=== design 1 ===
**Design 1: selected gate families**

Drawn at 1.5 px/µm.
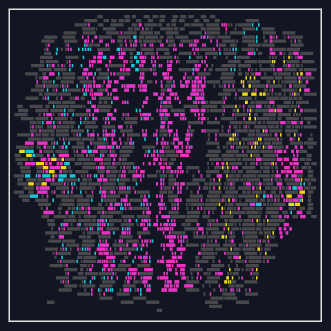

===== config.mk =====
export PLATFORM = sky130hd
export DESIGN_NAME = regfile_dump
export DESIGN_NICKNAME = d
export VERILOG_FILES = /design/src/rtl/regfile_dump.sv
export SDC_FILE = /design/constraint.sdc
export NUM_CORES = 1
export LEC_CHECK = 0
export ABC_AREA = 1
export CORE_MARGIN = 2
export CORE_UTILIZATION = 35
export DETAILED_ROUTE_END_ITERATION = 8
export GPL_TIMING_DRIVEN = 0
export SETUP_SLACK_MARGIN = 0.02
export SYNTH_ARGS = -nofsm -noshare
export SYNTH_HDL_FRONTEND = slang
export SYNTH_SLANG_ARGS = --single-unit

===== constraint.sdc =====
create_clock -name clock -period 1.4 [get_ports clock]
set_clock_uncertainty 0.2 [all_clocks]
set_input_delay 0.14 -clock clock [delete_from_list [all_inputs] [get_ports clock]]
set_output_delay 0.14 -clock clock [all_outputs]
set_load 0.03 [all_outputs]

===== src/rtl/regfile_dump.sv =====
// Register file with two registered read ports, write-to-read bypass and a
// snapshot dump engine that streams every register out over a valid/ready
// channel. All state advances on the falling edge of clock; reset is
// asynchronous and active-low.
module regfile_dump #(
    parameter int WIDTH   = 16,
    parameter int DEPTH   = 8,
    parameter int ZERO_R0 = 0,
    localparam int AW     = $clog2(DEPTH)
) (
    input  logic             clock,
    input  logic             reset,
    input  logic             write_en,
    input  logic [AW-1:0]    dr,
    input  logic [WIDTH-1:0] Wrdata,
    input  logic [AW-1:0]    ir1,
    input  logic [AW-1:0]    ir2,
    output logic [WIDTH-1:0] reg1val,
    output logic [WIDTH-1:0] reg2val,
    input  logic             dump_start,
    output logic             dump_valid,
    input  logic             dump_ready,
    output logic [AW-1:0]    dump_addr,
    output logic [WIDTH-1:0] dump_data,
    output logic             dump_busy,
    output logic             dump_done
);

    typedef enum logic [1:0] {
        IDLE = 2'd0,
        DUMP = 2'd1,
        DONE = 2'd2
    } state_t;

    // Address range helpers; the extra bit keeps the compare correct when
    // DEPTH is a power of two.
    localparam logic [AW:0]   DEPTH_EXT = (AW + 1)'(DEPTH);
    localparam logic [AW-1:0] LAST_ADDR = AW'(DEPTH - 1);

    state_t           state;
    state_t           state_next;
    logic [WIDTH-1:0] rf     [DEPTH];
    logic [WIDTH-1:0] shadow [DEPTH];
    logic [AW-1:0]    ptr;
    logic             write_ok;
    logic             beat_accept;
    logic             snap;
    logic [WIDTH-1:0] rd1_next;
    logic [WIDTH-1:0] rd2_next;

    // Qualify the write: out-of-range addresses and a hard-wired r0 drop it.
    always_comb begin
        write_ok = write_en
                   && ({1'b0, dr} < DEPTH_EXT)
                   && !((ZERO_R0 != 0) && (dr == '0));
    end

    // Handshake and snapshot strobes for the dump engine.
    always_comb begin
        beat_accept = (state == DUMP) && dump_ready;
        snap        = (state == IDLE) && dump_start;
    end

    // Read data selection: bypass an accepted write, otherwise the array,
    // with unmapped addresses and a hard-wired r0 reading as zero.
    always_comb begin
        rd1_next = '0;
        rd2_next = '0;
        if (write_ok && (dr == ir1)) begin
            rd1_next = Wrdata;
        end else if (({1'b0, ir1} < DEPTH_EXT) && !((ZERO_R0 != 0) && (ir1 == '0))) begin
            rd1_next = rf[ir1];
        end
        if (write_ok && (dr == ir2)) begin
            rd2_next = Wrdata;
        end else if (({1'b0, ir2} < DEPTH_EXT) && !((ZERO_R0 != 0) && (ir2 == '0))) begin
            rd2_next = rf[ir2];
        end
    end

    // Register array update.
    always_ff @(negedge clock or negedge reset) begin
        if (!reset) begin
            for (int i = 0; i < DEPTH; i++) begin
                rf[i] <= '0;
            end
        end else if (write_ok) begin
            rf[dr] <= Wrdata;
        end
    end

    // Registered read ports, one edge of latency.
    always_ff @(negedge clock or negedge reset) begin
        if (!reset) begin
            reg1val <= '0;
            reg2val <= '0;
        end else begin
            reg1val <= rd1_next;
            reg2val <= rd2_next;
        end
    end

    // Snapshot copy; nonblocking reads of rf capture the pre-write contents.
    always_ff @(negedge clock or negedge reset) begin
        if (!reset) begin
            for (int i = 0; i < DEPTH; i++) begin
                shadow[i] <= '0;
            end
        end else if (snap) begin
            for (int i = 0; i < DEPTH; i++) begin
                shadow[i] <= rf[i];
            end
        end
    end

    // Dump FSM state register.
    always_ff @(negedge clock or negedge reset) begin
        if (!reset) begin
            state <= IDLE;
        end else begin
            state <= state_next;
        end
    end

    // Beat pointer: cleared on a new dump, advanced on each accepted beat.
    always_ff @(negedge clock or negedge reset) begin
        if (!reset) begin
            ptr <= '0;
        end else if (snap) begin
            ptr <= '0;
        end else if (beat_accept) begin
            if (ptr == LAST_ADDR) begin
                ptr <= '0;
            end else begin
                ptr <= ptr + AW'(1);
            end
        end
    end

    // Dump FSM next-state logic; start requests outside IDLE are ignored.
    always_comb begin
        state_next = state;
        case (state)
            IDLE: if (dump_start) state_next = DUMP;
            DUMP: if (beat_accept && (ptr == LAST_ADDR)) state_next = DONE;
            DONE: state_next = IDLE;
            default: state_next = IDLE;
        endcase
    end

    // Dump FSM outputs; the beat fields are zero whenever no beat is offered.
    always_comb begin
        dump_valid = 1'b0;
        dump_busy  = 1'b0;
        dump_done  = 1'b0;
        dump_addr  = '0;
        dump_data  = '0;
        case (state)
            DUMP: begin
                dump_valid = 1'b1;
                dump_busy  = 1'b1;
                dump_addr  = ptr;
                dump_data  = shadow[ptr];
            end
            DONE: dump_done = 1'b1;
            default: ;
        endcase
    end

endmodule


=== design 2 ===
<file path="src/rtl/vend_pkg.sv">
// Shared coin codes, price and FSM state encoding for the vending session arbiter.
package vend_pkg;

    typedef enum logic [1:0] {
        NONE    = 2'b00,
        RS5     = 2'b01,
        RS10    = 2'b10,
        ILLEGAL = 2'b11
    } coin_e;

    localparam int PRICE = 15;

    typedef enum logic [1:0] {
        IDLE    = 2'b00,
        SESSION = 2'b01,
        DONE    = 2'b10,
        REFUND  = 2'b11
    } state_e;

    function automatic logic [4:0] coin_value(input logic [1:0] code);
        logic [4:0] value;
        value = 5'd0;
        if (code == RS5)  value = 5'd5;
        if (code == RS10) value = 5'd10;
        return value;
    endfunction

    // Rupee credit back to the coin code that the kiosk refund path understands.
    function automatic logic [1:0] credit_code(input logic [4:0] credit);
        logic [1:0] code;
        code = NONE;
        if (credit == 5'd5)  code = RS5;
        if (credit == 5'd10) code = RS10;
        return code;
    endfunction

endpackage

</file>
<file path="src/rtl/vend_session_arbiter_rr_picker.sv">
// Combinational round-robin picker: first requester after last_owner, one-hot result.
module rr_picker #(
    parameter int N_PORTS = 4
) (
    input  logic [N_PORTS-1:0]         req,
    input  logic [$clog2(N_PORTS)-1:0] last_owner,
    output logic [N_PORTS-1:0]         winner
);

    localparam int IW = $clog2(N_PORTS);

    logic          found;
    logic [IW-1:0] idx;

    always_comb begin
        winner = '0;
        found  = 1'b0;
        idx    = '0;
        for (int k = 1; k <= N_PORTS; k++) begin
            idx = IW'((int'(last_owner) + k) % N_PORTS);
            if (!found && req[idx]) begin
                winner[idx] = 1'b1;
                found       = 1'b1;
            end
        end
    end

endmodule

</file>
<file path="src/rtl/vend_session_arbiter.sv">
// Shares one vending core between N_PORTS coin kiosks: round-robin sessions,
// coin forwarding from the owner only, idle timeout with credit refund.
module vend_session_arbiter
    import vend_pkg::*;
#(
    parameter int N_PORTS = 4,
    parameter int TIMEOUT = 8
) (
    input  logic                         clk,
    input  logic                         reset,
    input  logic [N_PORTS-1:0]           req,
    input  logic [2*N_PORTS-1:0]         coin_in,
    output logic [N_PORTS-1:0]           grant,
    output logic [1:0]                   vm_inp,
    output logic                         vm_clr,
    input  logic                         vm_out,
    input  logic [1:0]                   vm_change,
    output logic                         dispense_vld,
    output logic [$clog2(N_PORTS)-1:0]   dispense_port,
    output logic [1:0]                   change_out,
    output logic                         refund_vld,
    output logic [1:0]                   refund_amt,
    output logic                         coin_err,
    output logic [1:0]                   fsm_state
);

    localparam int IW = $clog2(N_PORTS);
    localparam int CW = $clog2(TIMEOUT + 1);

    state_e               state_q, state_d;
    logic [N_PORTS-1:0]   grant_q, grant_d, winner;
    logic [IW-1:0]        owner_q, owner_d, last_q, last_d, win_idx;
    logic [4:0]           credit_q, credit_d;
    logic [CW-1:0]        idle_q, idle_d;
    logic [1:0]           change_q, change_d;
    logic [1:0]           owner_coin;
    logic [4:0]           coin_sum;
    logic                 abandon;

    rr_picker #(.N_PORTS(N_PORTS)) u_picker (
        .req        (req),
        .last_owner (last_q),
        .winner     (winner)
    );

    always_comb begin
        win_idx = '0;
        for (int i = 0; i < N_PORTS; i++) begin
            if (winner[i]) win_idx = IW'(i);
        end
    end

    assign owner_coin = coin_in[{owner_q, 1'b0} +: 2];
    assign coin_sum   = credit_q + coin_value(owner_coin);
    assign abandon    = (idle_q == CW'(TIMEOUT)) || !req[owner_q];

    always_ff @(posedge clk or negedge reset) begin
        if (!reset) begin
            state_q  <= IDLE;
            grant_q  <= '0;
            owner_q  <= '0;
            last_q   <= IW'(N_PORTS - 1);
            credit_q <= '0;
            idle_q   <= '0;
            change_q <= '0;
        end else begin
            state_q  <= state_d;
            grant_q  <= grant_d;
            owner_q  <= owner_d;
            last_q   <= last_d;
            credit_q <= credit_d;
            idle_q   <= idle_d;
            change_q <= change_d;
        end
    end

    always_comb begin
        state_d       = state_q;
        grant_d       = grant_q;
        owner_d       = owner_q;
        last_d        = last_q;
        credit_d      = credit_q;
        idle_d        = idle_q;
        change_d      = change_q;
        vm_inp        = NONE;
        vm_clr        = 1'b0;
        dispense_vld  = 1'b0;
        dispense_port = '0;
        refund_vld    = 1'b0;
        refund_amt    = NONE;
        coin_err      = 1'b0;

        case (state_q)
            IDLE: begin
                if (|req) begin
                    grant_d  = winner;
                    owner_d  = win_idx;
                    credit_d = '0;
                    idle_d   = '0;
                    state_d  = SESSION;
                end
            end
            SESSION: begin
                if (vm_out) begin
                    state_d  = DONE;
                    change_d = vm_change;
                    credit_d = '0;
                end else if (abandon) begin
                    if (credit_q == '0) begin
                        state_d = IDLE;
                        grant_d = '0;
                        last_d  = owner_q;
                    end else begin
                        state_d = REFUND;
                    end
                end
                // A coin arriving while the session is being abandoned is not forwarded,
                // so the refunded credit always matches what the core accumulated.
                if (!abandon || vm_out) begin
                    if (owner_coin == ILLEGAL) begin
                        coin_err = 1'b1;
                    end else begin
                        vm_inp = owner_coin;
                        if (owner_coin == NONE) begin
                            if (idle_q != CW'(TIMEOUT)) idle_d = idle_q + 1'b1;
                        end else begin
                            idle_d = '0;
                            if (!vm_out && 32'(coin_sum) < PRICE) credit_d = coin_sum;
                        end
                    end
                end
            end
            DONE: begin
                dispense_vld  = 1'b1;
                dispense_port = owner_q;
                grant_d       = '0;
                last_d        = owner_q;
                state_d       = IDLE;
            end
            REFUND: begin
                refund_vld    = 1'b1;
                refund_amt    = credit_code(credit_q);
                dispense_port = owner_q;
                vm_clr        = 1'b1;
                credit_d      = '0;
                grant_d       = '0;
                last_d        = owner_q;
                state_d       = IDLE;
            end
            default: state_d = IDLE;
        endcase
    end

    assign grant      = grant_q;
    assign change_out = change_q;
    assign fsm_state  = state_q;

endmodule

</file>
<file path="config.mk">
export PLATFORM = sky130hd
export DESIGN_NAME = vend_session_arbiter
export DESIGN_NICKNAME = d
export VERILOG_FILES = /design/src/rtl/vend_pkg.sv /design/src/rtl/vend_session_arbiter_rr_picker.sv /design/src/rtl/vend_session_arbiter.sv
export SDC_FILE = /design/constraint.sdc
export NUM_CORES = 1
export LEC_CHECK = 0
export ABC_AREA = 1
export CAP_MARGIN = 20
export CORE_ASPECT_RATIO = 0.7
export CORE_MARGIN = 3
export CORE_UTILIZATION = 51
export CTS_CLUSTER_SIZE = 16
export DETAILED_ROUTE_END_ITERATION = 10
export PLACE_DENSITY_LB_ADDON = 0.2
export SLEW_MARGIN = 20
export SYNTH_ARGS = -nofsm -noshare
export SYNTH_HDL_FRONTEND = slang
export SYNTH_SLANG_ARGS = --single-unit
</file>
<file path="constraint.sdc">
create_clock -name clk -period 4.1 [get_ports clk]
set_clock_uncertainty 0.1 [all_clocks]
set_input_delay 0.82 -clock clk [delete_from_list [all_inputs] [get_ports clk]]
set_output_delay 0.82 -clock clk [all_outputs]
set_load 0.02 [all_outputs]
</file>
=== design 3 ===
File: config.mk
export PLATFORM = sky130hd
export DESIGN_NAME = program_sequencer
export DESIGN_NICKNAME = d
export VERILOG_FILES = /design/src/rtl/program_sequencer.sv
export SDC_FILE = /design/constraint.sdc
export NUM_CORES = 1
export LEC_CHECK = 0
export CORE_UTILIZATION = 43
export DETAILED_ROUTE_END_ITERATION = 12
export GPL_TIMING_DRIVEN = 1
export PLACE_DENSITY = 0.67
export SETUP_SLACK_MARGIN = 0.2
export SYNTH_ARGS = -nofsm -noshare
export SYNTH_HDL_FRONTEND = slang
export SYNTH_SLANG_ARGS = --single-unit
File: constraint.sdc
create_clock -name i_clk50mhz -period 4.7 [get_ports i_clk50mhz]
set_input_delay 0.47 -clock i_clk50mhz [delete_from_list [all_inputs] [get_ports i_clk50mhz]]
set_output_delay 0.47 -clock i_clk50mhz [all_outputs]
set_load 0.1 [all_outputs]
File: src/rtl/program_sequencer.sv
// Program sequencer for the multicycle datapath: 16-word program memory,
// STEP/RUN-paced one-cycle datapath ticks, PC advance on word consumption, HALT stop.
module program_sequencer #(
  parameter int         RATE_DIV  = 25_000_000,
  parameter logic [9:0] HALT_WORD = 10'h3FF
) (
  input  logic       i_clk50mhz,
  input  logic       i_rst,
  input  logic       i_run,
  input  logic       i_step,
  input  logic       i_restart,
  input  logic       i_prog_we,
  input  logic [3:0] i_prog_addr,
  input  logic [9:0] i_prog_data,
  input  logic       i_irin,
  input  logic       i_ext,
  input  logic       i_done,
  output logic [9:0] o_data_out,
  output logic       o_tick,
  output logic [3:0] o_pc,
  output logic [7:0] o_instr_cnt,
  output logic       o_halted,
  output logic       o_busy
);

  localparam int PW = $clog2(RATE_DIV);

  typedef enum logic [1:0] {S_IDLE, S_RUN, S_HALT} state_t;

  state_t        r_state, w_state_next;
  logic [PW-1:0] r_pace, w_pace_next;
  logic          r_tick;
  logic [3:0]    r_pc;
  logic [7:0]    r_cnt;
  logic [9:0]    r_mem [16];
  logic          w_req_raw, w_req, w_is_halt;
  logic [9:0]    w_data_out;

  assign w_data_out = r_mem[r_pc];
  assign w_is_halt  = i_irin && (w_data_out == HALT_WORD);

  always_comb begin
    w_state_next = r_state;
    w_pace_next  = r_pace;
    w_req_raw    = 1'b0;
    w_req        = 1'b0;
    if (i_restart) begin
      w_state_next = S_IDLE;
      w_pace_next  = '0;
    end else begin
      case (r_state)
        S_IDLE: begin
          // Entering RUN behaves as a pace counter already at zero.
          if (i_run) begin
            w_req_raw    = 1'b1;
            w_pace_next  = PW'(RATE_DIV - 1);
            w_state_next = S_RUN;
          end else if (i_step) begin
            w_req_raw = 1'b1;
          end
        end
        S_RUN: begin
          if (!i_run) begin
            w_state_next = S_IDLE;
            w_pace_next  = '0;
          end else if (r_pace == '0) begin
            w_req_raw   = 1'b1;
            w_pace_next = PW'(RATE_DIV - 1);
          end else begin
            w_pace_next = r_pace - PW'(1);
          end
        end
        default: ;
      endcase
      if (w_req_raw) begin
        if (w_is_halt) begin
          w_state_next = S_HALT;
          w_pace_next  = '0;
        end else begin
          w_req = 1'b1;
        end
      end
    end
  end

  always_ff @(posedge i_clk50mhz or posedge i_rst) begin
    if (i_rst) begin
      r_state <= S_IDLE;
      r_pace  <= '0;
      r_tick  <= 1'b0;
      r_pc    <= '0;
      r_cnt   <= '0;
    end else begin
      r_state <= w_state_next;
      r_pace  <= w_pace_next;
      r_tick  <= w_req;
      if (i_restart) begin
        r_pc  <= '0;
        r_cnt <= '0;
      end else if (r_tick) begin
        // The datapath has sampled the bus during this tick; now advance.
        if (i_irin || i_ext)
          r_pc <= r_pc + 4'd1;
        if (i_done && (r_cnt != 8'hFF))
          r_cnt <= r_cnt + 8'd1;
      end
    end
  end

  always_ff @(posedge i_clk50mhz) begin
    if (i_prog_we && (r_state != S_RUN))
      r_mem[i_prog_addr] <= i_prog_data;
  end

  assign o_data_out  = w_data_out;
  assign o_tick      = r_tick;
  assign o_pc        = r_pc;
  assign o_instr_cnt = r_cnt;
  assign o_halted    = (r_state == S_HALT);
  assign o_busy      = (r_state == S_RUN);

endmodule
**Design 2: routing congestion map**

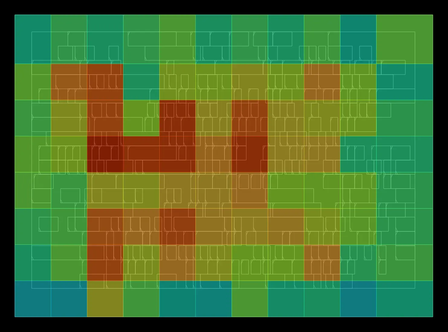
routed len/inst: 12.5 µm
global-route met1 utilization: 34.6%

==> flow_metrics.env, design 2 <==
# flow metrics
export IMPL_status="complete, no violations"
export IMPL_simple_gate_share_pct=36.8
export IMPL_dpl_hpwl_um=4020
export IMPL_p_sw_w=0.00102
export IMPL_nMultiInputCombCells=206
export IMPL_final_max_slew_viol_count=0
export IMPL_n_fill_cell=325
export IMPL_grt_pass1_vias=1712
export IMPL_area_leaders="dfrtp_1 (24%), nand2_1 (14%), inv_1 (12%), ha_1 (7.1%), nand3_1 (4.9%)"
export IMPL_fin_area_um2=2390
export IMPL_min_period_ns=3.85
export IMPL_cp_max_fo=6
export IMPL_chipArea_um2=4600
export IMPL_seqCellArea_um2=528
export IMPL_place_ws_ns=0.263
export IMPL_worstRegToRegCells=19
export IMPL_vdd_ir_drop_max_uv=396
export IMPL_routed_wl_um=4780
export IMPL_final_cells=383
export IMPL_yosys_cells=296
export IMPL_maxCapViolations=0
export IMPL_cts_root_buffer="clkbuf_8"
export IMPL_syn_to_final_growth_pct=22.8
export IMPL_postRouteAntennaNets=0
export IMPL_yosysWarnings=0
export IMPL_edf_count=0
export IMPL_criticalPathCategory="in2out"
export IMPL_tightest_slew_ns=0.939
export IMPL_power_leakage_nw=1.23
export IMPL_cts_inserted_buffers=3
export IMPL_ff_type="dfrtp_1"
export IMPL_fin_ws_ns=0.246
export IMPL_initial_core_util_pct=54.3
export IMPL_hp_start="change_out[0]"
export IMPL_highest_layer="met4"
export IMPL_dr_wl_met3_um=317
export IMPL_crit_slowest_cell="clkdlybuf4s50_1"
export IMPL_busiest_layer="met1"
export IMPL_mi_logic_area_um2=1140
export IMPL_antenna_found_initial=0
export IMPL_hold_buffers=0
export IMPL_top_logic_kind="simple AND/OR/NAND/NOR gates"
export IMPL_num_vias=1944
export IMPL_mux_share_pct=0
export IMPL_comb_share_pct=47.8
export IMPL_n_clock_buffer=3
export IMPL_netSwitchingFraction_pct=55.7
export IMPL_use_met2_pct=31.5
export IMPL_clk_path_buf_depth=2
export IMPL_place_area_um2=2340
export IMPL_rsz0062_at_grt="false"
export IMPL_cp_num_cells=10
export IMPL_gp_congestion=0.932
export IMPL_endpoint_kind="output port"
export IMPL_syn_avg_cell_area_um2=6.56
export IMPL_clk_pin_slew_ns=0.08
export IMPL_p_int_w=0.000811
export IMPL_clk_power_w=0.000143
export IMPL_crit_arrival_ns=2.93
export IMPL_die_w_um=79.8
export IMPL_syn_area_um2=1940
export IMPL_clk_latency_ns=0.27
export IMPL_diodes=0
export IMPL_nWellTaps=50
**Design 1: routing congestion map**

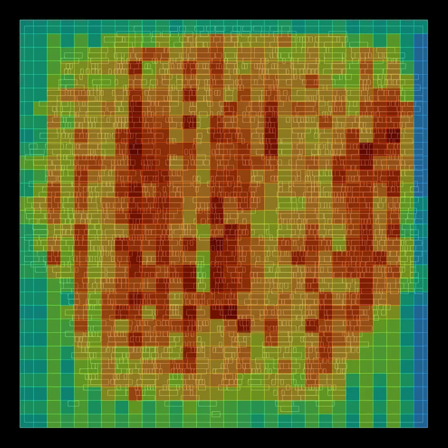
final core occ: 54.9%
routed len/inst: 24.3 µm
met2 global-route usage: 42.6%
met3 Use GR: 4.00%
Top Usage Layer GRT: met1

**Design 1: layout detail**

Region (91, 50) to (116, 75) µm. Cells in grey, sequential cells in the stronger grey; small squares are vias.
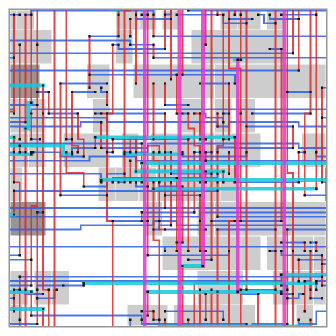
legend:
  blue:
    layer: met1
  cyan:
    layer: met3
  magenta:
    layer: met4
  red:
    layer: met2
most frequent: nand2_1 (27), nand3_1 (9), nand3_2 (6)
sequential cells in the window: 0
cells with their middle in the window: 51

## Picture notes: 'selected gate families' of design 1
legend:
  yellow:
    family: NOR gates
    cells: 97
    most_used: nor2_1
  magenta:
    family: NAND gates
    cells: 884
    most_used: nand2_1
  cyan:
    family: inverters
    cells: 164
    most_used: inv_1
most frequent logic cell in the layout: nand2_1
Final Non-Filler Cells: 2719

==> flow_metrics.env, design 1 <==
# flow metrics
export IMPL_hold_class="in2async"
export IMPL_status="finished with violations"
export IMPL_cp_startpoint="ptr[0]"
export IMPL_syn_area_um2=14400
export IMPL_top_cell_area_share_pct=50.8
export IMPL_syn_to_final_growth_pct=55.0
export IMPL_largest_area_cell="dfrtn_1"
export IMPL_yosys_cells=1921
export IMPL_final_max_slew_viol_count=0
export IMPL_tightest_slew_ns=0.633
export IMPL_cts_root_buffer="clkbuf_16"
export IMPL_place_area_um2=16800
export IMPL_io_pins=84
export IMPL_dr_pass1_iters=6
export IMPL_rrSetupSlack_ns=-0.32
export IMPL_chipArea_um2=42900
export IMPL_clk_latency_ns=0.55
export IMPL_cts_setup_buffers=29
export IMPL_num_rows=74
export IMPL_nWellTaps=532
export IMPL_initial_core_util_pct=35.4
export IMPL_holdWs_ns=-0.0163
export IMPL_m1WireLength_um=29000
export IMPL_htreeDepth=2
export IMPL_fa_ha_area_share_pct=0.173
export IMPL_synth_xor_area_share_pct=0
export IMPL_clk_pin_slew_ns=0.05
export IMPL_p_sw_w=0.0165
export IMPL_vias_per_cell=5.53
export IMPL_crit_path_end="dump_data[0]"
export IMPL_postCtsResizedCells=760
export IMPL_violations="hold timing, setup timing"
export IMPL_die_w_um=207
export IMPL_grt_met1_usage_pct=42.9
export IMPL_path_buffers=4
export IMPL_ff_type="dfrtn_1"
export IMPL_seq_area_share_pct=32.8
export IMPL_syn_avg_cell_area_um2=7.51
export IMPL_endpoint_kind="output port"
export IMPL_vdd_ir_drop_max_uv=925
export IMPL_grt_pass1_wl_um=92300
export IMPL_cp_max_fo=7
export IMPL_crit_arrival_ns=2.91
export IMPL_rsz0062_at_grt="true"
export IMPL_fin_nets=2192
export IMPL_cts_inserted_buffers=35
export IMPL_crit_slowest_cell="dfrtn_1"
export IMPL_hold_violations=36
export IMPL_seq_power_w=0.0127
export IMPL_clk_power_w=0.00909
export IMPL_grt_start_max_net_pins=122
export IMPL_mi_logic_area_um2=8040
export IMPL_syn_inst=1921
export IMPL_fin_ws_ns=-1.85
export IMPL_finalSetupViolCount=429
export IMPL_coreArea_um2=40700
**Design 3: selected gate families**

Drawn at 2 px/µm.
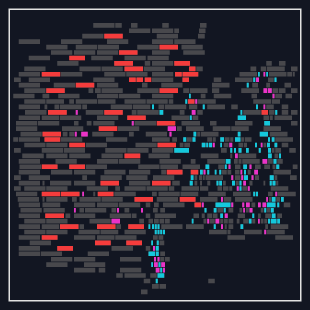
legend:
  cyan:
    family: NOR gates
    cells: 103
    most_used: nor2_1
  red:
    family: multiplexers
    cells: 50
    most_used: mux4_1
  magenta:
    family: NAND gates
    cells: 59
    most_used: nand2_1
logic share of the area: 27.0%
most frequent logic cell in the layout: edfxtp_1
Final Non-Filler Cells: 895

==> flow_metrics.env, design 3 <==
# flow metrics
export IMPL_reg2reg_to="r_pace[14]"
export IMPL_ys_area_um2=8790
export IMPL_worstPathCellList="inv_1, nand2_1, inv_1, clkdlybuf4s50_1"
export IMPL_status="complete, no violations"
export IMPL_common_cells="edfxtp_1 (160), nor2_1 (54), dfrtp_1 (40)"
export IMPL_nMultiInputCombCells=323
export IMPL_clock_skew_ns=0.0104
export IMPL_highest_layer="met4"
export IMPL_critical_path_startpoint_type="flop"
export IMPL_n_fill_cell=1622
export IMPL_endpoint_kind="output port"
export IMPL_path_buffers=3
export IMPL_synth_xor_area_share_pct=0.996
export IMPL_largestClassByArea="flip-flops and latches"
export IMPL_timing_rr_start="o_pc[0]"
export IMPL_place_area_um2=9470
export IMPL_hold_class="in2async"
export IMPL_cp_startpoint="r_state[1]"
export IMPL_hold_buffers=0
export IMPL_vdd_ir_drop_max_uv=304
export IMPL_clk_power_w=0.00142
export IMPL_final_max_slew_viol_count=0
export IMPL_synth_top_cell_by_count="edfxtp_1"
export IMPL_p_comb_share_pct=9.0
export IMPL_antenna_found_initial=0
export IMPL_gp_congestion=0.856
export IMPL_relSlewSlack_pct=14.4
export IMPL_aoi_share_pct=6.39
export IMPL_grt_met1_usage_pct=25.1
export IMPL_globalRouteTotalUtil_pct=19.5
export IMPL_slowest_delay_ns=1.18
export IMPL_maxPowerGroup="sequential cells"
export IMPL_yosysWarnings=0
export IMPL_ff_type="edfxtp_1"
export IMPL_postRouteAntennaNets=0
export IMPL_io_pins=48
export IMPL_edf_count=160

=== design 4 ===
**Design 4: selected gate families**

Drawn at 1.5 px/µm.
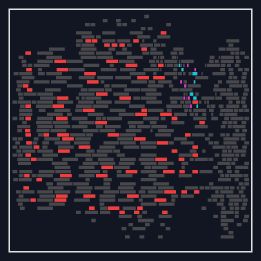

==> config.mk <==
export PLATFORM = sky130hd
export DESIGN_NAME = mem_req_initiator
export DESIGN_NICKNAME = d
export VERILOG_FILES = /design/src/rtl/mem_if_pkg.sv /design/src/rtl/mem_req_initiator_cmd_fifo.sv /design/src/rtl/mem_req_initiator.sv
export SDC_FILE = /design/constraint.sdc
export NUM_CORES = 1
export LEC_CHECK = 0
export CORE_UTILIZATION = 35
export CTS_BUF_LIST = sky130_fd_sc_hd__clkbuf_8
export CTS_CLUSTER_DIAMETER = 40
export CTS_CLUSTER_SIZE = 28
export DETAILED_ROUTE_END_ITERATION = 6
export SLEW_MARGIN = 15
export SYNTH_ARGS = -nofsm -noshare
export SYNTH_HDL_FRONTEND = slang
export SYNTH_SLANG_ARGS = --single-unit
export TNS_END_PERCENT = 50
==> constraint.sdc <==
create_clock -name clk -period 6.5 [get_ports clk]
set_input_delay 0.65 -clock clk [delete_from_list [all_inputs] [get_ports clk]]
set_output_delay 0.65 -clock clk [all_outputs]
set_load 0.01 [all_outputs]
==> src/rtl/mem_if_pkg.sv <==
// Shared types for the 16x32 valid/ready memory interface.
// Command payload, widths and initiator state encoding.
package mem_if_pkg;

  localparam int ADDR_W = 4;
  localparam int DATA_W = 32;

  typedef struct packed {
    logic              rnw;
    logic [ADDR_W-1:0] addr;
    logic [DATA_W-1:0] wdata;
  } mem_cmd_t;

  typedef enum logic [1:0] {
    IDLE,
    REQ,
    GAP
  } init_state_t;

endpackage

==> src/rtl/mem_req_initiator_cmd_fifo.sv <==
// Command FIFO for the memory request initiator.
// First-word-fall-through head, registered count drives full/empty.
module cmd_fifo
  import mem_if_pkg::*;
#(
  parameter int DEPTH = 4
) (
  input  logic                   clk,
  input  logic                   reset,
  input  logic                   push_i,
  input  mem_cmd_t               data_i,
  input  logic                   pop_i,
  output mem_cmd_t               data_o,
  output logic                   full_o,
  output logic                   empty_o,
  output logic [$clog2(DEPTH):0] count_o
);

  localparam int PW = $clog2(DEPTH);
  localparam int CW = PW + 1;

  mem_cmd_t        mem_q [DEPTH];
  logic [PW-1:0]   wr_q, wr_d;
  logic [PW-1:0]   rd_q, rd_d;
  logic [CW-1:0]   cnt_q, cnt_d;
  logic            push;
  logic            pop;

  assign full_o  = (cnt_q == CW'(DEPTH));
  assign empty_o = (cnt_q == '0);
  assign count_o = cnt_q;
  assign data_o  = mem_q[rd_q];

  // Pointer and occupancy update; full refuses push even alongside a pop.
  always_comb begin
    push  = push_i && !full_o;
    pop   = pop_i && !empty_o;
    wr_d  = wr_q;
    rd_d  = rd_q;
    cnt_d = cnt_q;
    if (push) wr_d = wr_q + PW'(1);
    if (pop)  rd_d = rd_q + PW'(1);
    unique case ({push, pop})
      2'b10:   cnt_d = cnt_q + CW'(1);
      2'b01:   cnt_d = cnt_q - CW'(1);
      default: cnt_d = cnt_q;
    endcase
  end

  // Pointer and count registers.
  always_ff @(posedge clk or posedge reset) begin
    if (reset) begin
      wr_q  <= '0;
      rd_q  <= '0;
      cnt_q <= '0;
    end else begin
      wr_q  <= wr_d;
      rd_q  <= rd_d;
      cnt_q <= cnt_d;
    end
  end

  // Payload storage; contents are don't-care while not counted.
  always_ff @(posedge clk) begin
    if (push) mem_q[wr_q] <= data_i;
  end

endmodule

==> src/rtl/mem_req_initiator.sv <==
// Memory request initiator: queues commands, issues them one at a time,
// returns in-order responses with a per-request timeout.
module mem_req_initiator
  import mem_if_pkg::*;
#(
  parameter int CMD_DEPTH = 4,
  parameter int TIMEOUT   = 15
) (
  input  logic              clk,
  input  logic              reset,
  input  logic              cmd_valid_i,
  output logic              cmd_ready_o,
  input  logic              cmd_rnw_i,
  input  logic [ADDR_W-1:0] cmd_addr_i,
  input  logic [DATA_W-1:0] cmd_wdata_i,
  output logic              req_o,
  output logic              req_rnw_o,
  output logic [ADDR_W-1:0] req_addr_o,
  output logic [DATA_W-1:0] req_wdata_o,
  input  logic              req_ready_i,
  input  logic [DATA_W-1:0] req_rdata_i,
  output logic              rsp_valid_o,
  output logic              rsp_rnw_o,
  output logic [ADDR_W-1:0] rsp_addr_o,
  output logic [DATA_W-1:0] rsp_rdata_o,
  output logic              rsp_timeout_o,
  output logic              busy_o
);

  localparam int TW = (TIMEOUT > 1) ? $clog2(TIMEOUT) : 1;
  localparam logic [TW-1:0] TMO_LAST = TW'(TIMEOUT - 1);

  mem_cmd_t                  cmd_in;
  mem_cmd_t                  head;
  logic                      full;
  logic                      empty;
  logic                      pop;
  logic [$clog2(CMD_DEPTH):0] fifo_cnt;

  init_state_t       state_q, state_d;
  logic [TW-1:0]     tmo_q, tmo_d;
  logic              req_q, req_d;
  logic              req_rnw_q, req_rnw_d;
  logic [ADDR_W-1:0] req_addr_q, req_addr_d;
  logic [DATA_W-1:0] req_wdata_q, req_wdata_d;
  logic              rsp_valid_q, rsp_valid_d;
  logic              rsp_rnw_q, rsp_rnw_d;
  logic [ADDR_W-1:0] rsp_addr_q, rsp_addr_d;
  logic [DATA_W-1:0] rsp_rdata_q, rsp_rdata_d;
  logic              rsp_tmo_q, rsp_tmo_d;

  assign cmd_in = '{rnw: cmd_rnw_i, addr: cmd_addr_i, wdata: cmd_wdata_i};

  cmd_fifo #(
    .DEPTH (CMD_DEPTH)
  ) u_fifo (
    .clk     (clk),
    .reset   (reset),
    .push_i  (cmd_valid_i),
    .data_i  (cmd_in),
    .pop_i   (pop),
    .data_o  (head),
    .full_o  (full),
    .empty_o (empty),
    .count_o (fifo_cnt)
  );

  assign cmd_ready_o   = !full;
  assign busy_o        = (state_q != IDLE) || (fifo_cnt != '0);
  assign req_o         = req_q;
  assign req_rnw_o     = req_rnw_q;
  assign req_addr_o    = req_addr_q;
  assign req_wdata_o   = req_wdata_q;
  assign rsp_valid_o   = rsp_valid_q;
  assign rsp_rnw_o     = rsp_rnw_q;
  assign rsp_addr_o    = rsp_addr_q;
  assign rsp_rdata_o   = rsp_rdata_q;
  assign rsp_timeout_o = rsp_tmo_q;

  // Issue / wait / gap sequencing; ready beats timeout in the same cycle.
  always_comb begin
    state_d     = state_q;
    tmo_d       = tmo_q;
    req_d       = req_q;
    req_rnw_d   = req_rnw_q;
    req_addr_d  = req_addr_q;
    req_wdata_d = req_wdata_q;
    rsp_valid_d = 1'b0;
    rsp_rnw_d   = rsp_rnw_q;
    rsp_addr_d  = rsp_addr_q;
    rsp_rdata_d = rsp_rdata_q;
    rsp_tmo_d   = rsp_tmo_q;
    pop         = 1'b0;
    unique case (state_q)
      IDLE: begin
        if (!empty) begin
          pop         = 1'b1;
          req_d       = 1'b1;
          req_rnw_d   = head.rnw;
          req_addr_d  = head.addr;
          req_wdata_d = head.wdata;
          tmo_d       = '0;
          state_d     = REQ;
        end
      end
      REQ: begin
        if (req_ready_i) begin
          req_d       = 1'b0;
          rsp_valid_d = 1'b1;
          rsp_rnw_d   = req_rnw_q;
          rsp_addr_d  = req_addr_q;
          rsp_rdata_d = req_rnw_q ? req_rdata_i : '0;
          rsp_tmo_d   = 1'b0;
          state_d     = GAP;
        end else if (tmo_q == TMO_LAST) begin
          req_d       = 1'b0;
          rsp_valid_d = 1'b1;
          rsp_rnw_d   = req_rnw_q;
          rsp_addr_d  = req_addr_q;
          rsp_rdata_d = '0;
          rsp_tmo_d   = 1'b1;
          state_d     = GAP;
        end else begin
          tmo_d = tmo_q + TW'(1);
        end
      end
      GAP: begin
        state_d = IDLE;
      end
      default: begin
        state_d = IDLE;
      end
    endcase
  end

  // FSM state, timeout counter and registered request/response outputs.
  always_ff @(posedge clk or posedge reset) begin
    if (reset) begin
      state_q     <= IDLE;
      tmo_q       <= '0;
      req_q       <= 1'b0;
      req_rnw_q   <= 1'b0;
      req_addr_q  <= '0;
      req_wdata_q <= '0;
      rsp_valid_q <= 1'b0;
      rsp_rnw_q   <= 1'b0;
      rsp_addr_q  <= '0;
      rsp_rdata_q <= '0;
      rsp_tmo_q   <= 1'b0;
    end else begin
      state_q     <= state_d;
      tmo_q       <= tmo_d;
      req_q       <= req_d;
      req_rnw_q   <= req_rnw_d;
      req_addr_q  <= req_addr_d;
      req_wdata_q <= req_wdata_d;
      rsp_valid_q <= rsp_valid_d;
      rsp_rnw_q   <= rsp_rnw_d;
      rsp_addr_q  <= rsp_addr_d;
      rsp_rdata_q <= rsp_rdata_d;
      rsp_tmo_q   <= rsp_tmo_d;
    end
  end

endmodule

=== design 5 ===
## src/rtl/fetch_pkg.sv

```systemverilog
// Shared types and constants for the instruction-fetch stage.
package fetch_pkg;

    localparam int          MEM_ADDR_W = 10;
    localparam int          WORD_W     = 32;
    localparam logic [31:0] ERR_DATA   = 32'h0000_0000;

    typedef enum logic [1:0] {
        IDLE,
        ACK_IN,
        MEM_WAIT,
        OUT_VALID
    } fetch_state_e;

endpackage

```

## src/rtl/fetch_timeout_counter.sv

```systemverilog
// 8-bit loadable down-counter; expired is high while the count sits at zero.
module fetch_timeout_counter (
    input  logic       clk,
    input  logic       reset,
    input  logic       load,
    input  logic       dec,
    input  logic [7:0] load_val,
    output logic       expired
);

    logic [7:0] count_q, count_d;

    always_comb begin
        count_d = count_q;
        if (load) begin
            count_d = load_val;
        end else if (dec && (count_q != 8'd0)) begin
            count_d = count_q - 8'd1;
        end
    end

    always_ff @(posedge clk or posedge reset) begin
        if (reset) begin
            count_q <= 8'd0;
        end else begin
            count_q <= count_d;
        end
    end

    assign expired = (count_q == 8'd0);

endmodule

```

## src/rtl/fetch_stage.sv

```systemverilog
// Single-outstanding instruction fetch: PC in via DIR/ack, one memory read, word out via DOR/ack.
// Optional build macro FETCH_STAGE_ALIGN_CHECK_EN rejects PCs with PC[1:0] != 0 without a memory read.
module fetch_stage
    import fetch_pkg::*;
#(
    parameter int MEM_TIMEOUT = 15
) (
    input  logic                  clk,
    input  logic                  reset,
    input  logic                  DIR,
    input  logic [WORD_W-1:0]     data_in,
    output logic                  ack_from_stage,
    output logic                  DOR,
    output logic [WORD_W-1:0]     data_out,
    output logic                  fetch_err,
    input  logic                  ack_to_stage,
    output logic                  mem_en,
    output logic [MEM_ADDR_W-1:0] mem_addr,
    output logic [WORD_W-1:0]     mem_di,
    output logic                  mem_we,
    output logic                  burst_en,
    input  logic                  do_ack,
    input  logic [WORD_W-1:0]     mem_do
);

    localparam logic [7:0] TIMEOUT_LOAD = 8'(MEM_TIMEOUT);

    fetch_state_e            state_q, state_d;
    logic [WORD_W-1:0]       pc_q, pc_d;
    logic                    ack_q, ack_d;
    logic                    dor_q, dor_d;
    logic [WORD_W-1:0]       data_q, data_d;
    logic                    err_q, err_d;
    logic                    mem_en_q, mem_en_d;
    logic [MEM_ADDR_W-1:0]   mem_addr_q, mem_addr_d;
    logic                    cnt_load, cnt_dec, cnt_expired;
    logic                    misaligned;
    logic                    unused_pc_bits;

`ifdef FETCH_STAGE_ALIGN_CHECK_EN
    assign misaligned     = |pc_q[1:0];
    assign unused_pc_bits = ^pc_q[31:12];
`else
    assign misaligned     = 1'b0;
    assign unused_pc_bits = ^{pc_q[31:12], pc_q[1:0]};
`endif

    fetch_timeout_counter u_timeout (
        .clk      (clk),
        .reset    (reset),
        .load     (cnt_load),
        .dec      (cnt_dec),
        .load_val (TIMEOUT_LOAD),
        .expired  (cnt_expired)
    );

    always_comb begin
        state_d    = state_q;
        pc_d       = pc_q;
        ack_d      = ack_q;
        dor_d      = dor_q;
        data_d     = data_q;
        err_d      = err_q;
        mem_en_d   = mem_en_q;
        mem_addr_d = mem_addr_q;
        cnt_load   = 1'b0;
        cnt_dec    = 1'b0;
        unique case (state_q)
            IDLE: begin
                if (DIR) begin
                    pc_d    = data_in;
                    ack_d   = 1'b1;
                    state_d = ACK_IN;
                end
            end
            ACK_IN: begin
                // Upstream drops DIR on the edge that saw the ack, so DIR is not looked at here.
                ack_d = 1'b0;
                if (misaligned) begin
                    data_d  = ERR_DATA;
                    err_d   = 1'b1;
                    dor_d   = 1'b1;
                    state_d = OUT_VALID;
                end else begin
                    mem_en_d   = 1'b1;
                    mem_addr_d = pc_q[11:2];
                    cnt_load   = 1'b1;
                    state_d    = MEM_WAIT;
                end
            end
            MEM_WAIT: begin
                // do_ack takes priority over a simultaneous timeout expiry.
                if (do_ack) begin
                    data_d   = mem_do;
                    err_d    = 1'b0;
                    mem_en_d = 1'b0;
                    dor_d    = 1'b1;
                    state_d  = OUT_VALID;
                end else if (cnt_expired) begin
                    data_d   = ERR_DATA;
                    err_d    = 1'b1;
                    mem_en_d = 1'b0;
                    dor_d    = 1'b1;
                    state_d  = OUT_VALID;
                end else begin
                    cnt_dec = 1'b1;
                end
            end
            OUT_VALID: begin
                if (ack_to_stage) begin
                    dor_d   = 1'b0;
                    state_d = IDLE;
                end
            end
            default: state_d = IDLE;
        endcase
    end

    always_ff @(posedge clk or posedge reset) begin
        if (reset) begin
            state_q    <= IDLE;
            pc_q       <= '0;
            ack_q      <= 1'b0;
            dor_q      <= 1'b0;
            data_q     <= '0;
            err_q      <= 1'b0;
            mem_en_q   <= 1'b0;
            mem_addr_q <= '0;
        end else begin
            state_q    <= state_d;
            pc_q       <= pc_d;
            ack_q      <= ack_d;
            dor_q      <= dor_d;
            data_q     <= data_d;
            err_q      <= err_d;
            mem_en_q   <= mem_en_d;
            mem_addr_q <= mem_addr_d;
        end
    end

    assign ack_from_stage = ack_q;
    assign DOR            = dor_q;
    assign data_out       = data_q;
    assign fetch_err      = err_q;
    assign mem_en         = mem_en_q;
    assign mem_addr       = mem_addr_q;
    assign mem_di         = '0;
    assign mem_we         = 1'b0;
    assign burst_en       = 1'b0;

endmodule

```

## config.mk

```make
export PLATFORM = sky130hd
export DESIGN_NAME = fetch_stage
export DESIGN_NICKNAME = d
export VERILOG_FILES = /design/src/rtl/fetch_pkg.sv /design/src/rtl/fetch_timeout_counter.sv /design/src/rtl/fetch_stage.sv
export SDC_FILE = /design/constraint.sdc
export NUM_CORES = 1
export LEC_CHECK = 0
export CORE_MARGIN = 5
export CORE_UTILIZATION = 40
export CTS_CLUSTER_DIAMETER = 80
export DETAILED_ROUTE_END_ITERATION = 12
export PLACE_DENSITY = 0.82
export SETUP_SLACK_MARGIN = 0.1
export SYNTH_ARGS = -nofsm -noshare
export SYNTH_HDL_FRONTEND = slang
export SYNTH_SLANG_ARGS = --single-unit
```

## constraint.sdc

```tcl
create_clock -name clk -period 2.75 [get_ports clk]
set_clock_uncertainty 0.15 [all_clocks]
set_input_delay 0.55 -clock clk [delete_from_list [all_inputs] [get_ports clk]]
set_output_delay 0.55 -clock clk [all_outputs]
set_load 0.02 [all_outputs]
```

**Design 4: layout detail**

Region (68, 36) to (93, 61) µm. Cells in grey, sequential cells in the stronger grey; small squares are vias.
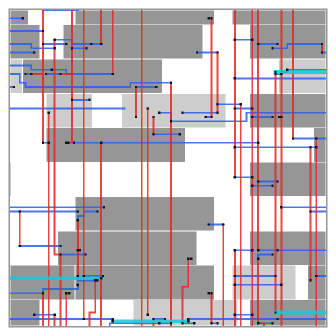
legend:
  red:
    layer: met2
  blue:
    layer: met1
  cyan:
    layer: met3
sequential cells in the window: 11
most frequent: edfxtp_1 (11), mux4_2 (2), clkbuf_8 (2)
cells with their middle in the window: 16
netlist names of flops here include: `u_fifo.mem_q` (11)

**Design 4: pin placement**

Drawn at 3 px/µm. Pins as bars across the die edge, other pins in grey.
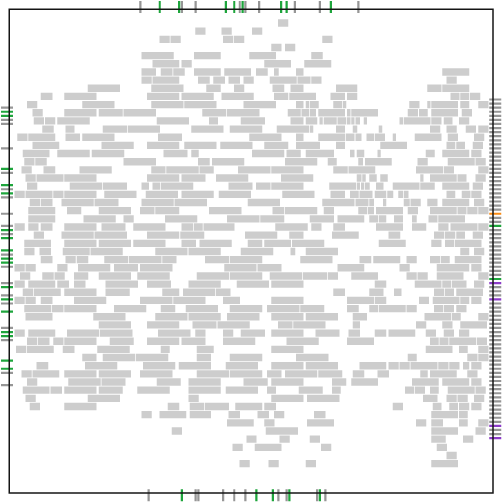
legend:
  green:
    port: `req_wdata_o`
    pins: 32
    direction: output
    edge: 17 left, 8 top, 5 bottom, 2 right
  purple:
    port: `req_addr_o`
    pins: 4
    direction: output
    edge: right
  orange:
    port: `req_rnw_o`
    pins: 1
    direction: output
    edge: right
all pins by edge: 84 right, 36 left, 17 top, 15 bottom
die height: 161 µm
Port Buffer Count: 151
die width: 161 µm

About 'selected gate families' of design 4:
legend:
  cyan:
    family: NOR gates
    cells: 7
    most_used: nor2_1
  magenta:
    family: NAND gates
    cells: 7
    most_used: nand3_1
  red:
    family: multiplexers
    cells: 81
    most_used: mux2_2
    where: all over the die
Final Non-Filler Cells: 951
logic share of the area: 17.3%
most frequent logic cell in the layout: clkdlybuf4s50_1

==> flow_metrics.env, design 4 <==
# flow metrics
export IMPL_status="complete, no violations"
export IMPL_ff_type="edfxtp_1"
export IMPL_buffer_area_share_pct=13.4
export IMPL_post_route_period_util_pct=39.9
export IMPL_yosys_cells=431
export IMPL_nWellTaps=324
export IMPL_hold_violations=0
export IMPL_largestClassByArea="flip-flops and latches"
export IMPL_hold_class="in2async"
export IMPL_worstRegToRegCells=9
export IMPL_place_area_um2=10700
export IMPL_syn_num_nets=512
export IMPL_crit_path_end="cmd_ready_o"
export IMPL_use_met3_pct=4.05
export IMPL_grt_met1_usage_pct=19.0
export IMPL_initial_core_util_pct=35.9
export IMPL_critPathRequiredTime_ns=5.85
export IMPL_ys_seq_share_pct=75.9
export IMPL_min_period_ns=2.59
export IMPL_antenna_found_initial=0
export IMPL_syn_to_final_growth_pct=30.3
export IMPL_synth_top_cell_by_count="edfxtp_1"
export IMPL_fin_ws_ns=3.91
export IMPL_clock_sinks=238
export IMPL_cts_tree="yes"
export IMPL_final_clk_cell_share_pct=7.10
export IMPL_cp_num_cells=2
export IMPL_dr_wl_met3_um=1350
export IMPL_grt_pass1_wl_um=28800
export IMPL_wl_met2_um=8450
export IMPL_n_all_inverters=11
export IMPL_power_leakage_nw=4.22
export IMPL_holdWs_ns=0.486
export IMPL_reg2reg_to="u_fifo.count_o[2]"
export IMPL_syn_inst=431
export IMPL_warnings=30
export IMPL_crit_slowest_cell="clkdlybuf4s50_1"
export IMPL_maxPowerGroup="sequential cells"
export IMPL_cp_max_fo=6
export IMPL_seq_power_w=0.00240
export IMPL_wl_per_cell_um=18.9
export IMPL_coreArea_um2=24500
export IMPL_cts_root_buffer="clkbuf_8"
export IMPL_cts_setup_buffers=0
export IMPL_nMultiInputCombCells=162
export IMPL_syn_area_um2=8820
export IMPL_final_max_slew_viol_count=0
export IMPL_hold_buffers=0
export IMPL_synth_cell_type_count=30
export IMPL_clk_power_w=0.00137
export IMPL_postRouteAntennaNets=0
export IMPL_globalRouteTotalUtil_pct=14.5
export IMPL_drt_iter0_markers=397
export IMPL_io_pins=152
export IMPL_n_fill_cell=2072
export IMPL_common_cells="edfxtp_1 (148), dfrtp_1 (90), mux2_2 (44)"
export IMPL_overflow=0
export IMPL_clk_latency_ns=0.55
export IMPL_p_int_w=0.00382
export IMPL_routed_wl_um=18000
export IMPL_synth_xor_area_share_pct=0.596
export IMPL_n_clock_buffer=34
export IMPL_clk_path_buf_depth=3
export IMPL_critical_path_startpoint_type="flop"
export IMPL_diodes=0
export IMPL_gp_congestion=0.863
export IMPL_slowest_delay_ns=0.53
export IMPL_rsz0062_at_grt="false"
export IMPL_top_register="u_fifo.mem_q"
**Design 5: pin placement**

Drawn at 4 px/µm. Pins as bars across the die edge, other pins in grey.
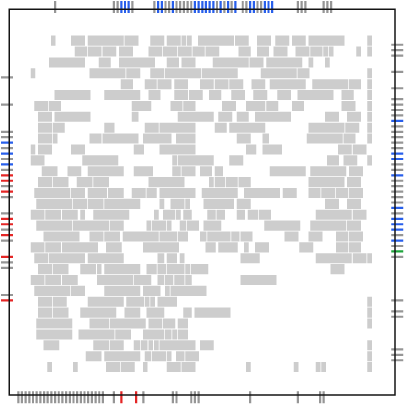
legend:
  blue:
    port: `mem_do`
    pins: 32
    direction: input
    edge: 20 top, 9 right, 3 left
  red:
    port: `mem_addr`
    pins: 10
    direction: output
    edge: 8 left, 2 bottom
  green:
    port: `do_ack`
    pins: 1
    direction: input
    edge: right
all pins by edge: 45 top, 41 right, 37 bottom, 26 left
die width: 96.1 µm
die height: 96.1 µm
Port Buffer Count: 92

**Design 5: sequential cells coloured by netlist name**

Drawn at 3 px/µm.
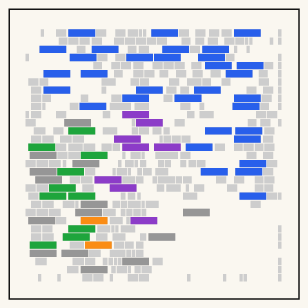
legend:
  purple:
    netlist_name: `u_timeout.count_q`
    sequential_cells: 8
    where: middle
  blue:
    netlist_name: `data_out`
    sequential_cells: 32
  green:
    netlist_name: `mem_addr`
    sequential_cells: 10
  orange:
    netlist_name: `state_q`
    sequential_cells: 2
not coloured: 14
sequential share of cell area: 40.8%
P_seq: 0.00164 W

==> flow_metrics.env, design 5 <==
# flow metrics
export IMPL_n_fill_cell=590
export IMPL_syn_inst=229
export IMPL_final_cell_mix="clkdlybuf4s50_1 (92), dfrtp_1 (66), conb_1 (34)"
export IMPL_num_rows=31
export IMPL_finalSetupTns_ns=0
export IMPL_crit_arrival_ns=2.23
export IMPL_largest_register_ffs=32
export IMPL_timing_rr_start="u_timeout.count_q[0]"
export IMPL_m1WireLength_um=2530
export IMPL_relSlewSlack_pct=57.7
export IMPL_vdd_ir_drop_max_uv=589
export IMPL_clock_sinks=66
export IMPL_htreeDepth=3
export IMPL_n_clock_buffer=11
export IMPL_cp_num_cells=7
export IMPL_grt_start_max_net_pins=33
export IMPL_seqCellArea_um2=1650
export IMPL_grt_pass1_wl_um=9910
export IMPL_highest_layer="met4"
export IMPL_ys_area_um2=2960
export IMPL_buffer_area_share_pct=24.4
export IMPL_wl_per_cell_um=14.7
export IMPL_largestClassByArea="flip-flops and latches"
export IMPL_synth_top_cell_by_count="dfrtp_1"
export IMPL_final_max_slew_viol_count=0
export IMPL_grt_pass1_vias=2053
export IMPL_maxCapViolations=0
export IMPL_p_seq_share_pct=37.3
export IMPL_cp_max_fo=32
export IMPL_place_area_um2=3880
export IMPL_clk_path_buf_depth=2
export IMPL_rsz0062_at_grt="false"
export IMPL_postCtsResizedCells=0
export IMPL_busiest_layer="met2"
export IMPL_diodes=0
export IMPL_finalSetupViolCount=0
export IMPL_total_power_w=0.00439
export IMPL_comb_share_pct=27.1
export IMPL_globalRouteTotalUtil_pct=14.1
export IMPL_tightest_slew_ns=0.635
export IMPL_worstRegToRegCells=7
export IMPL_coreArea_um2=7210
export IMPL_gp_congestion=0.756
export IMPL_mux_share_pct=8.99
export IMPL_largest_area_cell="dfrtp_1"
export IMPL_drt_iter0_markers=67
export IMPL_synth_cell_type_count=40
export IMPL_top_cell_area_share_pct=55.7
export IMPL_simple_gate_share_pct=7.22
export IMPL_power_density_nw_per_um2=1090
export IMPL_chipArea_um2=9230
export IMPL_cts_setup_buffers=0
export IMPL_comb_cell_power_w=0.00208
export IMPL_status="complete, no violations"
export IMPL_clk_pin_slew_ns=0.07
export IMPL_dr_wl_met3_um=667
export IMPL_antenna_found_initial=0
export IMPL_rrSetupSlack_ns=0.64
export IMPL_ys_seq_share_pct=55.7
export IMPL_area_leaders="dfrtp_1 (56%), a22o_1 (9.5%), buf_4 (8.6%), mux2_2 (7.6%), ha_1 (2.5%)"
export IMPL_final_cells=432
export IMPL_fin_area_um2=4040
export IMPL_fin_nets=403

## Gallery

Routing congestion map.
shot_01.png
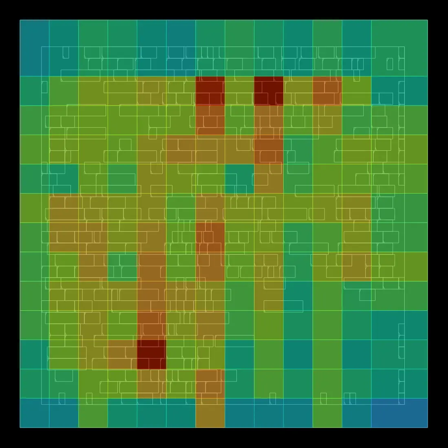
shot_02.png
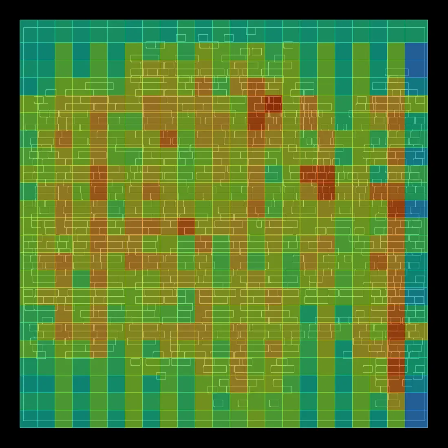
shot_02.png is design 4.
shot_01.png is design 5.


=== design 6 ===
**Design 6: pin placement**

Drawn at 4 px/µm. Pins as bars across the die edge, other pins in grey.
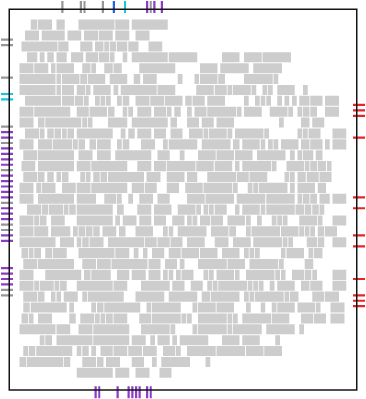

==> config.mk <==
export PLATFORM = sky130hd
export DESIGN_NAME = lookahead_hash_buffer
export DESIGN_NICKNAME = d
export VERILOG_FILES = /design/src/rtl/lookahead_hash_buffer.sv
export SDC_FILE = /design/constraint.sdc
export NUM_CORES = 1
export LEC_CHECK = 0
export CORE_ASPECT_RATIO = 1.1
export CORE_MARGIN = 2
export CORE_UTILIZATION = 60
export DETAILED_ROUTE_END_ITERATION = 12
export PLACE_DENSITY = 0.87
export SLEW_MARGIN = 10
export SYNTH_ARGS = -nofsm -noshare
export SYNTH_HDL_FRONTEND = slang
export SYNTH_SLANG_ARGS = --single-unit
==> constraint.sdc <==
create_clock -name ClkxCI -period 19.2 [get_ports ClkxCI]
set_input_delay 3.84 -clock ClkxCI [delete_from_list [all_inputs] [get_ports ClkxCI]]
set_output_delay 3.84 -clock ClkxCI [all_outputs]
set_load 0.005 [all_outputs]
==> src/rtl/lookahead_hash_buffer.sv <==
// Lookahead window between the input FIFO and the match stage: collects up to LA_LEN bytes,
// presents them with a 3-byte hash, and drains the tail on flush.
module lookahead_hash_buffer #(
    parameter int unsigned LA_LEN    = 4,
    parameter int unsigned HASH_BITS = 12
) (
    input  logic                         ClkxCI,
    input  logic                         RstxRI,
    input  logic [7:0]                   DInxDI,
    input  logic                         StrobexSI,
    input  logic                         FlushxSI,
    output logic                         StopInxSO,
    output logic [8*LA_LEN-1:0]          WinxDO,
    output logic [$clog2(LA_LEN+1)-1:0]  WinLenxDO,
    output logic [HASH_BITS-1:0]         HashxDO,
    output logic                         OutValidxSO,
    input  logic                         OutReadyxSI,
    output logic                         DonexSO,
    output logic                         OverflowxSO
);

    localparam int unsigned LEN_W = $clog2(LA_LEN + 1);
    localparam logic [LEN_W-1:0] LEN_FULL = LEN_W'(LA_LEN);
    localparam logic [LEN_W-1:0] LEN_STOP = LEN_W'(LA_LEN - 1);
    localparam logic [31:0] HASH_MULT = 32'd40543;

    localparam logic [1:0] StFill  = 2'd0;
    localparam logic [1:0] StFull  = 2'd1;
    localparam logic [1:0] StDrain = 2'd2;
    localparam logic [1:0] StDone  = 2'd3;

    logic [1:0]              state_q, state_d;
    logic [LA_LEN-1:0][7:0]  win_q, win_d;
    logic [LEN_W-1:0]        win_len_q, win_len_d;
    logic                    stop_q, stop_d;
    logic                    ovf_q, ovf_d;

    logic                    out_valid;
    logic                    consume;
    logic                    accept;
    logic [15:0]             hash_key;
    logic [31:0]             hash_prod;

    always_comb begin
        out_valid = (state_q == StFull) || ((state_q == StDrain) && (win_len_q != '0));
        consume   = out_valid && OutReadyxSI;
        accept    = StrobexSI && ((state_q == StFill) || (state_q == StFull));
    end

    // Window update: consume shifts first, so a simultaneous strobe lands at the new top slot.
    always_comb begin
        win_d     = win_q;
        win_len_d = win_len_q;
        ovf_d     = ovf_q;

        if (consume) begin
            for (int i = 0; i < int'(LA_LEN) - 1; i++) begin
                win_d[i] = win_q[i+1];
            end
            win_d[LA_LEN-1] = 8'h00;
            win_len_d       = win_len_q - LEN_W'(1);
        end

        if (accept) begin
            if (win_len_d < LEN_FULL) begin
                for (int i = 0; i < int'(LA_LEN); i++) begin
                    if (win_len_d == LEN_W'(i)) begin
                        win_d[i] = DInxDI;
                    end
                end
                win_len_d = win_len_d + LEN_W'(1);
            end else begin
                ovf_d = 1'b1;
            end
        end
    end

    always_comb begin
        state_d = state_q;
        case (state_q)
            StFill, StFull: begin
                if (FlushxSI) begin
                    state_d = StDrain;
                end else if (win_len_d == LEN_FULL) begin
                    state_d = StFull;
                end else begin
                    state_d = StFill;
                end
            end
            StDrain: begin
                if (win_len_q == '0) begin
                    state_d = StDone;
                end
            end
            default: state_d = StDone;
        endcase
    end

    // One byte of slack: the FIFO may still deliver a byte after StopIn rises.
    always_comb begin
        stop_d = (state_d == StDone) || (win_len_d >= LEN_STOP);
    end

    always_ff @(posedge ClkxCI or negedge RstxRI) begin
        if (!RstxRI) begin
            state_q   <= StFill;
            win_q     <= '0;
            win_len_q <= '0;
            stop_q    <= 1'b0;
            ovf_q     <= 1'b0;
        end else begin
            state_q   <= state_d;
            win_q     <= win_d;
            win_len_q <= win_len_d;
            stop_q    <= stop_d;
            ovf_q     <= ovf_d;
        end
    end

    // Empty slots are held at zero, so the hash needs no masking of invalid bytes.
    always_comb begin
        hash_key  = {win_q[0], 8'h00} ^ {4'h0, win_q[1], 4'h0} ^ {8'h00, win_q[2]};
        hash_prod = 32'(hash_key) * HASH_MULT;
        HashxDO   = HASH_BITS'(hash_prod >> 4);
    end

    always_comb begin
        WinxDO      = win_q;
        WinLenxDO   = win_len_q;
        StopInxSO   = stop_q;
        OutValidxSO = out_valid;
        DonexSO     = (state_q == StDone);
        OverflowxSO = ovf_q;
    end

endmodule

=== design 7 ===
===== src/rtl/audio_fifo_pkg.sv =====
// ============================================================================
// Module      : audio_fifo_pkg
// Description : Shared sample/state types and helpers for the audio output FIFO.
// Revision    : 1.0 - initial release
// ============================================================================
`default_nettype none

package audio_fifo_pkg;

   localparam int c_SAMPLE_W = 16;

   typedef logic signed [c_SAMPLE_W-1:0] sample_t;

   typedef enum logic {
      PRIME = 1'b0,
      RUN   = 1'b1
   } fifo_state_t;

   localparam logic [15:0] c_STAT_MAX = 16'hFFFF;

   // Saturating event counter step used by the optional statistics outputs.
   function automatic logic [15:0] sat_inc16(input logic [15:0] v, input logic en);
      return (en && (v != c_STAT_MAX)) ? v + 16'd1 : v;
   endfunction

endpackage

`default_nettype wire


===== src/rtl/audio_fifo_ram.sv =====
// ============================================================================
// Module      : audio_fifo_ram
// Description : DEPTH x 16 simple dual-port storage, synchronous write and
//               asynchronous read; contents are never reset.
// Revision    : 1.0 - initial release
// ============================================================================
`default_nettype none

module audio_fifo_ram
   import audio_fifo_pkg::*;
#(
   parameter int DEPTH = 8,
   parameter int AW    = $clog2(DEPTH)
) (
   input  logic          clk,
   input  logic          i_we,
   input  logic [AW-1:0] i_waddr,
   input  logic [15:0]   i_wdata,
   input  logic [AW-1:0] i_raddr,
   output logic [15:0]   o_rdata
);

   sample_t r_mem [0:DEPTH-1];

   always_ff @(posedge clk) begin
      if (i_we) begin
         r_mem[i_waddr] <= sample_t'(i_wdata);
      end
   end

   assign o_rdata = r_mem[i_raddr];

endmodule

`default_nettype wire


===== src/rtl/audio_output_fifo.sv =====
// ============================================================================
// Module      : audio_output_fifo
// Description : Priming audio sample FIFO with overflow/underrun pulses.
//               Optional AUDIO_FIFO_STATS_EN adds saturating event counters.
// Revision    : 1.0 - initial release
// ============================================================================
`default_nettype none

module audio_output_fifo
   import audio_fifo_pkg::*;
#(
   parameter int DEPTH       = 8,
   parameter int PRIME_LEVEL = 4
) (
   input  logic                     clk,
   input  logic                     I_RSTn,
   input  logic                     audio_clk_en,
   input  logic [15:0]              in,
   input  logic                     out_ready,
   output logic                     out_valid,
   output logic [15:0]              out,
   output logic [$clog2(DEPTH):0]   level,
   output logic                     overflow,
   output logic                     underrun
`ifdef AUDIO_FIFO_STATS_EN
   ,
   output logic [15:0]              overflow_count,
   output logic [15:0]              underrun_count
`endif
);

   localparam int              c_AW        = $clog2(DEPTH);
   localparam logic [c_AW:0]   c_PTR_ONE   = (c_AW+1)'(1);
   localparam logic [c_AW:0]   c_PRIME_LVL = (c_AW+1)'(PRIME_LEVEL);

   fifo_state_t     r_state;
   fifo_state_t     w_state_next;
   logic [c_AW:0]   r_wptr;
   logic [c_AW:0]   r_rptr;
   sample_t         r_last;
   logic            r_overflow;
   logic            r_underrun;

   logic            w_full;
   logic            w_pop;
   logic            w_we;
   logic            w_ovf_evt;
   logic            w_und_evt;
   logic            w_level_zero;
   logic [15:0]     w_head;

   // Full when the pointers address the same slot but differ in the wrap bit.
   assign w_full       = (r_wptr[c_AW] != r_rptr[c_AW]) &&
                         (r_wptr[c_AW-1:0] == r_rptr[c_AW-1:0]);
   assign level        = r_wptr - r_rptr;
   assign w_level_zero = (level == '0);

   assign out_valid = (r_state == RUN) && !w_level_zero;
   assign w_pop     = out_valid && out_ready;
   assign w_we      = audio_clk_en && (!w_full || w_pop);
   assign w_ovf_evt = audio_clk_en && w_full && !w_pop;

   assign out = out_valid ? w_head : r_last;

   always_comb begin
      w_state_next = r_state;
      w_und_evt    = 1'b0;
      case (r_state)
         PRIME: begin
            if (level >= c_PRIME_LVL) begin
               w_state_next = RUN;
            end
         end
         RUN: begin
            if (w_level_zero && out_ready) begin
               w_state_next = PRIME;
               w_und_evt    = 1'b1;
            end
         end
         default: w_state_next = PRIME;
      endcase
   end

   always_ff @(posedge clk) begin
      if (!I_RSTn) begin
         r_state <= PRIME;
      end else begin
         r_state <= w_state_next;
      end
   end

   always_ff @(posedge clk) begin
      if (!I_RSTn) begin
         r_wptr     <= '0;
         r_rptr     <= '0;
         r_last     <= '0;
         r_overflow <= 1'b0;
         r_underrun <= 1'b0;
      end else begin
         if (w_we) begin
            r_wptr <= r_wptr + c_PTR_ONE;
         end
         if (w_pop) begin
            r_rptr <= r_rptr + c_PTR_ONE;
            r_last <= sample_t'(w_head);
         end
         r_overflow <= w_ovf_evt;
         r_underrun <= w_und_evt;
      end
   end

   assign overflow = r_overflow;
   assign underrun = r_underrun;

   audio_fifo_ram #(
      .DEPTH (DEPTH),
      .AW    (c_AW)
   ) u_ram (
      .clk     (clk),
      .i_we    (w_we && I_RSTn),
      .i_waddr (r_wptr[c_AW-1:0]),
      .i_wdata (in),
      .i_raddr (r_rptr[c_AW-1:0]),
      .o_rdata (w_head)
   );

`ifdef AUDIO_FIFO_STATS_EN
   logic [15:0] r_ovf_cnt;
   logic [15:0] r_und_cnt;

   always_ff @(posedge clk) begin
      if (!I_RSTn) begin
         r_ovf_cnt <= '0;
         r_und_cnt <= '0;
      end else begin
         r_ovf_cnt <= sat_inc16(r_ovf_cnt, r_overflow);
         r_und_cnt <= sat_inc16(r_und_cnt, r_underrun);
      end
   end

   assign overflow_count = r_ovf_cnt;
   assign underrun_count = r_und_cnt;
`endif

endmodule

`default_nettype wire

===== config.mk =====
export PLATFORM = sky130hd
export DESIGN_NAME = audio_output_fifo
export DESIGN_NICKNAME = d
export VERILOG_FILES = /design/src/rtl/audio_fifo_pkg.sv /design/src/rtl/audio_fifo_ram.sv /design/src/rtl/audio_output_fifo.sv
export SDC_FILE = /design/constraint.sdc
export NUM_CORES = 1
export LEC_CHECK = 0
export ABC_AREA = 0
export CELL_PAD_IN_SITES_DETAIL_PLACEMENT = 1
export CELL_PAD_IN_SITES_GLOBAL_PLACEMENT = 1
export CORE_MARGIN = 5
export CORE_UTILIZATION = 54
export CTS_BUF_LIST = sky130_fd_sc_hd__clkbuf_16
export CTS_CLUSTER_SIZE = 28
export DETAILED_ROUTE_END_ITERATION = 8
export PLACE_DENSITY_LB_ADDON = 0.05
export REMOVE_ABC_BUFFERS = 1
export SLEW_MARGIN = 20
export SYNTH_ARGS = -nofsm -noshare
export SYNTH_HDL_FRONTEND = slang
export SYNTH_SLANG_ARGS = --single-unit
export TNS_END_PERCENT = 20

===== constraint.sdc =====
create_clock -name clk -period 10.57 [get_ports clk]
set_input_delay 2.114 -clock clk [delete_from_list [all_inputs] [get_ports clk]]
set_output_delay 2.114 -clock clk [all_outputs]
set_load 0.05 [all_outputs]

**Design 6: layout detail**

Region (31, 16) to (56, 41) µm. Cells in grey, sequential cells in the stronger grey; small squares are vias.
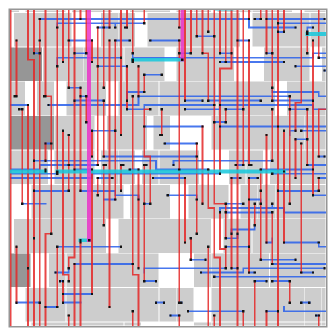
legend:
  red:
    layer: met2
  cyan:
    layer: met3
  blue:
    layer: met1
  magenta:
    layer: met4
cells with their middle in the window: 52
most frequent: inv_1 (14), xnor2_1 (11), fa_1 (10)
sequential cells in the window: 0

**Design 6: routing congestion map**

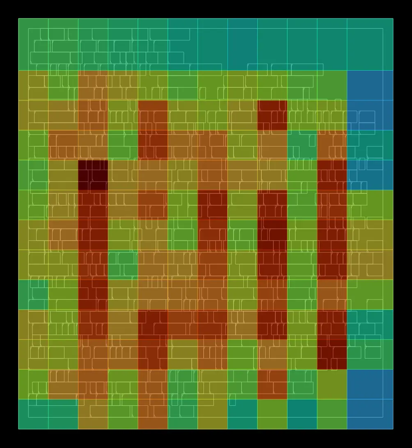
routed len/inst: 15.6 µm
total track usage: 26.0%
met3 Use GR: 4.02%

About 'pin placement' of design 6:
legend:
  purple:
    port: `WinxDO`
    pins: 32
    direction: output
    edge: 20 left, 9 bottom, 3 top
  cyan:
    port: `WinLenxDO`
    pins: 3
    direction: output
    edge: 2 left, 1 top
  red:
    port: `HashxDO`
    pins: 12
    direction: output
    edge: right
  blue:
    port: `StrobexSI`
    pins: 1
    direction: input
    edge: top
all pins by edge: 33 left, 12 right, 10 top, 9 bottom
die width: 86.5 µm
Port Buffer Count: 63

==> flow_metrics.env, design 6 <==
# flow metrics
export IMPL_status="complete, no violations"
export IMPL_top_cell_area_share_pct=21.7
export IMPL_antenna_found_initial=0
export IMPL_max_clock_freq_ghz=0.0983
export IMPL_fin_ws_ns=9.03
export IMPL_diodes=0
export IMPL_postRouteAntennaNets=0
export IMPL_syn_inst=486
export IMPL_hold_buffers=0
export IMPL_initial_core_util_pct=61.2
export IMPL_cp_max_fo=8
export IMPL_yosys_cells=486
export IMPL_num_vias=3455
export IMPL_edf_count=0
export IMPL_routed_wl_um=9920
export IMPL_rsz0062_at_grt="false"
export IMPL_grt_met1_usage_pct=29.8
export IMPL_syn_area_um2=4500
export IMPL_ys_seq_share_pct=21.7
export IMPL_area_leaders="dfrtp_1 (22%), fa_1 (19%), ha_1 (16%), inv_1 (9.2%), xnor2_1 (6.0%)"
export IMPL_fa_ha_area_share_pct=36.0
export IMPL_postCtsResizedCells=0
export IMPL_final_max_slew_viol_count=0
export IMPL_maxCapViolations=0
export IMPL_gp_congestion=0.888
export IMPL_worstRegToRegCells=11
export IMPL_crit_path_end="HashxDO[11]"
export IMPL_yosysWarnings=0
export IMPL_path_buffers=7
export IMPL_ys_area_um2=4500
export IMPL_nMultiInputCombCells=328
export IMPL_fin_nets=662
export IMPL_min_delay_worst_endpoint="OverflowxSO"
export IMPL_slowest_delay_ns=0.73
export IMPL_cp_num_cells=20
export IMPL_critPathRequiredTime_ns=15.36
export IMPL_cts_inserted_buffers=5
export IMPL_post_route_period_util_pct=53.0
export IMPL_crit_slowest_cell="xor2_1"
export IMPL_worstPathCellList="xor2_1, xor2_1, ha_1, inv_1, fa_1, inv_1, ha_1, inv_1, fa_1, inv_1, fa_1, inv_1, fa_1, inv_1, ha_1, o41ai_1, a21oi_1, a311oi_1, xor2_1, clkdlybuf4s50_1"
export IMPL_hold_class="reg2reg"
export IMPL_wl_met2_um=5390
export IMPL_numSynthFlops=39
export IMPL_overflow=0
export IMPL_crit_arrival_ns=6.33
export IMPL_hold_violations=0
export IMPL_place_ws_ns=9.37
export IMPL_top_logic_kind="adder cells"
export IMPL_mux_share_pct=5.12
export IMPL_utilization_pct=71.7
export IMPL_final_cells=635
export IMPL_cts_setup_buffers=0
export IMPL_cp_common_cell="inv_1"
export IMPL_clk_path_buf_depth=2
export IMPL_common_cells="inv_1 (110), ha_1 (59), fa_1 (43)"
export IMPL_min_delay_path_depth=1
export IMPL_m1WireLength_um=3900
export IMPL_largest_area_cell="dfrtp_1"
export IMPL_dr_pass1_iters=4
export IMPL_use_met2_pct=48.8
export IMPL_clock_skew_ns=0.00648
export IMPL_final_cell_mix="inv_1 (110), clkdlybuf4s50_1 (62), ha_1 (59)"
export IMPL_layout_top_cell="inv_1"
**Design 7: routing congestion map**

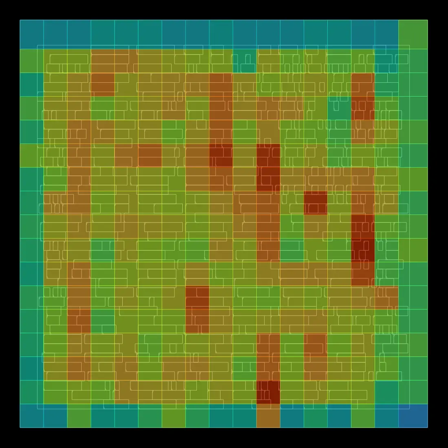
global-route met1 utilization: 25.9%
total track usage: 20.6%
met2 global-route usage: 34.8%
final core occ: 66.0%

**Design 7: layout detail**

Region (47, 23) to (72, 48) µm. Cells in grey, sequential cells in the stronger grey; small squares are vias.
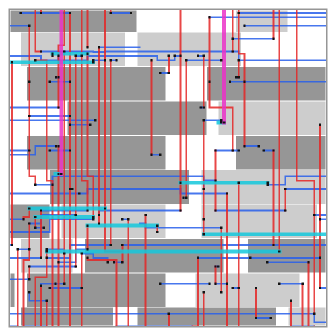
legend:
  red:
    layer: met2
  blue:
    layer: met1
  magenta:
    layer: met4
  cyan:
    layer: met3
netlist names of flops here include: `u_ram.r_mem` (10), `r_last` (2)
sequential cells in the window: 12
most frequent: edfxtp_1 (10), mux4_2 (4)
cells with their middle in the window: 22

==> flow_metrics.env, design 7 <==
# flow metrics
export IMPL_status="complete, no violations"
export IMPL_final_max_slew_viol_count=0
export IMPL_wl_met2_um=7120
export IMPL_cp_startpoint="r_wptr[0]"
export IMPL_maxCapViolations=0
export IMPL_syn_to_final_growth_pct=18.8
export IMPL_final_cells=580
export IMPL_cts_tree="yes"
export IMPL_clk_latency_ns=0.42
export IMPL_clk_pin_slew_ns=0.06
export IMPL_dpl_hpwl_um=8100
export IMPL_gp_congestion=0.759
export IMPL_crit_family="buffers and inverters"
export IMPL_slowest_delay_ns=0.71
export IMPL_syn_inst=371
export IMPL_common_cells="edfxtp_1 (128), nor2_1 (35), mux4_2 (32)"
export IMPL_layout_top_cell="edfxtp_1"
export IMPL_rsz0062_at_grt="false"
export IMPL_criticalPathCategory="reg2out"
export IMPL_final_clk_cell_share_pct=7.55
export IMPL_routed_wl_um=13600
export IMPL_cts_root_buffer="clkbuf_16"
export IMPL_design_seq_count=158
export IMPL_cp_max_fo=17
export IMPL_drt_iter0_markers=203
export IMPL_largest_area_cell="edfxtp_1"
export IMPL_yosys_cells=371
export IMPL_use_met3_pct=5.07
export IMPL_mux_share_pct=18.0
export IMPL_seqCellArea_um2=4450
export IMPL_crit_path_end="out[4]"
export IMPL_min_delay_path_depth=2
export IMPL_io_pins=43
export IMPL_postCtsResizedCells=0
export IMPL_grt_start_max_net_pins=33
export IMPL_fin_ws_ns=4.34
export IMPL_comb_share_pct=24.6
export IMPL_finalSetupTns_ns=0
export IMPL_die_h_um=119

==> screenshots <==
Selected gate families.
image #1
Drawn at 3 px/µm.
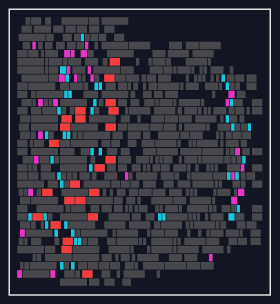
image #2
Drawn at 2 px/µm.
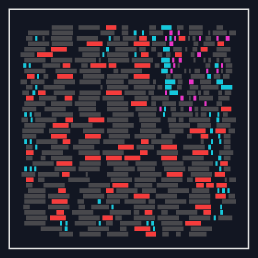
- image #1 = design 6
- image #2 = design 7

Key to image #1:
legend:
  red:
    family: multiplexers
    cells: 23
    most_used: mux2i_1
  magenta:
    family: NAND gates
    cells: 27
    most_used: nand2_1
    where: all over the die
  cyan:
    family: NOR gates
    cells: 42
    most_used: nor2_1


=== design 8 ===
`src/rtl/bpu_pkg.sv`:
```
// Shared types and default geometry for the branch prediction table write path.
package bpu_pkg;

  localparam int unsigned BPU_XLEN      = 32;
  localparam int unsigned BPU_ENTRY_NUM = 64;
  localparam int unsigned BPU_UPD_DEPTH = 4;
  localparam int unsigned TBL_W         = $clog2(BPU_ENTRY_NUM);

  typedef enum logic [1:0] {
    OP_NOP    = 2'b00,
    OP_ALLOC  = 2'b01,
    OP_UPDATE = 2'b10,
    OP_INVAL  = 2'b11
  } tbl_op_e;

  typedef enum logic {
    ST_FLUSH = 1'b0,
    ST_RUN   = 1'b1
  } sched_state_e;

  typedef struct packed {
    logic [TBL_W-1:0]    idx;
    logic                taken;
    logic [BPU_XLEN-1:0] target;
  } upd_entry_t;

endpackage

```
`src/rtl/bpu_upd_fifo.sv`:
```
// Resolution-update FIFO; head is visible combinationally, clear empties it in one cycle.
module bpu_upd_fifo import bpu_pkg::*; #(
  parameter int unsigned DEPTH = BPU_UPD_DEPTH
) (
  input  logic       clk_i,
  input  logic       rst_ni,
  input  logic       clear_i,
  input  logic       push_i,
  input  upd_entry_t din_i,
  input  logic       pop_i,
  output logic       full_o,
  output logic       empty_o,
  output upd_entry_t head_o
);

  localparam int unsigned PW = $clog2(DEPTH);

  upd_entry_t    r_mem [DEPTH];
  logic [PW-1:0] r_rd_ptr;
  logic [PW-1:0] r_wr_ptr;
  logic [PW:0]   r_cnt;
  logic          w_push;
  logic          w_pop;

  assign full_o  = (r_cnt == DEPTH[PW:0]);
  assign empty_o = (r_cnt == '0);
  assign head_o  = r_mem[r_rd_ptr];
  assign w_push  = push_i & ~full_o;
  assign w_pop   = pop_i & ~empty_o;

  always_ff @(posedge clk_i or negedge rst_ni) begin
    if (!rst_ni) begin
      r_rd_ptr <= '0;
      r_wr_ptr <= '0;
      r_cnt    <= '0;
    end else if (clear_i) begin
      r_rd_ptr <= '0;
      r_wr_ptr <= '0;
      r_cnt    <= '0;
    end else begin
      if (w_push) r_wr_ptr <= r_wr_ptr + PW'(1);
      if (w_pop)  r_rd_ptr <= r_rd_ptr + PW'(1);
      case ({w_push, w_pop})
        2'b10:   r_cnt <= r_cnt + (PW+1)'(1);
        2'b01:   r_cnt <= r_cnt - (PW+1)'(1);
        default: r_cnt <= r_cnt;
      endcase
    end
  end

  always_ff @(posedge clk_i) begin
    if (w_push && !clear_i) r_mem[r_wr_ptr] <= din_i;
  end

endmodule

```
`src/rtl/bpu_wr_sched.sv`:
```
// Arbitrates the single table write port between invalidation sweep, decode
// allocations and buffered execute updates; all table outputs are registered.
module bpu_wr_sched import bpu_pkg::*; #(
  parameter int unsigned XLEN      = BPU_XLEN,
  parameter int unsigned ENTRY_NUM = BPU_ENTRY_NUM,
  parameter int unsigned UPD_DEPTH = BPU_UPD_DEPTH
) (
  input  logic                         clk_i,
  input  logic                         rst_ni,
  input  logic                         stall_i,
  input  logic                         alloc_req_i,
  input  logic [XLEN-1:0]              alloc_pc_i,
  input  logic                         alloc_taken_i,
  output logic                         alloc_ready_o,
  input  logic                         upd_valid_i,
  input  logic [$clog2(ENTRY_NUM)-1:0] upd_idx_i,
  input  logic                         upd_taken_i,
  input  logic [XLEN-1:0]              upd_target_i,
  output logic                         upd_ready_o,
  input  logic                         flush_req_i,
  output logic                         flush_busy_o,
  output logic                         predict_en_o,
  output logic                         tbl_we_o,
  output logic [1:0]                   tbl_op_o,
  output logic [$clog2(ENTRY_NUM)-1:0] tbl_idx_o,
  output logic [XLEN-1:0]              tbl_pc_o,
  output logic [XLEN-1:0]              tbl_target_o,
  output logic                         tbl_taken_o,
  output logic [15:0]                  drop_cnt_o
);

  localparam int unsigned IW = $clog2(ENTRY_NUM);

  sched_state_e  r_state, w_state_nx;
  logic [IW-1:0] r_sweep, w_sweep_nx;
  logic [IW-1:0] r_alloc_ptr, w_alloc_ptr_nx;
  logic [15:0]   r_drop_cnt;

  logic          w_full, w_empty, w_push, w_pop, w_clear, w_run;
  upd_entry_t    w_head, w_push_data;

  logic          w_we, r_we;
  tbl_op_e       w_op, r_op;
  logic [IW-1:0] w_idx, r_idx;
  logic [XLEN-1:0] w_pc, r_pc, w_target, r_target;
  logic          w_taken, r_taken;

  assign w_run         = (r_state == ST_RUN);
  assign upd_ready_o   = w_run & ~w_full;
  assign alloc_ready_o = w_run & ~stall_i & ~w_full & ~flush_req_i;
  assign flush_busy_o  = ~w_run;
  assign predict_en_o  = w_run;
  assign w_push        = upd_valid_i & upd_ready_o;
  assign w_push_data   = '{idx: upd_idx_i, taken: upd_taken_i, target: upd_target_i};

  bpu_upd_fifo #(.DEPTH(UPD_DEPTH)) u_fifo (
    .clk_i   (clk_i),
    .rst_ni  (rst_ni),
    .clear_i (w_clear),
    .push_i  (w_push),
    .din_i   (w_push_data),
    .pop_i   (w_pop),
    .full_o  (w_full),
    .empty_o (w_empty),
    .head_o  (w_head)
  );

  always_comb begin
    w_state_nx     = r_state;
    w_sweep_nx     = r_sweep;
    w_alloc_ptr_nx = r_alloc_ptr;
    w_pop          = 1'b0;
    w_clear        = 1'b0;
    w_we           = 1'b0;
    w_op           = OP_NOP;
    w_idx          = '0;
    w_pc           = '0;
    w_target       = '0;
    w_taken        = 1'b0;
    if (!stall_i) begin
      if (flush_req_i) begin
        w_state_nx     = ST_FLUSH;
        w_sweep_nx     = '0;
        w_alloc_ptr_nx = '0;
        w_clear        = 1'b1;
      end else if (r_state == ST_FLUSH) begin
        w_we       = 1'b1;
        w_op       = OP_INVAL;
        w_idx      = r_sweep;
        w_sweep_nx = r_sweep + IW'(1);
        if (r_sweep == IW'(ENTRY_NUM - 1)) w_state_nx = ST_RUN;
      end else if (w_full) begin
        w_pop    = 1'b1;
        w_we     = 1'b1;
        w_op     = OP_UPDATE;
        w_idx    = w_head.idx;
        w_target = w_head.target;
        w_taken  = w_head.taken;
      end else if (alloc_req_i) begin
        w_we           = 1'b1;
        w_op           = OP_ALLOC;
        w_idx          = r_alloc_ptr;
        w_pc           = alloc_pc_i;
        w_taken        = alloc_taken_i;
        w_alloc_ptr_nx = r_alloc_ptr + IW'(1);
        // A queued update for the slot being reallocated belongs to the evicted branch.
        w_pop          = ~w_empty & (w_head.idx == r_alloc_ptr);
      end else if (!w_empty) begin
        w_pop    = 1'b1;
        w_we     = 1'b1;
        w_op     = OP_UPDATE;
        w_idx    = w_head.idx;
        w_target = w_head.target;
        w_taken  = w_head.taken;
      end
    end
  end

  always_ff @(posedge clk_i or negedge rst_ni) begin
    if (!rst_ni) begin
      r_state     <= ST_FLUSH;
      r_sweep     <= '0;
      r_alloc_ptr <= '0;
      r_drop_cnt  <= '0;
      r_we        <= 1'b0;
      r_op        <= OP_NOP;
      r_idx       <= '0;
      r_pc        <= '0;
      r_target    <= '0;
      r_taken     <= 1'b0;
    end else begin
      r_state     <= w_state_nx;
      r_sweep     <= w_sweep_nx;
      r_alloc_ptr <= w_alloc_ptr_nx;
      r_we        <= w_we;
      r_op        <= w_op;
      r_idx       <= w_idx;
      r_pc        <= w_pc;
      r_target    <= w_target;
      r_taken     <= w_taken;
      if (upd_valid_i && !upd_ready_o && r_drop_cnt != 16'hFFFF)
        r_drop_cnt <= r_drop_cnt + 16'd1;
    end
  end

  assign tbl_we_o     = r_we;
  assign tbl_op_o     = r_op;
  assign tbl_idx_o    = r_idx;
  assign tbl_pc_o     = r_pc;
  assign tbl_target_o = r_target;
  assign tbl_taken_o  = r_taken;
  assign drop_cnt_o   = r_drop_cnt;

endmodule

```
`config.mk`:
```
export PLATFORM = sky130hd
export DESIGN_NAME = bpu_wr_sched
export DESIGN_NICKNAME = d
export VERILOG_FILES = /design/src/rtl/bpu_pkg.sv /design/src/rtl/bpu_upd_fifo.sv /design/src/rtl/bpu_wr_sched.sv
export SDC_FILE = /design/constraint.sdc
export NUM_CORES = 1
export LEC_CHECK = 0
export CORE_MARGIN = 3
export CORE_UTILIZATION = 45
export DETAILED_ROUTE_END_ITERATION = 8
export PLACE_DENSITY = 0.69
export SLEW_MARGIN = 20
export SYNTH_ARGS = -nofsm -noshare
export SYNTH_HDL_FRONTEND = slang
export SYNTH_SLANG_ARGS = --single-unit
```
`constraint.sdc`:
```
create_clock -name clk_i -period 2.5 [get_ports clk_i]
set_input_delay 0.375 -clock clk_i [delete_from_list [all_inputs] [get_ports clk_i]]
set_output_delay 0.375 -clock clk_i [all_outputs]
set_load 0.1 [all_outputs]
```
=== design 9 ===
[src/rtl/hs_cmd_initiator.sv]
// hs_cmd_initiator
//   Turns one burst request into a run of single-beat commands on a
//   valid/ready command channel. Addresses increment and wrap modulo
//   2^ADDR_WD. Write data is seed + beat index. Reads are tracked with an
//   outstanding counter capped at MAX_OUT. In-order read responses are
//   forwarded downstream, and rd_last marks the final response of the burst.
//
//   Optional build macro HS_INIT_RD_CHECK_EN: compares each accepted read
//   response i against seed + i and raises the sticky err_mismatch on a
//   difference. When the macro is undefined, err_mismatch is tied low.
//
// Ports
//   clk, rstn                  clock, asynchronous active-low reset
//   req_valid/req_ready        burst request handshake
//   req_write/addr/len/data    burst type, start address, beats-1, data seed
//   cmd_valid/cmd_ready        command beat handshake
//   cmd_write/addr/data        registered command fields
//   rsp_valid/rsp_ready/data   read response from target
//   rd_valid/rd_ready/data     read data to downstream, rd_last on final beat
//   busy                       burst in progress
//   done                       one-cycle pulse when a burst completes
//   err_unexp                  sticky: response seen with nothing outstanding
//   err_mismatch               sticky: read data differed from seed + index
module hs_cmd_initiator #(
  parameter int DATA_WD = 4,
  parameter int ADDR_WD = 4,
  parameter int LEN_WD  = 4,
  parameter int MAX_OUT = 4
) (
  input  logic               clk,
  input  logic               rstn,
  input  logic               req_valid,
  input  logic               req_write,
  input  logic [ADDR_WD-1:0] req_addr,
  input  logic [LEN_WD-1:0]  req_len,
  input  logic [DATA_WD-1:0] req_data,
  output logic               req_ready,
  output logic               cmd_valid,
  output logic               cmd_write,
  output logic [ADDR_WD-1:0] cmd_addr,
  output logic [DATA_WD-1:0] cmd_data,
  input  logic               cmd_ready,
  input  logic               rsp_valid,
  input  logic [DATA_WD-1:0] rsp_data,
  output logic               rsp_ready,
  output logic               rd_valid,
  output logic [DATA_WD-1:0] rd_data,
  output logic               rd_last,
  input  logic               rd_ready,
  output logic               busy,
  output logic               done,
  output logic               err_unexp,
  output logic               err_mismatch
);

  localparam int OUT_W = $clog2(MAX_OUT + 1);
  localparam logic [OUT_W-1:0] OUT_MAX = OUT_W'(MAX_OUT);
  localparam logic [OUT_W-1:0] OUT_ONE = OUT_W'(1);

  typedef enum logic [1:0] {
    IDLE  = 2'd0,
    ISSUE = 2'd1,
    DRAIN = 2'd2
  } state_t;

  state_t state, state_nxt;

  logic               wr_q;
  logic [ADDR_WD-1:0] addr_q;
  logic [DATA_WD-1:0] data_q;
  logic [LEN_WD-1:0]  len_q;
  logic [LEN_WD-1:0]  beat_q;
  logic [OUT_W-1:0]   out_q;
  logic               done_q;
  logic               err_unexp_q;
  logic               done_set;

  logic req_fire, cmd_fire, rsp_fire, rsp_acc, out_zero;

  // A response is only passed downstream while a read is outstanding.
  // Otherwise it is swallowed, so a stray response can never stall the target.
  assign out_zero  = (out_q == '0);
  assign rsp_ready = rd_ready || out_zero;
  assign rd_valid  = rsp_valid && !out_zero;
  assign rsp_fire  = rsp_valid && rsp_ready;
  assign rsp_acc   = rsp_fire && !out_zero;
  assign req_fire  = req_valid && req_ready;
  assign cmd_fire  = cmd_valid && cmd_ready;

  always_ff @(posedge clk or negedge rstn) begin
    if (!rstn) state <= IDLE;
    else       state <= state_nxt;
  end

  always_comb begin
    state_nxt = state;
    req_ready = 1'b0;
    cmd_valid = 1'b0;
    done_set  = 1'b0;
    case (state)
      IDLE: begin
        req_ready = 1'b1;
        if (req_valid) state_nxt = ISSUE;
      end
      ISSUE: begin
        // Reads hold off while the outstanding window is full.
        cmd_valid = wr_q || (out_q != OUT_MAX);
        if (cmd_valid && cmd_ready && (beat_q == len_q)) begin
          if (wr_q) begin
            state_nxt = IDLE;
            done_set  = 1'b1;
          end else begin
            state_nxt = DRAIN;
          end
        end
      end
      DRAIN: begin
        if (rsp_acc && (out_q == OUT_ONE)) begin
          state_nxt = IDLE;
          done_set  = 1'b1;
        end
      end
      default: state_nxt = IDLE;
    endcase
  end

  always_ff @(posedge clk or negedge rstn) begin
    if (!rstn) begin
      wr_q        <= 1'b0;
      addr_q      <= '0;
      data_q      <= '0;
      len_q       <= '0;
      beat_q      <= '0;
      out_q       <= '0;
      done_q      <= 1'b0;
      err_unexp_q <= 1'b0;
    end else begin
      done_q <= done_set;
      if (req_fire) begin
        wr_q   <= req_write;
        addr_q <= req_addr;
        data_q <= req_data;
        len_q  <= req_len;
        beat_q <= '0;
      end else if (cmd_fire) begin
        addr_q <= addr_q + ADDR_WD'(1);
        data_q <= data_q + DATA_WD'(1);
        beat_q <= beat_q + LEN_WD'(1);
      end
      // A simultaneous issue and return leave the count unchanged.
      case ({cmd_fire && !wr_q, rsp_acc})
        2'b10:   out_q <= out_q + OUT_ONE;
        2'b01:   out_q <= out_q - OUT_ONE;
        default: out_q <= out_q;
      endcase
      if (rsp_fire && out_zero) err_unexp_q <= 1'b1;
    end
  end

`ifdef HS_INIT_RD_CHECK_EN
  logic [DATA_WD-1:0] seed_q;
  logic [DATA_WD-1:0] rsp_idx_q;
  logic               err_mm_q;

  always_ff @(posedge clk or negedge rstn) begin
    if (!rstn) begin
      seed_q    <= '0;
      rsp_idx_q <= '0;
      err_mm_q  <= 1'b0;
    end else if (req_fire) begin
      seed_q    <= req_data;
      rsp_idx_q <= '0;
    end else if (rsp_acc) begin
      rsp_idx_q <= rsp_idx_q + DATA_WD'(1);
      if (rsp_data != DATA_WD'(seed_q + rsp_idx_q)) err_mm_q <= 1'b1;
    end
  end

  assign err_mismatch = err_mm_q;
`else
  assign err_mismatch = 1'b0;
`endif

  assign cmd_write = wr_q;
  assign cmd_addr  = addr_q;
  assign cmd_data  = data_q;
  assign rd_data   = rsp_data;
  assign rd_last   = (state == DRAIN) && (out_q == OUT_ONE);
  assign busy      = (state != IDLE);
  assign done      = done_q;
  assign err_unexp = err_unexp_q;

endmodule

[config.mk]
export PLATFORM = sky130hd
export DESIGN_NAME = hs_cmd_initiator
export DESIGN_NICKNAME = d
export VERILOG_FILES = /design/src/rtl/hs_cmd_initiator.sv
export SDC_FILE = /design/constraint.sdc
export NUM_CORES = 1
export LEC_CHECK = 0
export CAP_MARGIN = 15
export CORE_MARGIN = 2
export CORE_UTILIZATION = 41
export DETAILED_ROUTE_END_ITERATION = 16
export GPL_ROUTABILITY_DRIVEN = 0
export PLACE_DENSITY = 0.76
export SLEW_MARGIN = 20
export SYNTH_ARGS = -nofsm -noshare
export SYNTH_HDL_FRONTEND = slang
export SYNTH_SLANG_ARGS = --single-unit
[constraint.sdc]
create_clock -name clk -period 2.1 [get_ports clk]
set_input_delay 0.42 -clock clk [delete_from_list [all_inputs] [get_ports clk]]
set_output_delay 0.42 -clock clk [all_outputs]
set_load 0.03 [all_outputs]
=== design 10 ===
==> config.mk <==
export PLATFORM = sky130hd
export DESIGN_NAME = reg_file_flat
export DESIGN_NICKNAME = d
export VERILOG_FILES = /design/src/rtl/reg_file_if.sv /design/src/rtl/reg_file.sv /design/src/flat_wrapper.sv
export SDC_FILE = /design/constraint.sdc
export NUM_CORES = 2
export LEC_CHECK = 0
export CORE_MARGIN = 8
export CORE_UTILIZATION = 55
export CTS_CLUSTER_DIAMETER = 200
export DETAILED_ROUTE_END_ITERATION = 8
export DONT_BUFFER_PORTS = 1
export GPL_ROUTABILITY_DRIVEN = 0
export PLACE_DENSITY = 0.7
export REMOVE_ABC_BUFFERS = 1
export SYNTH_ARGS = -nofsm -noshare
export SYNTH_HDL_FRONTEND = slang
export SYNTH_SLANG_ARGS = --single-unit
==> constraint.sdc <==
create_clock -name clk -period 14.2 [get_ports clk]
set_input_delay 2.13 -clock clk [delete_from_list [all_inputs] [get_ports clk]]
set_output_delay 2.13 -clock clk [all_outputs]
set_load 0.02 [all_outputs]
==> src/rtl/reg_file_if.sv <==
// Register-file bus: write ports, read ports, debug read and commit counter.
// master drives IDs and write data; slave (the register file) returns read data.
interface reg_file_if #(
    parameter int DATA_W = 64
);
    logic              wr_en;
    logic [3:0]        dstE;
    logic [DATA_W-1:0] valE;
    logic [3:0]        dstM;
    logic [DATA_W-1:0] valM;
    logic [3:0]        srcA;
    logic [3:0]        srcB;
    logic [DATA_W-1:0] valA;
    logic [DATA_W-1:0] valB;
    logic [3:0]        dbg_sel;
    logic [DATA_W-1:0] dbg_val;
    logic [15:0]       wr_count;

    modport master (
        output wr_en, dstE, valE, dstM, valM, srcA, srcB, dbg_sel,
        input  valA, valB, dbg_val, wr_count
    );

    modport slave (
        input  wr_en, dstE, valE, dstM, valM, srcA, srcB, dbg_sel,
        output valA, valB, dbg_val, wr_count
    );
endinterface

==> src/rtl/reg_file.sv <==
// Y86-64 register file: 15 x DATA_W registers, E/M write ports, A/B read ports,
// debug read, optional same-cycle forwarding and a saturating commit counter.
module reg_file #(
    parameter int                 DATA_W     = 64,
    parameter logic [DATA_W-1:0]  STACK_INIT = '0,
    parameter int                 BYPASS     = 0
) (
    input  logic       clk,
    input  logic       rst_n,
    reg_file_if.slave  bus
);
    localparam logic [3:0] RNONE = 4'hF;

    logic [DATA_W-1:0] regs [0:14];
    logic [DATA_W-1:0] view [0:15];
    logic [15:0]       count;
    logic              e_wr;
    logic              m_wr;
    logic              e_eff;
    logic [1:0]        n_wr;
    logic              fwd_en;

    function automatic logic [15:0] sat_add(input logic [15:0] a, input logic [1:0] b);
        logic [16:0] sum;
        sum = {1'b0, a} + {15'd0, b};
        return sum[16] ? 16'hFFFF : sum[15:0];
    endfunction

    assign e_wr   = (bus.dstE != RNONE);
    assign m_wr   = (bus.dstM != RNONE);
    // A shared destination is one register written, so E drops out of the count.
    assign e_eff  = e_wr && !(m_wr && (bus.dstE == bus.dstM));
    assign n_wr   = {1'b0, e_eff} + {1'b0, m_wr};
    assign fwd_en = (BYPASS != 0) && rst_n && bus.wr_en;

    always_comb begin
        for (int i = 0; i < 15; i++) view[i] = regs[i];
        view[15] = '0;
    end

    always_comb begin
        bus.valA = view[bus.srcA];
        bus.valB = view[bus.srcB];
        if (fwd_en && bus.srcA != RNONE) begin
            if (bus.srcA == bus.dstM)      bus.valA = bus.valM;
            else if (bus.srcA == bus.dstE) bus.valA = bus.valE;
        end
        if (fwd_en && bus.srcB != RNONE) begin
            if (bus.srcB == bus.dstM)      bus.valB = bus.valM;
            else if (bus.srcB == bus.dstE) bus.valB = bus.valE;
        end
    end

    assign bus.dbg_val  = view[bus.dbg_sel];
    assign bus.wr_count = count;

    always_ff @(posedge clk) begin
        if (!rst_n) begin
            for (int i = 0; i < 15; i++) regs[i] <= (i == 4) ? STACK_INIT : '0;
            count <= '0;
        end else if (bus.wr_en) begin
            // M is checked first so popq %rsp keeps the popped value.
            for (int i = 0; i < 15; i++) begin
                if (m_wr && bus.dstM == 4'(i))      regs[i] <= bus.valM;
                else if (e_wr && bus.dstE == 4'(i)) regs[i] <= bus.valE;
            end
            count <= sat_add(count, n_wr);
        end
    end
endmodule

==> src/flat_wrapper.sv <==
// flat-port wrapper written by rule: the top's interface ports become plain ports
module reg_file_flat 
#(
    parameter int                 DATA_W     = 64,
    parameter logic [DATA_W-1:0]  STACK_INIT = '0,
    parameter int                 BYPASS     = 0
)
  (clk, rst_n, bus_wr_en, bus_dstE, bus_valE, bus_dstM, bus_valM, bus_srcA, bus_srcB, bus_dbg_sel, bus_valA, bus_valB, bus_dbg_val, bus_wr_count);
  reg_file_if #(.DATA_W(DATA_W)) bus_i ();
  input  logic clk;
  input  logic rst_n;
  input wire logic [$bits(bus_i.wr_en)-1:0] bus_wr_en;
  input wire logic [$bits(bus_i.dstE)-1:0] bus_dstE;
  input wire logic [$bits(bus_i.valE)-1:0] bus_valE;
  input wire logic [$bits(bus_i.dstM)-1:0] bus_dstM;
  input wire logic [$bits(bus_i.valM)-1:0] bus_valM;
  input wire logic [$bits(bus_i.srcA)-1:0] bus_srcA;
  input wire logic [$bits(bus_i.srcB)-1:0] bus_srcB;
  input wire logic [$bits(bus_i.dbg_sel)-1:0] bus_dbg_sel;
  output wire logic [$bits(bus_i.valA)-1:0] bus_valA;
  output wire logic [$bits(bus_i.valB)-1:0] bus_valB;
  output wire logic [$bits(bus_i.dbg_val)-1:0] bus_dbg_val;
  output wire logic [$bits(bus_i.wr_count)-1:0] bus_wr_count;
  assign bus_i.wr_en = bus_wr_en;
  assign bus_i.dstE = bus_dstE;
  assign bus_i.valE = bus_valE;
  assign bus_i.dstM = bus_dstM;
  assign bus_i.valM = bus_valM;
  assign bus_i.srcA = bus_srcA;
  assign bus_i.srcB = bus_srcB;
  assign bus_i.dbg_sel = bus_dbg_sel;
  assign bus_valA = bus_i.valA;
  assign bus_valB = bus_i.valB;
  assign bus_dbg_val = bus_i.dbg_val;
  assign bus_wr_count = bus_i.wr_count;
  reg_file #(.DATA_W(DATA_W), .STACK_INIT(STACK_INIT), .BYPASS(BYPASS)) u_core (.clk(clk), .rst_n(rst_n), .bus(bus_i));
endmodule
**Design 9: routing congestion map**

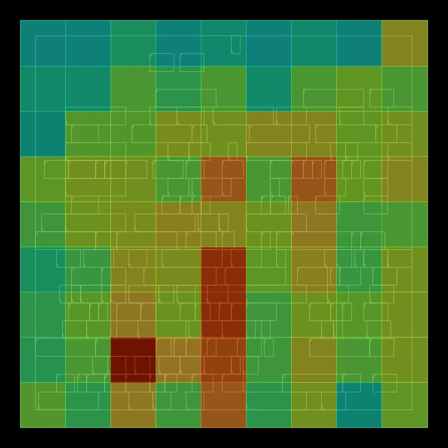
Top Usage Layer GRT: met2
final core occ: 54.9%
total track usage: 15.4%

==> flow_metrics.env, design 9 <==
# flow metrics
export IMPL_vdd_ir_drop_max_uv=729
export IMPL_reg2reg_to="out_q[2]"
export IMPL_fin_ws_ns=0.0927
export IMPL_synth_async_reset_ratio_pct=100
export IMPL_status="complete, no violations"
export IMPL_fin_area_um2=1800
export IMPL_layout_top_cell="clkdlybuf4s50_1"
export IMPL_final_cell_mix="clkdlybuf4s50_1 (29), dfrtp_1 (24), nand2_1 (12), nor2_1 (12), xor2_1 (11)"
export IMPL_chipArea_um2=3870
export IMPL_n_clock_buffer=3
export IMPL_htreeDepth=1
export IMPL_drt_iter0_markers=58
export IMPL_path_buffers=2
export IMPL_die_h_um=62.2
export IMPL_slowest_delay_ns=0.42
export IMPL_hold_buffers=0
export IMPL_cts_inserted_buffers=3
export IMPL_final_max_slew_viol_count=0
export IMPL_comb_cell_power_w=0.00152
export IMPL_cp_max_fo=3
export IMPL_grt_pass1_vias=1046
export IMPL_clock_skew_ns=0.00586
export IMPL_yosys_cells=134
export IMPL_syn_num_nets=168
export IMPL_criticalPathCategory="reg2out"
export IMPL_timing_rr_start="out_q[0]"
export IMPL_dpl_cell_count=209
export IMPL_vias_per_cell=4.78
export IMPL_aoi_share_pct=6.58
export IMPL_n_fill_cell=288
export IMPL_highest_layer="met4"
export IMPL_mi_logic_area_um2=702
export IMPL_holdWs_ns=0.436
export IMPL_grt_start_max_net_pins=25
export IMPL_syn_avg_cell_area_um2=10.4
export IMPL_grt_met1_usage_pct=19.1
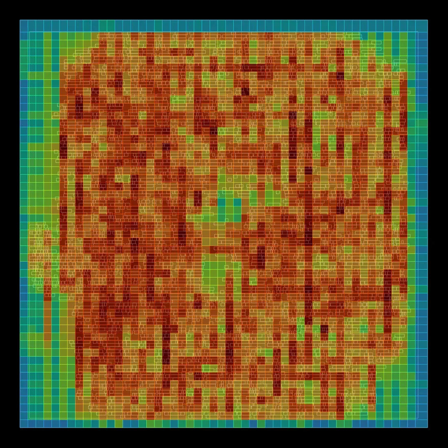
**Above:** design 10 (routing congestion map).
total track usage: 38.5%
Top Usage Layer GRT: met2

==> flow_metrics.env, design 10 <==
# flow metrics
export IMPL_status="finished with violations"
export IMPL_violations="slew limit"
export IMPL_syn_avg_cell_area_um2=13.6
export IMPL_postCtsResizedCells=0
export IMPL_coreArea_um2=114000
export IMPL_rrSetupSlack_ns=12.06
export IMPL_final_max_slew_viol_count=37
export IMPL_maxPowerGroup="sequential cells"
export IMPL_die_h_um=356
export IMPL_final_cell_mix="a22o_1 (960), edfxtp_1 (960), mux2i_1 (450)"
export IMPL_ff_type="edfxtp_1"
export IMPL_grt_met1_usage_pct=50.5
export IMPL_m1WireLength_um=85300
export IMPL_largest_area_cell="edfxtp_1"
export IMPL_aoi_share_pct=20.3
export IMPL_num_vias=50300
export IMPL_place_ws_ns=7.40
export IMPL_post_route_period_util_pct=53.1
export IMPL_syn_area_um2=63400
export IMPL_crit_path_end="bus_dbg_val[39]"
export IMPL_holdWs_ns=0.641
export IMPL_initial_core_util_pct=55.5
export IMPL_min_delay_path_depth=1
**Design 8: sequential cells coloured by netlist name**

Drawn at 2 px/µm.
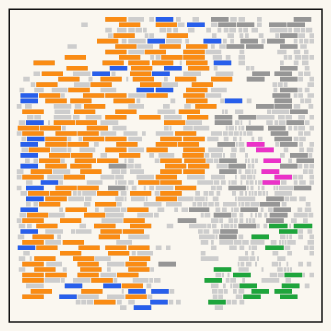
legend:
  green:
    netlist_name: `drop_cnt_o`
    sequential_cells: 16
    where: bottom right
  blue:
    netlist_name: `tbl_target_o`
    sequential_cells: 32
  orange:
    netlist_name: `u_fifo.r_mem`
    sequential_cells: 156
  magenta:
    netlist_name: `tbl_idx_o`
    sequential_cells: 6
    where: right middle
Flop area: 7450 µm²
final core occ: 60.8%
sequential share of cell area: 56.0%
P_seq: 0.00482 W

==> flow_metrics.env, design 8 <==
# flow metrics
export IMPL_crit_path_end="u_fifo.r_cnt[2]"
export IMPL_numSynthFlops=266
export IMPL_ys_area_um2=10100
export IMPL_fin_ws_ns=-0.347
export IMPL_critPathRequiredTime_ns=2.95
export IMPL_nMultiInputCombCells=280
export IMPL_antenna_found_initial=2
export IMPL_status="finished with violations"
export IMPL_use_met3_pct=4.22
export IMPL_maxPowerGroup="sequential cells"
export IMPL_netSwitchingFraction_pct=23.3
export IMPL_overflow=0
export IMPL_buffers=210
export IMPL_comb_cell_power_w=0.000906
export IMPL_final_cells=1099
export IMPL_worstRegToRegCells=10
export IMPL_grt_met1_usage_pct=23.1
export IMPL_min_period_ns=2.85
export IMPL_postRouteAntennaNets=0
export IMPL_cts_tree="yes"
export IMPL_chipArea_um2=24200
export IMPL_syn_area_um2=10100
export IMPL_routed_wl_um=20500
export IMPL_criticalPathCategory="reg2reg"
export IMPL_yosysWarnings=0
export IMPL_dr_pass1_iters=4
export IMPL_die_h_um=156
export IMPL_clk_path_buf_depth=3
export IMPL_clock_skew_ns=0.0100
export IMPL_violations="setup timing"
export IMPL_aoi_share_pct=2.68
export IMPL_syn_avg_cell_area_um2=17.4
export IMPL_p_int_w=0.00762
export IMPL_synth_cell_type_count=49
export IMPL_n_fill_cell=1624
export IMPL_power_leakage_nw=5.28
export IMPL_die_w_um=156
export IMPL_place_area_um2=12300
export IMPL_syn_to_final_growth_pct=32.2
export IMPL_vdd_ir_drop_max_uv=647
export IMPL_p_seq_share_pct=48.6
export IMPL_diodes=0
export IMPL_grt_start_max_net_pins=46
export IMPL_slowest_delay_ns=0.50
export IMPL_yosys_cells=580
export IMPL_syn_num_nets=667
export IMPL_globalRouteTotalUtil_pct=17.0
export IMPL_final_cell_mix="edfxtp_1 (156), buf_4 (119), dfrtp_1 (103)"
export IMPL_finalSetupTns_ns=-0.564
export IMPL_gp_congestion=0.797
export IMPL_finalSetupViolCount=2
export IMPL_top_register="u_fifo.r_mem"
export IMPL_layout_top_cell="edfxtp_1"
export IMPL_clk_latency_ns=0.52
export IMPL_port_buffers=171
export IMPL_simple_gate_share_pct=9.02
export IMPL_final_max_slew_viol_count=0
export IMPL_io_pins=172
export IMPL_n_all_inverters=12
export IMPL_cp_num_cells=10
export IMPL_path_buffers=1

==> layout pictures side by side <==
Layout detail.
(a)
Region (19, 6) to (44, 31) µm. Cells in grey, sequential cells in the stronger grey; small squares are vias.
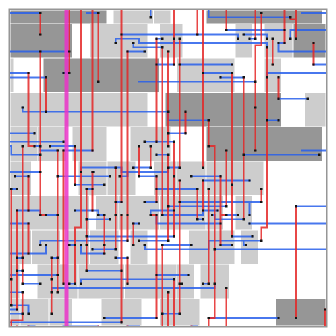
(b)
Region (65, 34) to (90, 59) µm. Cells in grey, sequential cells in the stronger grey; small squares are vias.
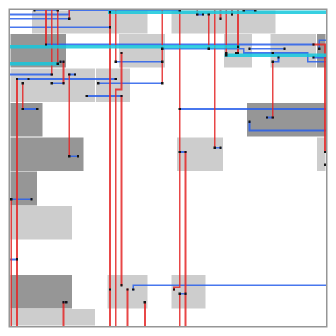
(c)
Region (165, 94) to (190, 119) µm. Cells in grey, sequential cells in the stronger grey; small squares are vias.
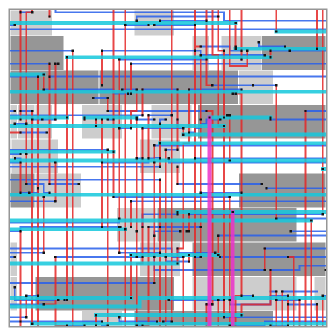
(a) is design 9.
(c) is design 10.
(b) is design 8.


=== design 11 ===
[src/rtl/cobalt_pkg.sv]
// Shared constants for the CDB arbitration slice.
//   W_TAG   : tag width, equal to the tag free-list FIFO data width
//   W_DATA  : result width carried on the CDB
//   N_REQ   : number of completing execution units
//   unit_e  : requester index of each execution unit on the arbiter
package cobalt_pkg;

  localparam int unsigned W_TAG  = 6;
  localparam int unsigned W_DATA = 32;
  localparam int unsigned N_REQ  = 4;

  typedef enum logic [1:0] {
    UNIT_ALU = 2'd0,
    UNIT_MUL = 2'd1,
    UNIT_DIV = 2'd2,
    UNIT_LS  = 2'd3
  } unit_e;

endpackage

[src/rtl/cdb_arbiter_rr_pick.sv]
// rr_pick: combinational round-robin picker.
//   req_i   : request vector
//   ptr_i   : search start index
//   grant_o : one-hot grant of the first request at or after ptr_i (wrapping), zero if none
//   idx_o   : encoded index of the granted request
//   found_o : any request present
module rr_pick #(
  parameter int unsigned N  = 4,
  parameter int unsigned PW = (N > 1) ? $clog2(N) : 1
) (
  input  logic [N-1:0]  req_i,
  input  logic [PW-1:0] ptr_i,
  output logic [N-1:0]  grant_o,
  output logic [PW-1:0] idx_o,
  output logic          found_o
);

  logic [N-1:0]   lo_mask;
  logic [2*N-1:0] dbl;

  // Low half holds only requests at or after ptr_i; the unmasked upper
  // half supplies the wrapped-around candidates, so a single LSB-first
  // scan gives the round-robin winner.
  always_comb begin
    lo_mask = '0;
    for (int unsigned i = 0; i < N; i++) begin
      lo_mask[i] = (i < 32'(ptr_i));
    end
    dbl     = {req_i, req_i & ~lo_mask};
    grant_o = '0;
    idx_o   = '0;
    found_o = 1'b0;
    for (int unsigned i = 0; i < 2*N; i++) begin
      if (!found_o && dbl[i]) begin
        found_o = 1'b1;
        idx_o   = PW'(i % N);
      end
    end
    if (found_o) grant_o[idx_o] = 1'b1;
  end

endmodule

[src/rtl/cdb_arbiter.sv]
// cdb_arbiter: grants the Common Data Bus to one completing unit per cycle
// and broadcasts its tag/result on a registered CDB.
//   clk, reset           : rising-edge clock, synchronous active-high reset
//   req_valid/tag/data   : per-unit completed result, held until granted
//   req_grant            : combinational one-hot accept (zero during reset)
//   cdb_valid/tag/data   : registered broadcast, one cycle after the grant
//   cdb_src              : index of the unit owning the current broadcast
//   starve               : sticky per-unit starvation flags
// FIXED_PRIO selects an absolute-priority unit; FIXED_PRIO == N_REQ disables it.
module cdb_arbiter #(
  parameter int unsigned N_REQ      = cobalt_pkg::N_REQ,
  parameter int unsigned W_TAG      = cobalt_pkg::W_TAG,
  parameter int unsigned W_DATA     = cobalt_pkg::W_DATA,
  parameter int unsigned FIXED_PRIO = 32'(cobalt_pkg::UNIT_MUL),
  parameter int unsigned STARVE_LIM = 15,
  localparam int unsigned PW        = (N_REQ > 1) ? $clog2(N_REQ) : 1
) (
  input  logic                      clk,
  input  logic                      reset,
  input  logic [N_REQ-1:0]          req_valid,
  input  logic [N_REQ*W_TAG-1:0]    req_tag,
  input  logic [N_REQ*W_DATA-1:0]   req_data,
  output logic [N_REQ-1:0]          req_grant,
  output logic                      cdb_valid,
  output logic [W_TAG-1:0]          cdb_tag,
  output logic [W_DATA-1:0]         cdb_data,
  output logic [PW-1:0]             cdb_src,
  output logic [N_REQ-1:0]          starve
);

  localparam bit            FP_EN    = (FIXED_PRIO < N_REQ);
  localparam int unsigned   FP_IDX   = FP_EN ? FIXED_PRIO : 0;
  localparam logic [PW-1:0] FP_IDX_W = PW'(FP_IDX);
  localparam logic [PW-1:0] LAST     = PW'(N_REQ - 1);

  logic [PW-1:0]     rr_ptr_q, rr_ptr_d;
  logic [N_REQ-1:0]  rr_grant;
  logic [PW-1:0]     rr_idx;
  logic              rr_found;
  logic              fixed_hit;
  logic [PW-1:0]     gnt_idx;
  logic              gnt_any;

  logic              cdb_valid_q, cdb_valid_d;
  logic [W_TAG-1:0]  cdb_tag_q,   cdb_tag_d;
  logic [W_DATA-1:0] cdb_data_q,  cdb_data_d;
  logic [PW-1:0]     cdb_src_q,   cdb_src_d;
  logic [3:0]        wait_q [N_REQ];
  logic [3:0]        wait_d [N_REQ];
  logic [N_REQ-1:0]  starve_q, starve_d;

  rr_pick #(.N(N_REQ), .PW(PW)) u_pick (
    .req_i   (req_valid),
    .ptr_i   (rr_ptr_q),
    .grant_o (rr_grant),
    .idx_o   (rr_idx),
    .found_o (rr_found)
  );

  always_comb begin
    fixed_hit = FP_EN && req_valid[FP_IDX];
    req_grant = '0;
    gnt_idx   = '0;
    gnt_any   = 1'b0;
    rr_ptr_d  = rr_ptr_q;
    if (!reset) begin
      if (fixed_hit) begin
        req_grant[FP_IDX] = 1'b1;
        gnt_idx           = FP_IDX_W;
        gnt_any           = 1'b1;
      end else if (rr_found) begin
        req_grant = rr_grant;
        gnt_idx   = rr_idx;
        gnt_any   = 1'b1;
        rr_ptr_d  = (rr_idx == LAST) ? '0 : rr_idx + 1'b1;
      end
    end
  end

  always_comb begin
    cdb_valid_d = gnt_any;
    cdb_tag_d   = cdb_tag_q;
    cdb_data_d  = cdb_data_q;
    cdb_src_d   = cdb_src_q;
    if (gnt_any) begin
      cdb_tag_d  = req_tag[gnt_idx*W_TAG +: W_TAG];
      cdb_data_d = req_data[gnt_idx*W_DATA +: W_DATA];
      cdb_src_d  = gnt_idx;
    end
  end

  // Counters saturate at 15; the priority unit keeps its counter but never flags.
  always_comb begin
    wait_d   = wait_q;
    starve_d = starve_q;
    for (int unsigned i = 0; i < N_REQ; i++) begin
      if (req_grant[i] || !req_valid[i]) begin
        wait_d[i] = '0;
      end else if (wait_q[i] != 4'hF) begin
        wait_d[i] = wait_q[i] + 4'd1;
      end
      if (!(FP_EN && i == FP_IDX) && 32'(wait_d[i]) == STARVE_LIM) begin
        starve_d[i] = 1'b1;
      end
    end
  end

  always_ff @(posedge clk) begin
    if (reset) begin
      rr_ptr_q    <= '0;
      cdb_valid_q <= 1'b0;
      cdb_tag_q   <= '0;
      cdb_data_q  <= '0;
      cdb_src_q   <= '0;
      starve_q    <= '0;
      for (int unsigned i = 0; i < N_REQ; i++) wait_q[i] <= '0;
    end else begin
      rr_ptr_q    <= rr_ptr_d;
      cdb_valid_q <= cdb_valid_d;
      cdb_tag_q   <= cdb_tag_d;
      cdb_data_q  <= cdb_data_d;
      cdb_src_q   <= cdb_src_d;
      starve_q    <= starve_d;
      for (int unsigned i = 0; i < N_REQ; i++) wait_q[i] <= wait_d[i];
    end
  end

  assign cdb_valid = cdb_valid_q;
  assign cdb_tag   = cdb_tag_q;
  assign cdb_data  = cdb_data_q;
  assign cdb_src   = cdb_src_q;
  assign starve    = starve_q;

endmodule

[config.mk]
export PLATFORM = sky130hd
export DESIGN_NAME = cdb_arbiter
export DESIGN_NICKNAME = d
export VERILOG_FILES = /design/src/rtl/cobalt_pkg.sv /design/src/rtl/cdb_arbiter_rr_pick.sv /design/src/rtl/cdb_arbiter.sv
export SDC_FILE = /design/constraint.sdc
export NUM_CORES = 1
export LEC_CHECK = 0
export CORE_ASPECT_RATIO = 0.8
export CORE_MARGIN = 4
export CORE_UTILIZATION = 54
export CTS_CLUSTER_DIAMETER = 30
export CTS_CLUSTER_SIZE = 25
export DETAILED_ROUTE_END_ITERATION = 12
export DONT_BUFFER_PORTS = 1
export MAX_ROUTING_LAYER = met4
export PLACE_DENSITY = 0.68
export REMOVE_ABC_BUFFERS = 1
export SLEW_MARGIN = 15
export SYNTH_ARGS = -nofsm -noshare
export SYNTH_HDL_FRONTEND = slang
export SYNTH_SLANG_ARGS = --single-unit
[constraint.sdc]
create_clock -name clk -period 2.2 [get_ports clk]
set_input_delay 0.33 -clock clk [delete_from_list [all_inputs] [get_ports clk]]
set_output_delay 0.33 -clock clk [all_outputs]
set_load 0.02 [all_outputs]
**Design 11: layout detail**

Region (37, 12) to (62, 37) µm. Cells in grey, sequential cells in the stronger grey; small squares are vias.
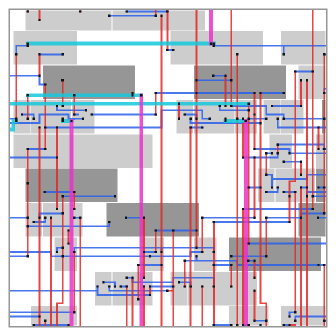
legend:
  red:
    layer: met2
  cyan:
    layer: met3
  magenta:
    layer: met4
  blue:
    layer: met1
cells with their middle in the window: 35
sequential cells in the window: 5
netlist names of flops here include: `cdb_data` (5)
most frequent: nand2_1 (7), o21ai_0 (6), a311oi_1 (6)

==> flow_metrics.env <==
# flow metrics
export IMPL_status="complete, no violations"
export IMPL_fa_ha_area_share_pct=2.48
export IMPL_power_density_nw_per_um2=694
export IMPL_hold_violations=0
export IMPL_seq_area_share_pct=30.1
export IMPL_worstRegToRegCells=10
export IMPL_grt_start_max_net_pins=58
export IMPL_warnings=29
export IMPL_diodes=0
export IMPL_routed_wl_um=10200
export IMPL_seq_power_w=0.00130
export IMPL_wl_met2_um=5050
export IMPL_synth_async_reset_ratio_pct=0
export IMPL_crit_slowest_cell="dfxtp_2"
export IMPL_utilization_pct=60.9
export IMPL_min_delay_worst_endpoint="rr_ptr_q[1]"
export IMPL_common_cells="dfxtp_1 (58), nand2_1 (49), o21ai_0 (45)"
export IMPL_yosysWarnings=0
export IMPL_place_ws_ns=0.133
export IMPL_drt_iter0_markers=169
export IMPL_p_comb_share_pct=16.5
export IMPL_cp_startpoint="rr_ptr_q[0]"
export IMPL_yosys_cells=407
export IMPL_vdd_ir_drop_max_uv=358
export IMPL_max_clock_freq_ghz=0.464
export IMPL_mi_logic_area_um2=2190
export IMPL_antenna_found_initial=0
export IMPL_postRouteAntennaNets=0
export IMPL_design_seq_count=58
export IMPL_min_period_ns=2.15
export IMPL_comb_share_pct=56.4
export IMPL_top_logic_kind="AND-OR/OR-AND gates"
export IMPL_worstPathCellList="and2b_2, a21oi_2, o22ai_2, a21oi_2, inv_2, ha_2, inv_2, nor4_2, buf_4"
export IMPL_synth_top_cell_by_count="dfxtp_1"
export IMPL_cts_tree="yes"
export IMPL_p_sw_w=0.000812
export IMPL_pwr_share_clk_pct=35.3
export IMPL_numSynthFlops=58
export IMPL_syn_to_final_growth_pct=9.81
export IMPL_use_met3_pct=10.1
export IMPL_ys_seq_share_pct=32.9
export IMPL_clk_power_w=0.000950
export IMPL_maxCapViolations=0
export IMPL_vias_per_cell=6.76
export IMPL_path_buffers=3
export IMPL_n_all_inverters=9
export IMPL_largest_register_ffs=32
export IMPL_syn_inst=407
export IMPL_nWellTaps=84
export IMPL_top_cell_area_share_pct=32.9
export IMPL_simple_gate_share_pct=13.4
export IMPL_grt_pass1_vias=3148
export IMPL_slowest_delay_ns=0.32
export IMPL_ys_area_um2=3530
export IMPL_syn_avg_cell_area_um2=8.68
export IMPL_clock_skew_ns=0.00692
export IMPL_mux_share_pct=11.6
export IMPL_netSwitchingFraction_pct=30.2
export IMPL_p_seq_share_pct=48.2
export IMPL_fin_nets=564
export IMPL_seqCellArea_um2=1170
export IMPL_postCtsResizedCells=6
export IMPL_largestClassByArea="multi-input combinational cells"
export IMPL_critical_path_startpoint_type="flop"
export IMPL_ff_type="dfxtp_1"
export IMPL_final_clk_cell_share_pct=4.77


==> screenshots <==
Sequential cells coloured by netlist name.
picture 1
Drawn at 3 px/µm.
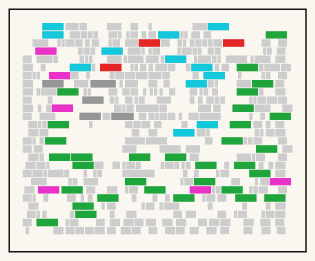
picture 2
Drawn at 3 px/µm.
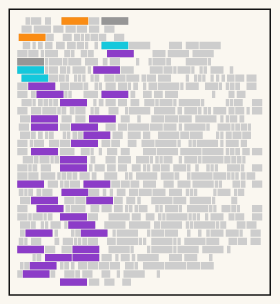
picture 3
Drawn at 1 px/µm.
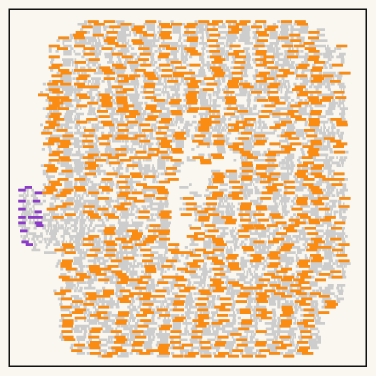
picture 4
Drawn at 4 px/µm.
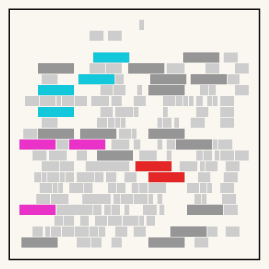
picture 5
Drawn at 1.5 px/µm.
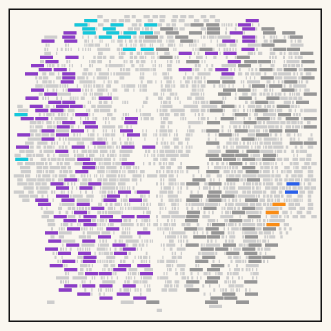
picture 6
Drawn at 3 px/µm.
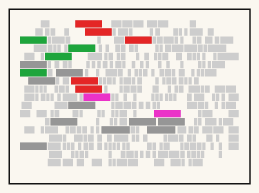
| from | picture |
|---|---|
| design 9 | picture 4 |
| design 10 | picture 3 |
| design 2 | picture 6 |
| design 11 | picture 1 |
| design 1 | picture 5 |
| design 6 | picture 2 |
- smallest die: picture 4
- largest die: picture 3

Key to picture 1:
legend:
  cyan:
    netlist_name: `wait_q`
    sequential_cells: 12
  green:
    netlist_name: `cdb_data`
    sequential_cells: 32
  magenta:
    netlist_name: `cdb_tag`
    sequential_cells: 6
  red:
    netlist_name: `starve`
    sequential_cells: 3
not coloured: 5


==> gallery <==
Routing congestion map.
Plate I
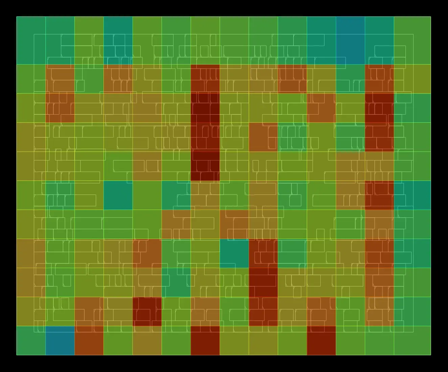
Plate II
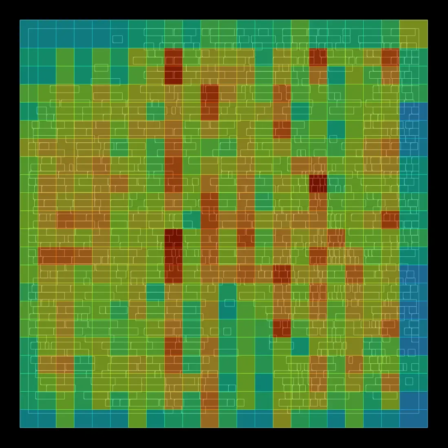
Plate III
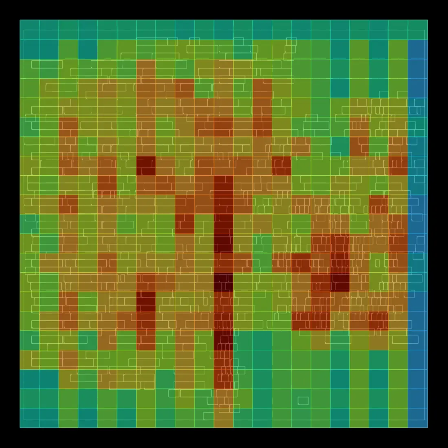
Plate II comes from design 8.
Plate I comes from design 11.
Plate III comes from design 3.
The one with the lowest utilization is Plate III.
The one with the highest track usage is Plate I.

No activity file was given, so power comes from the tool's default toggle rates.
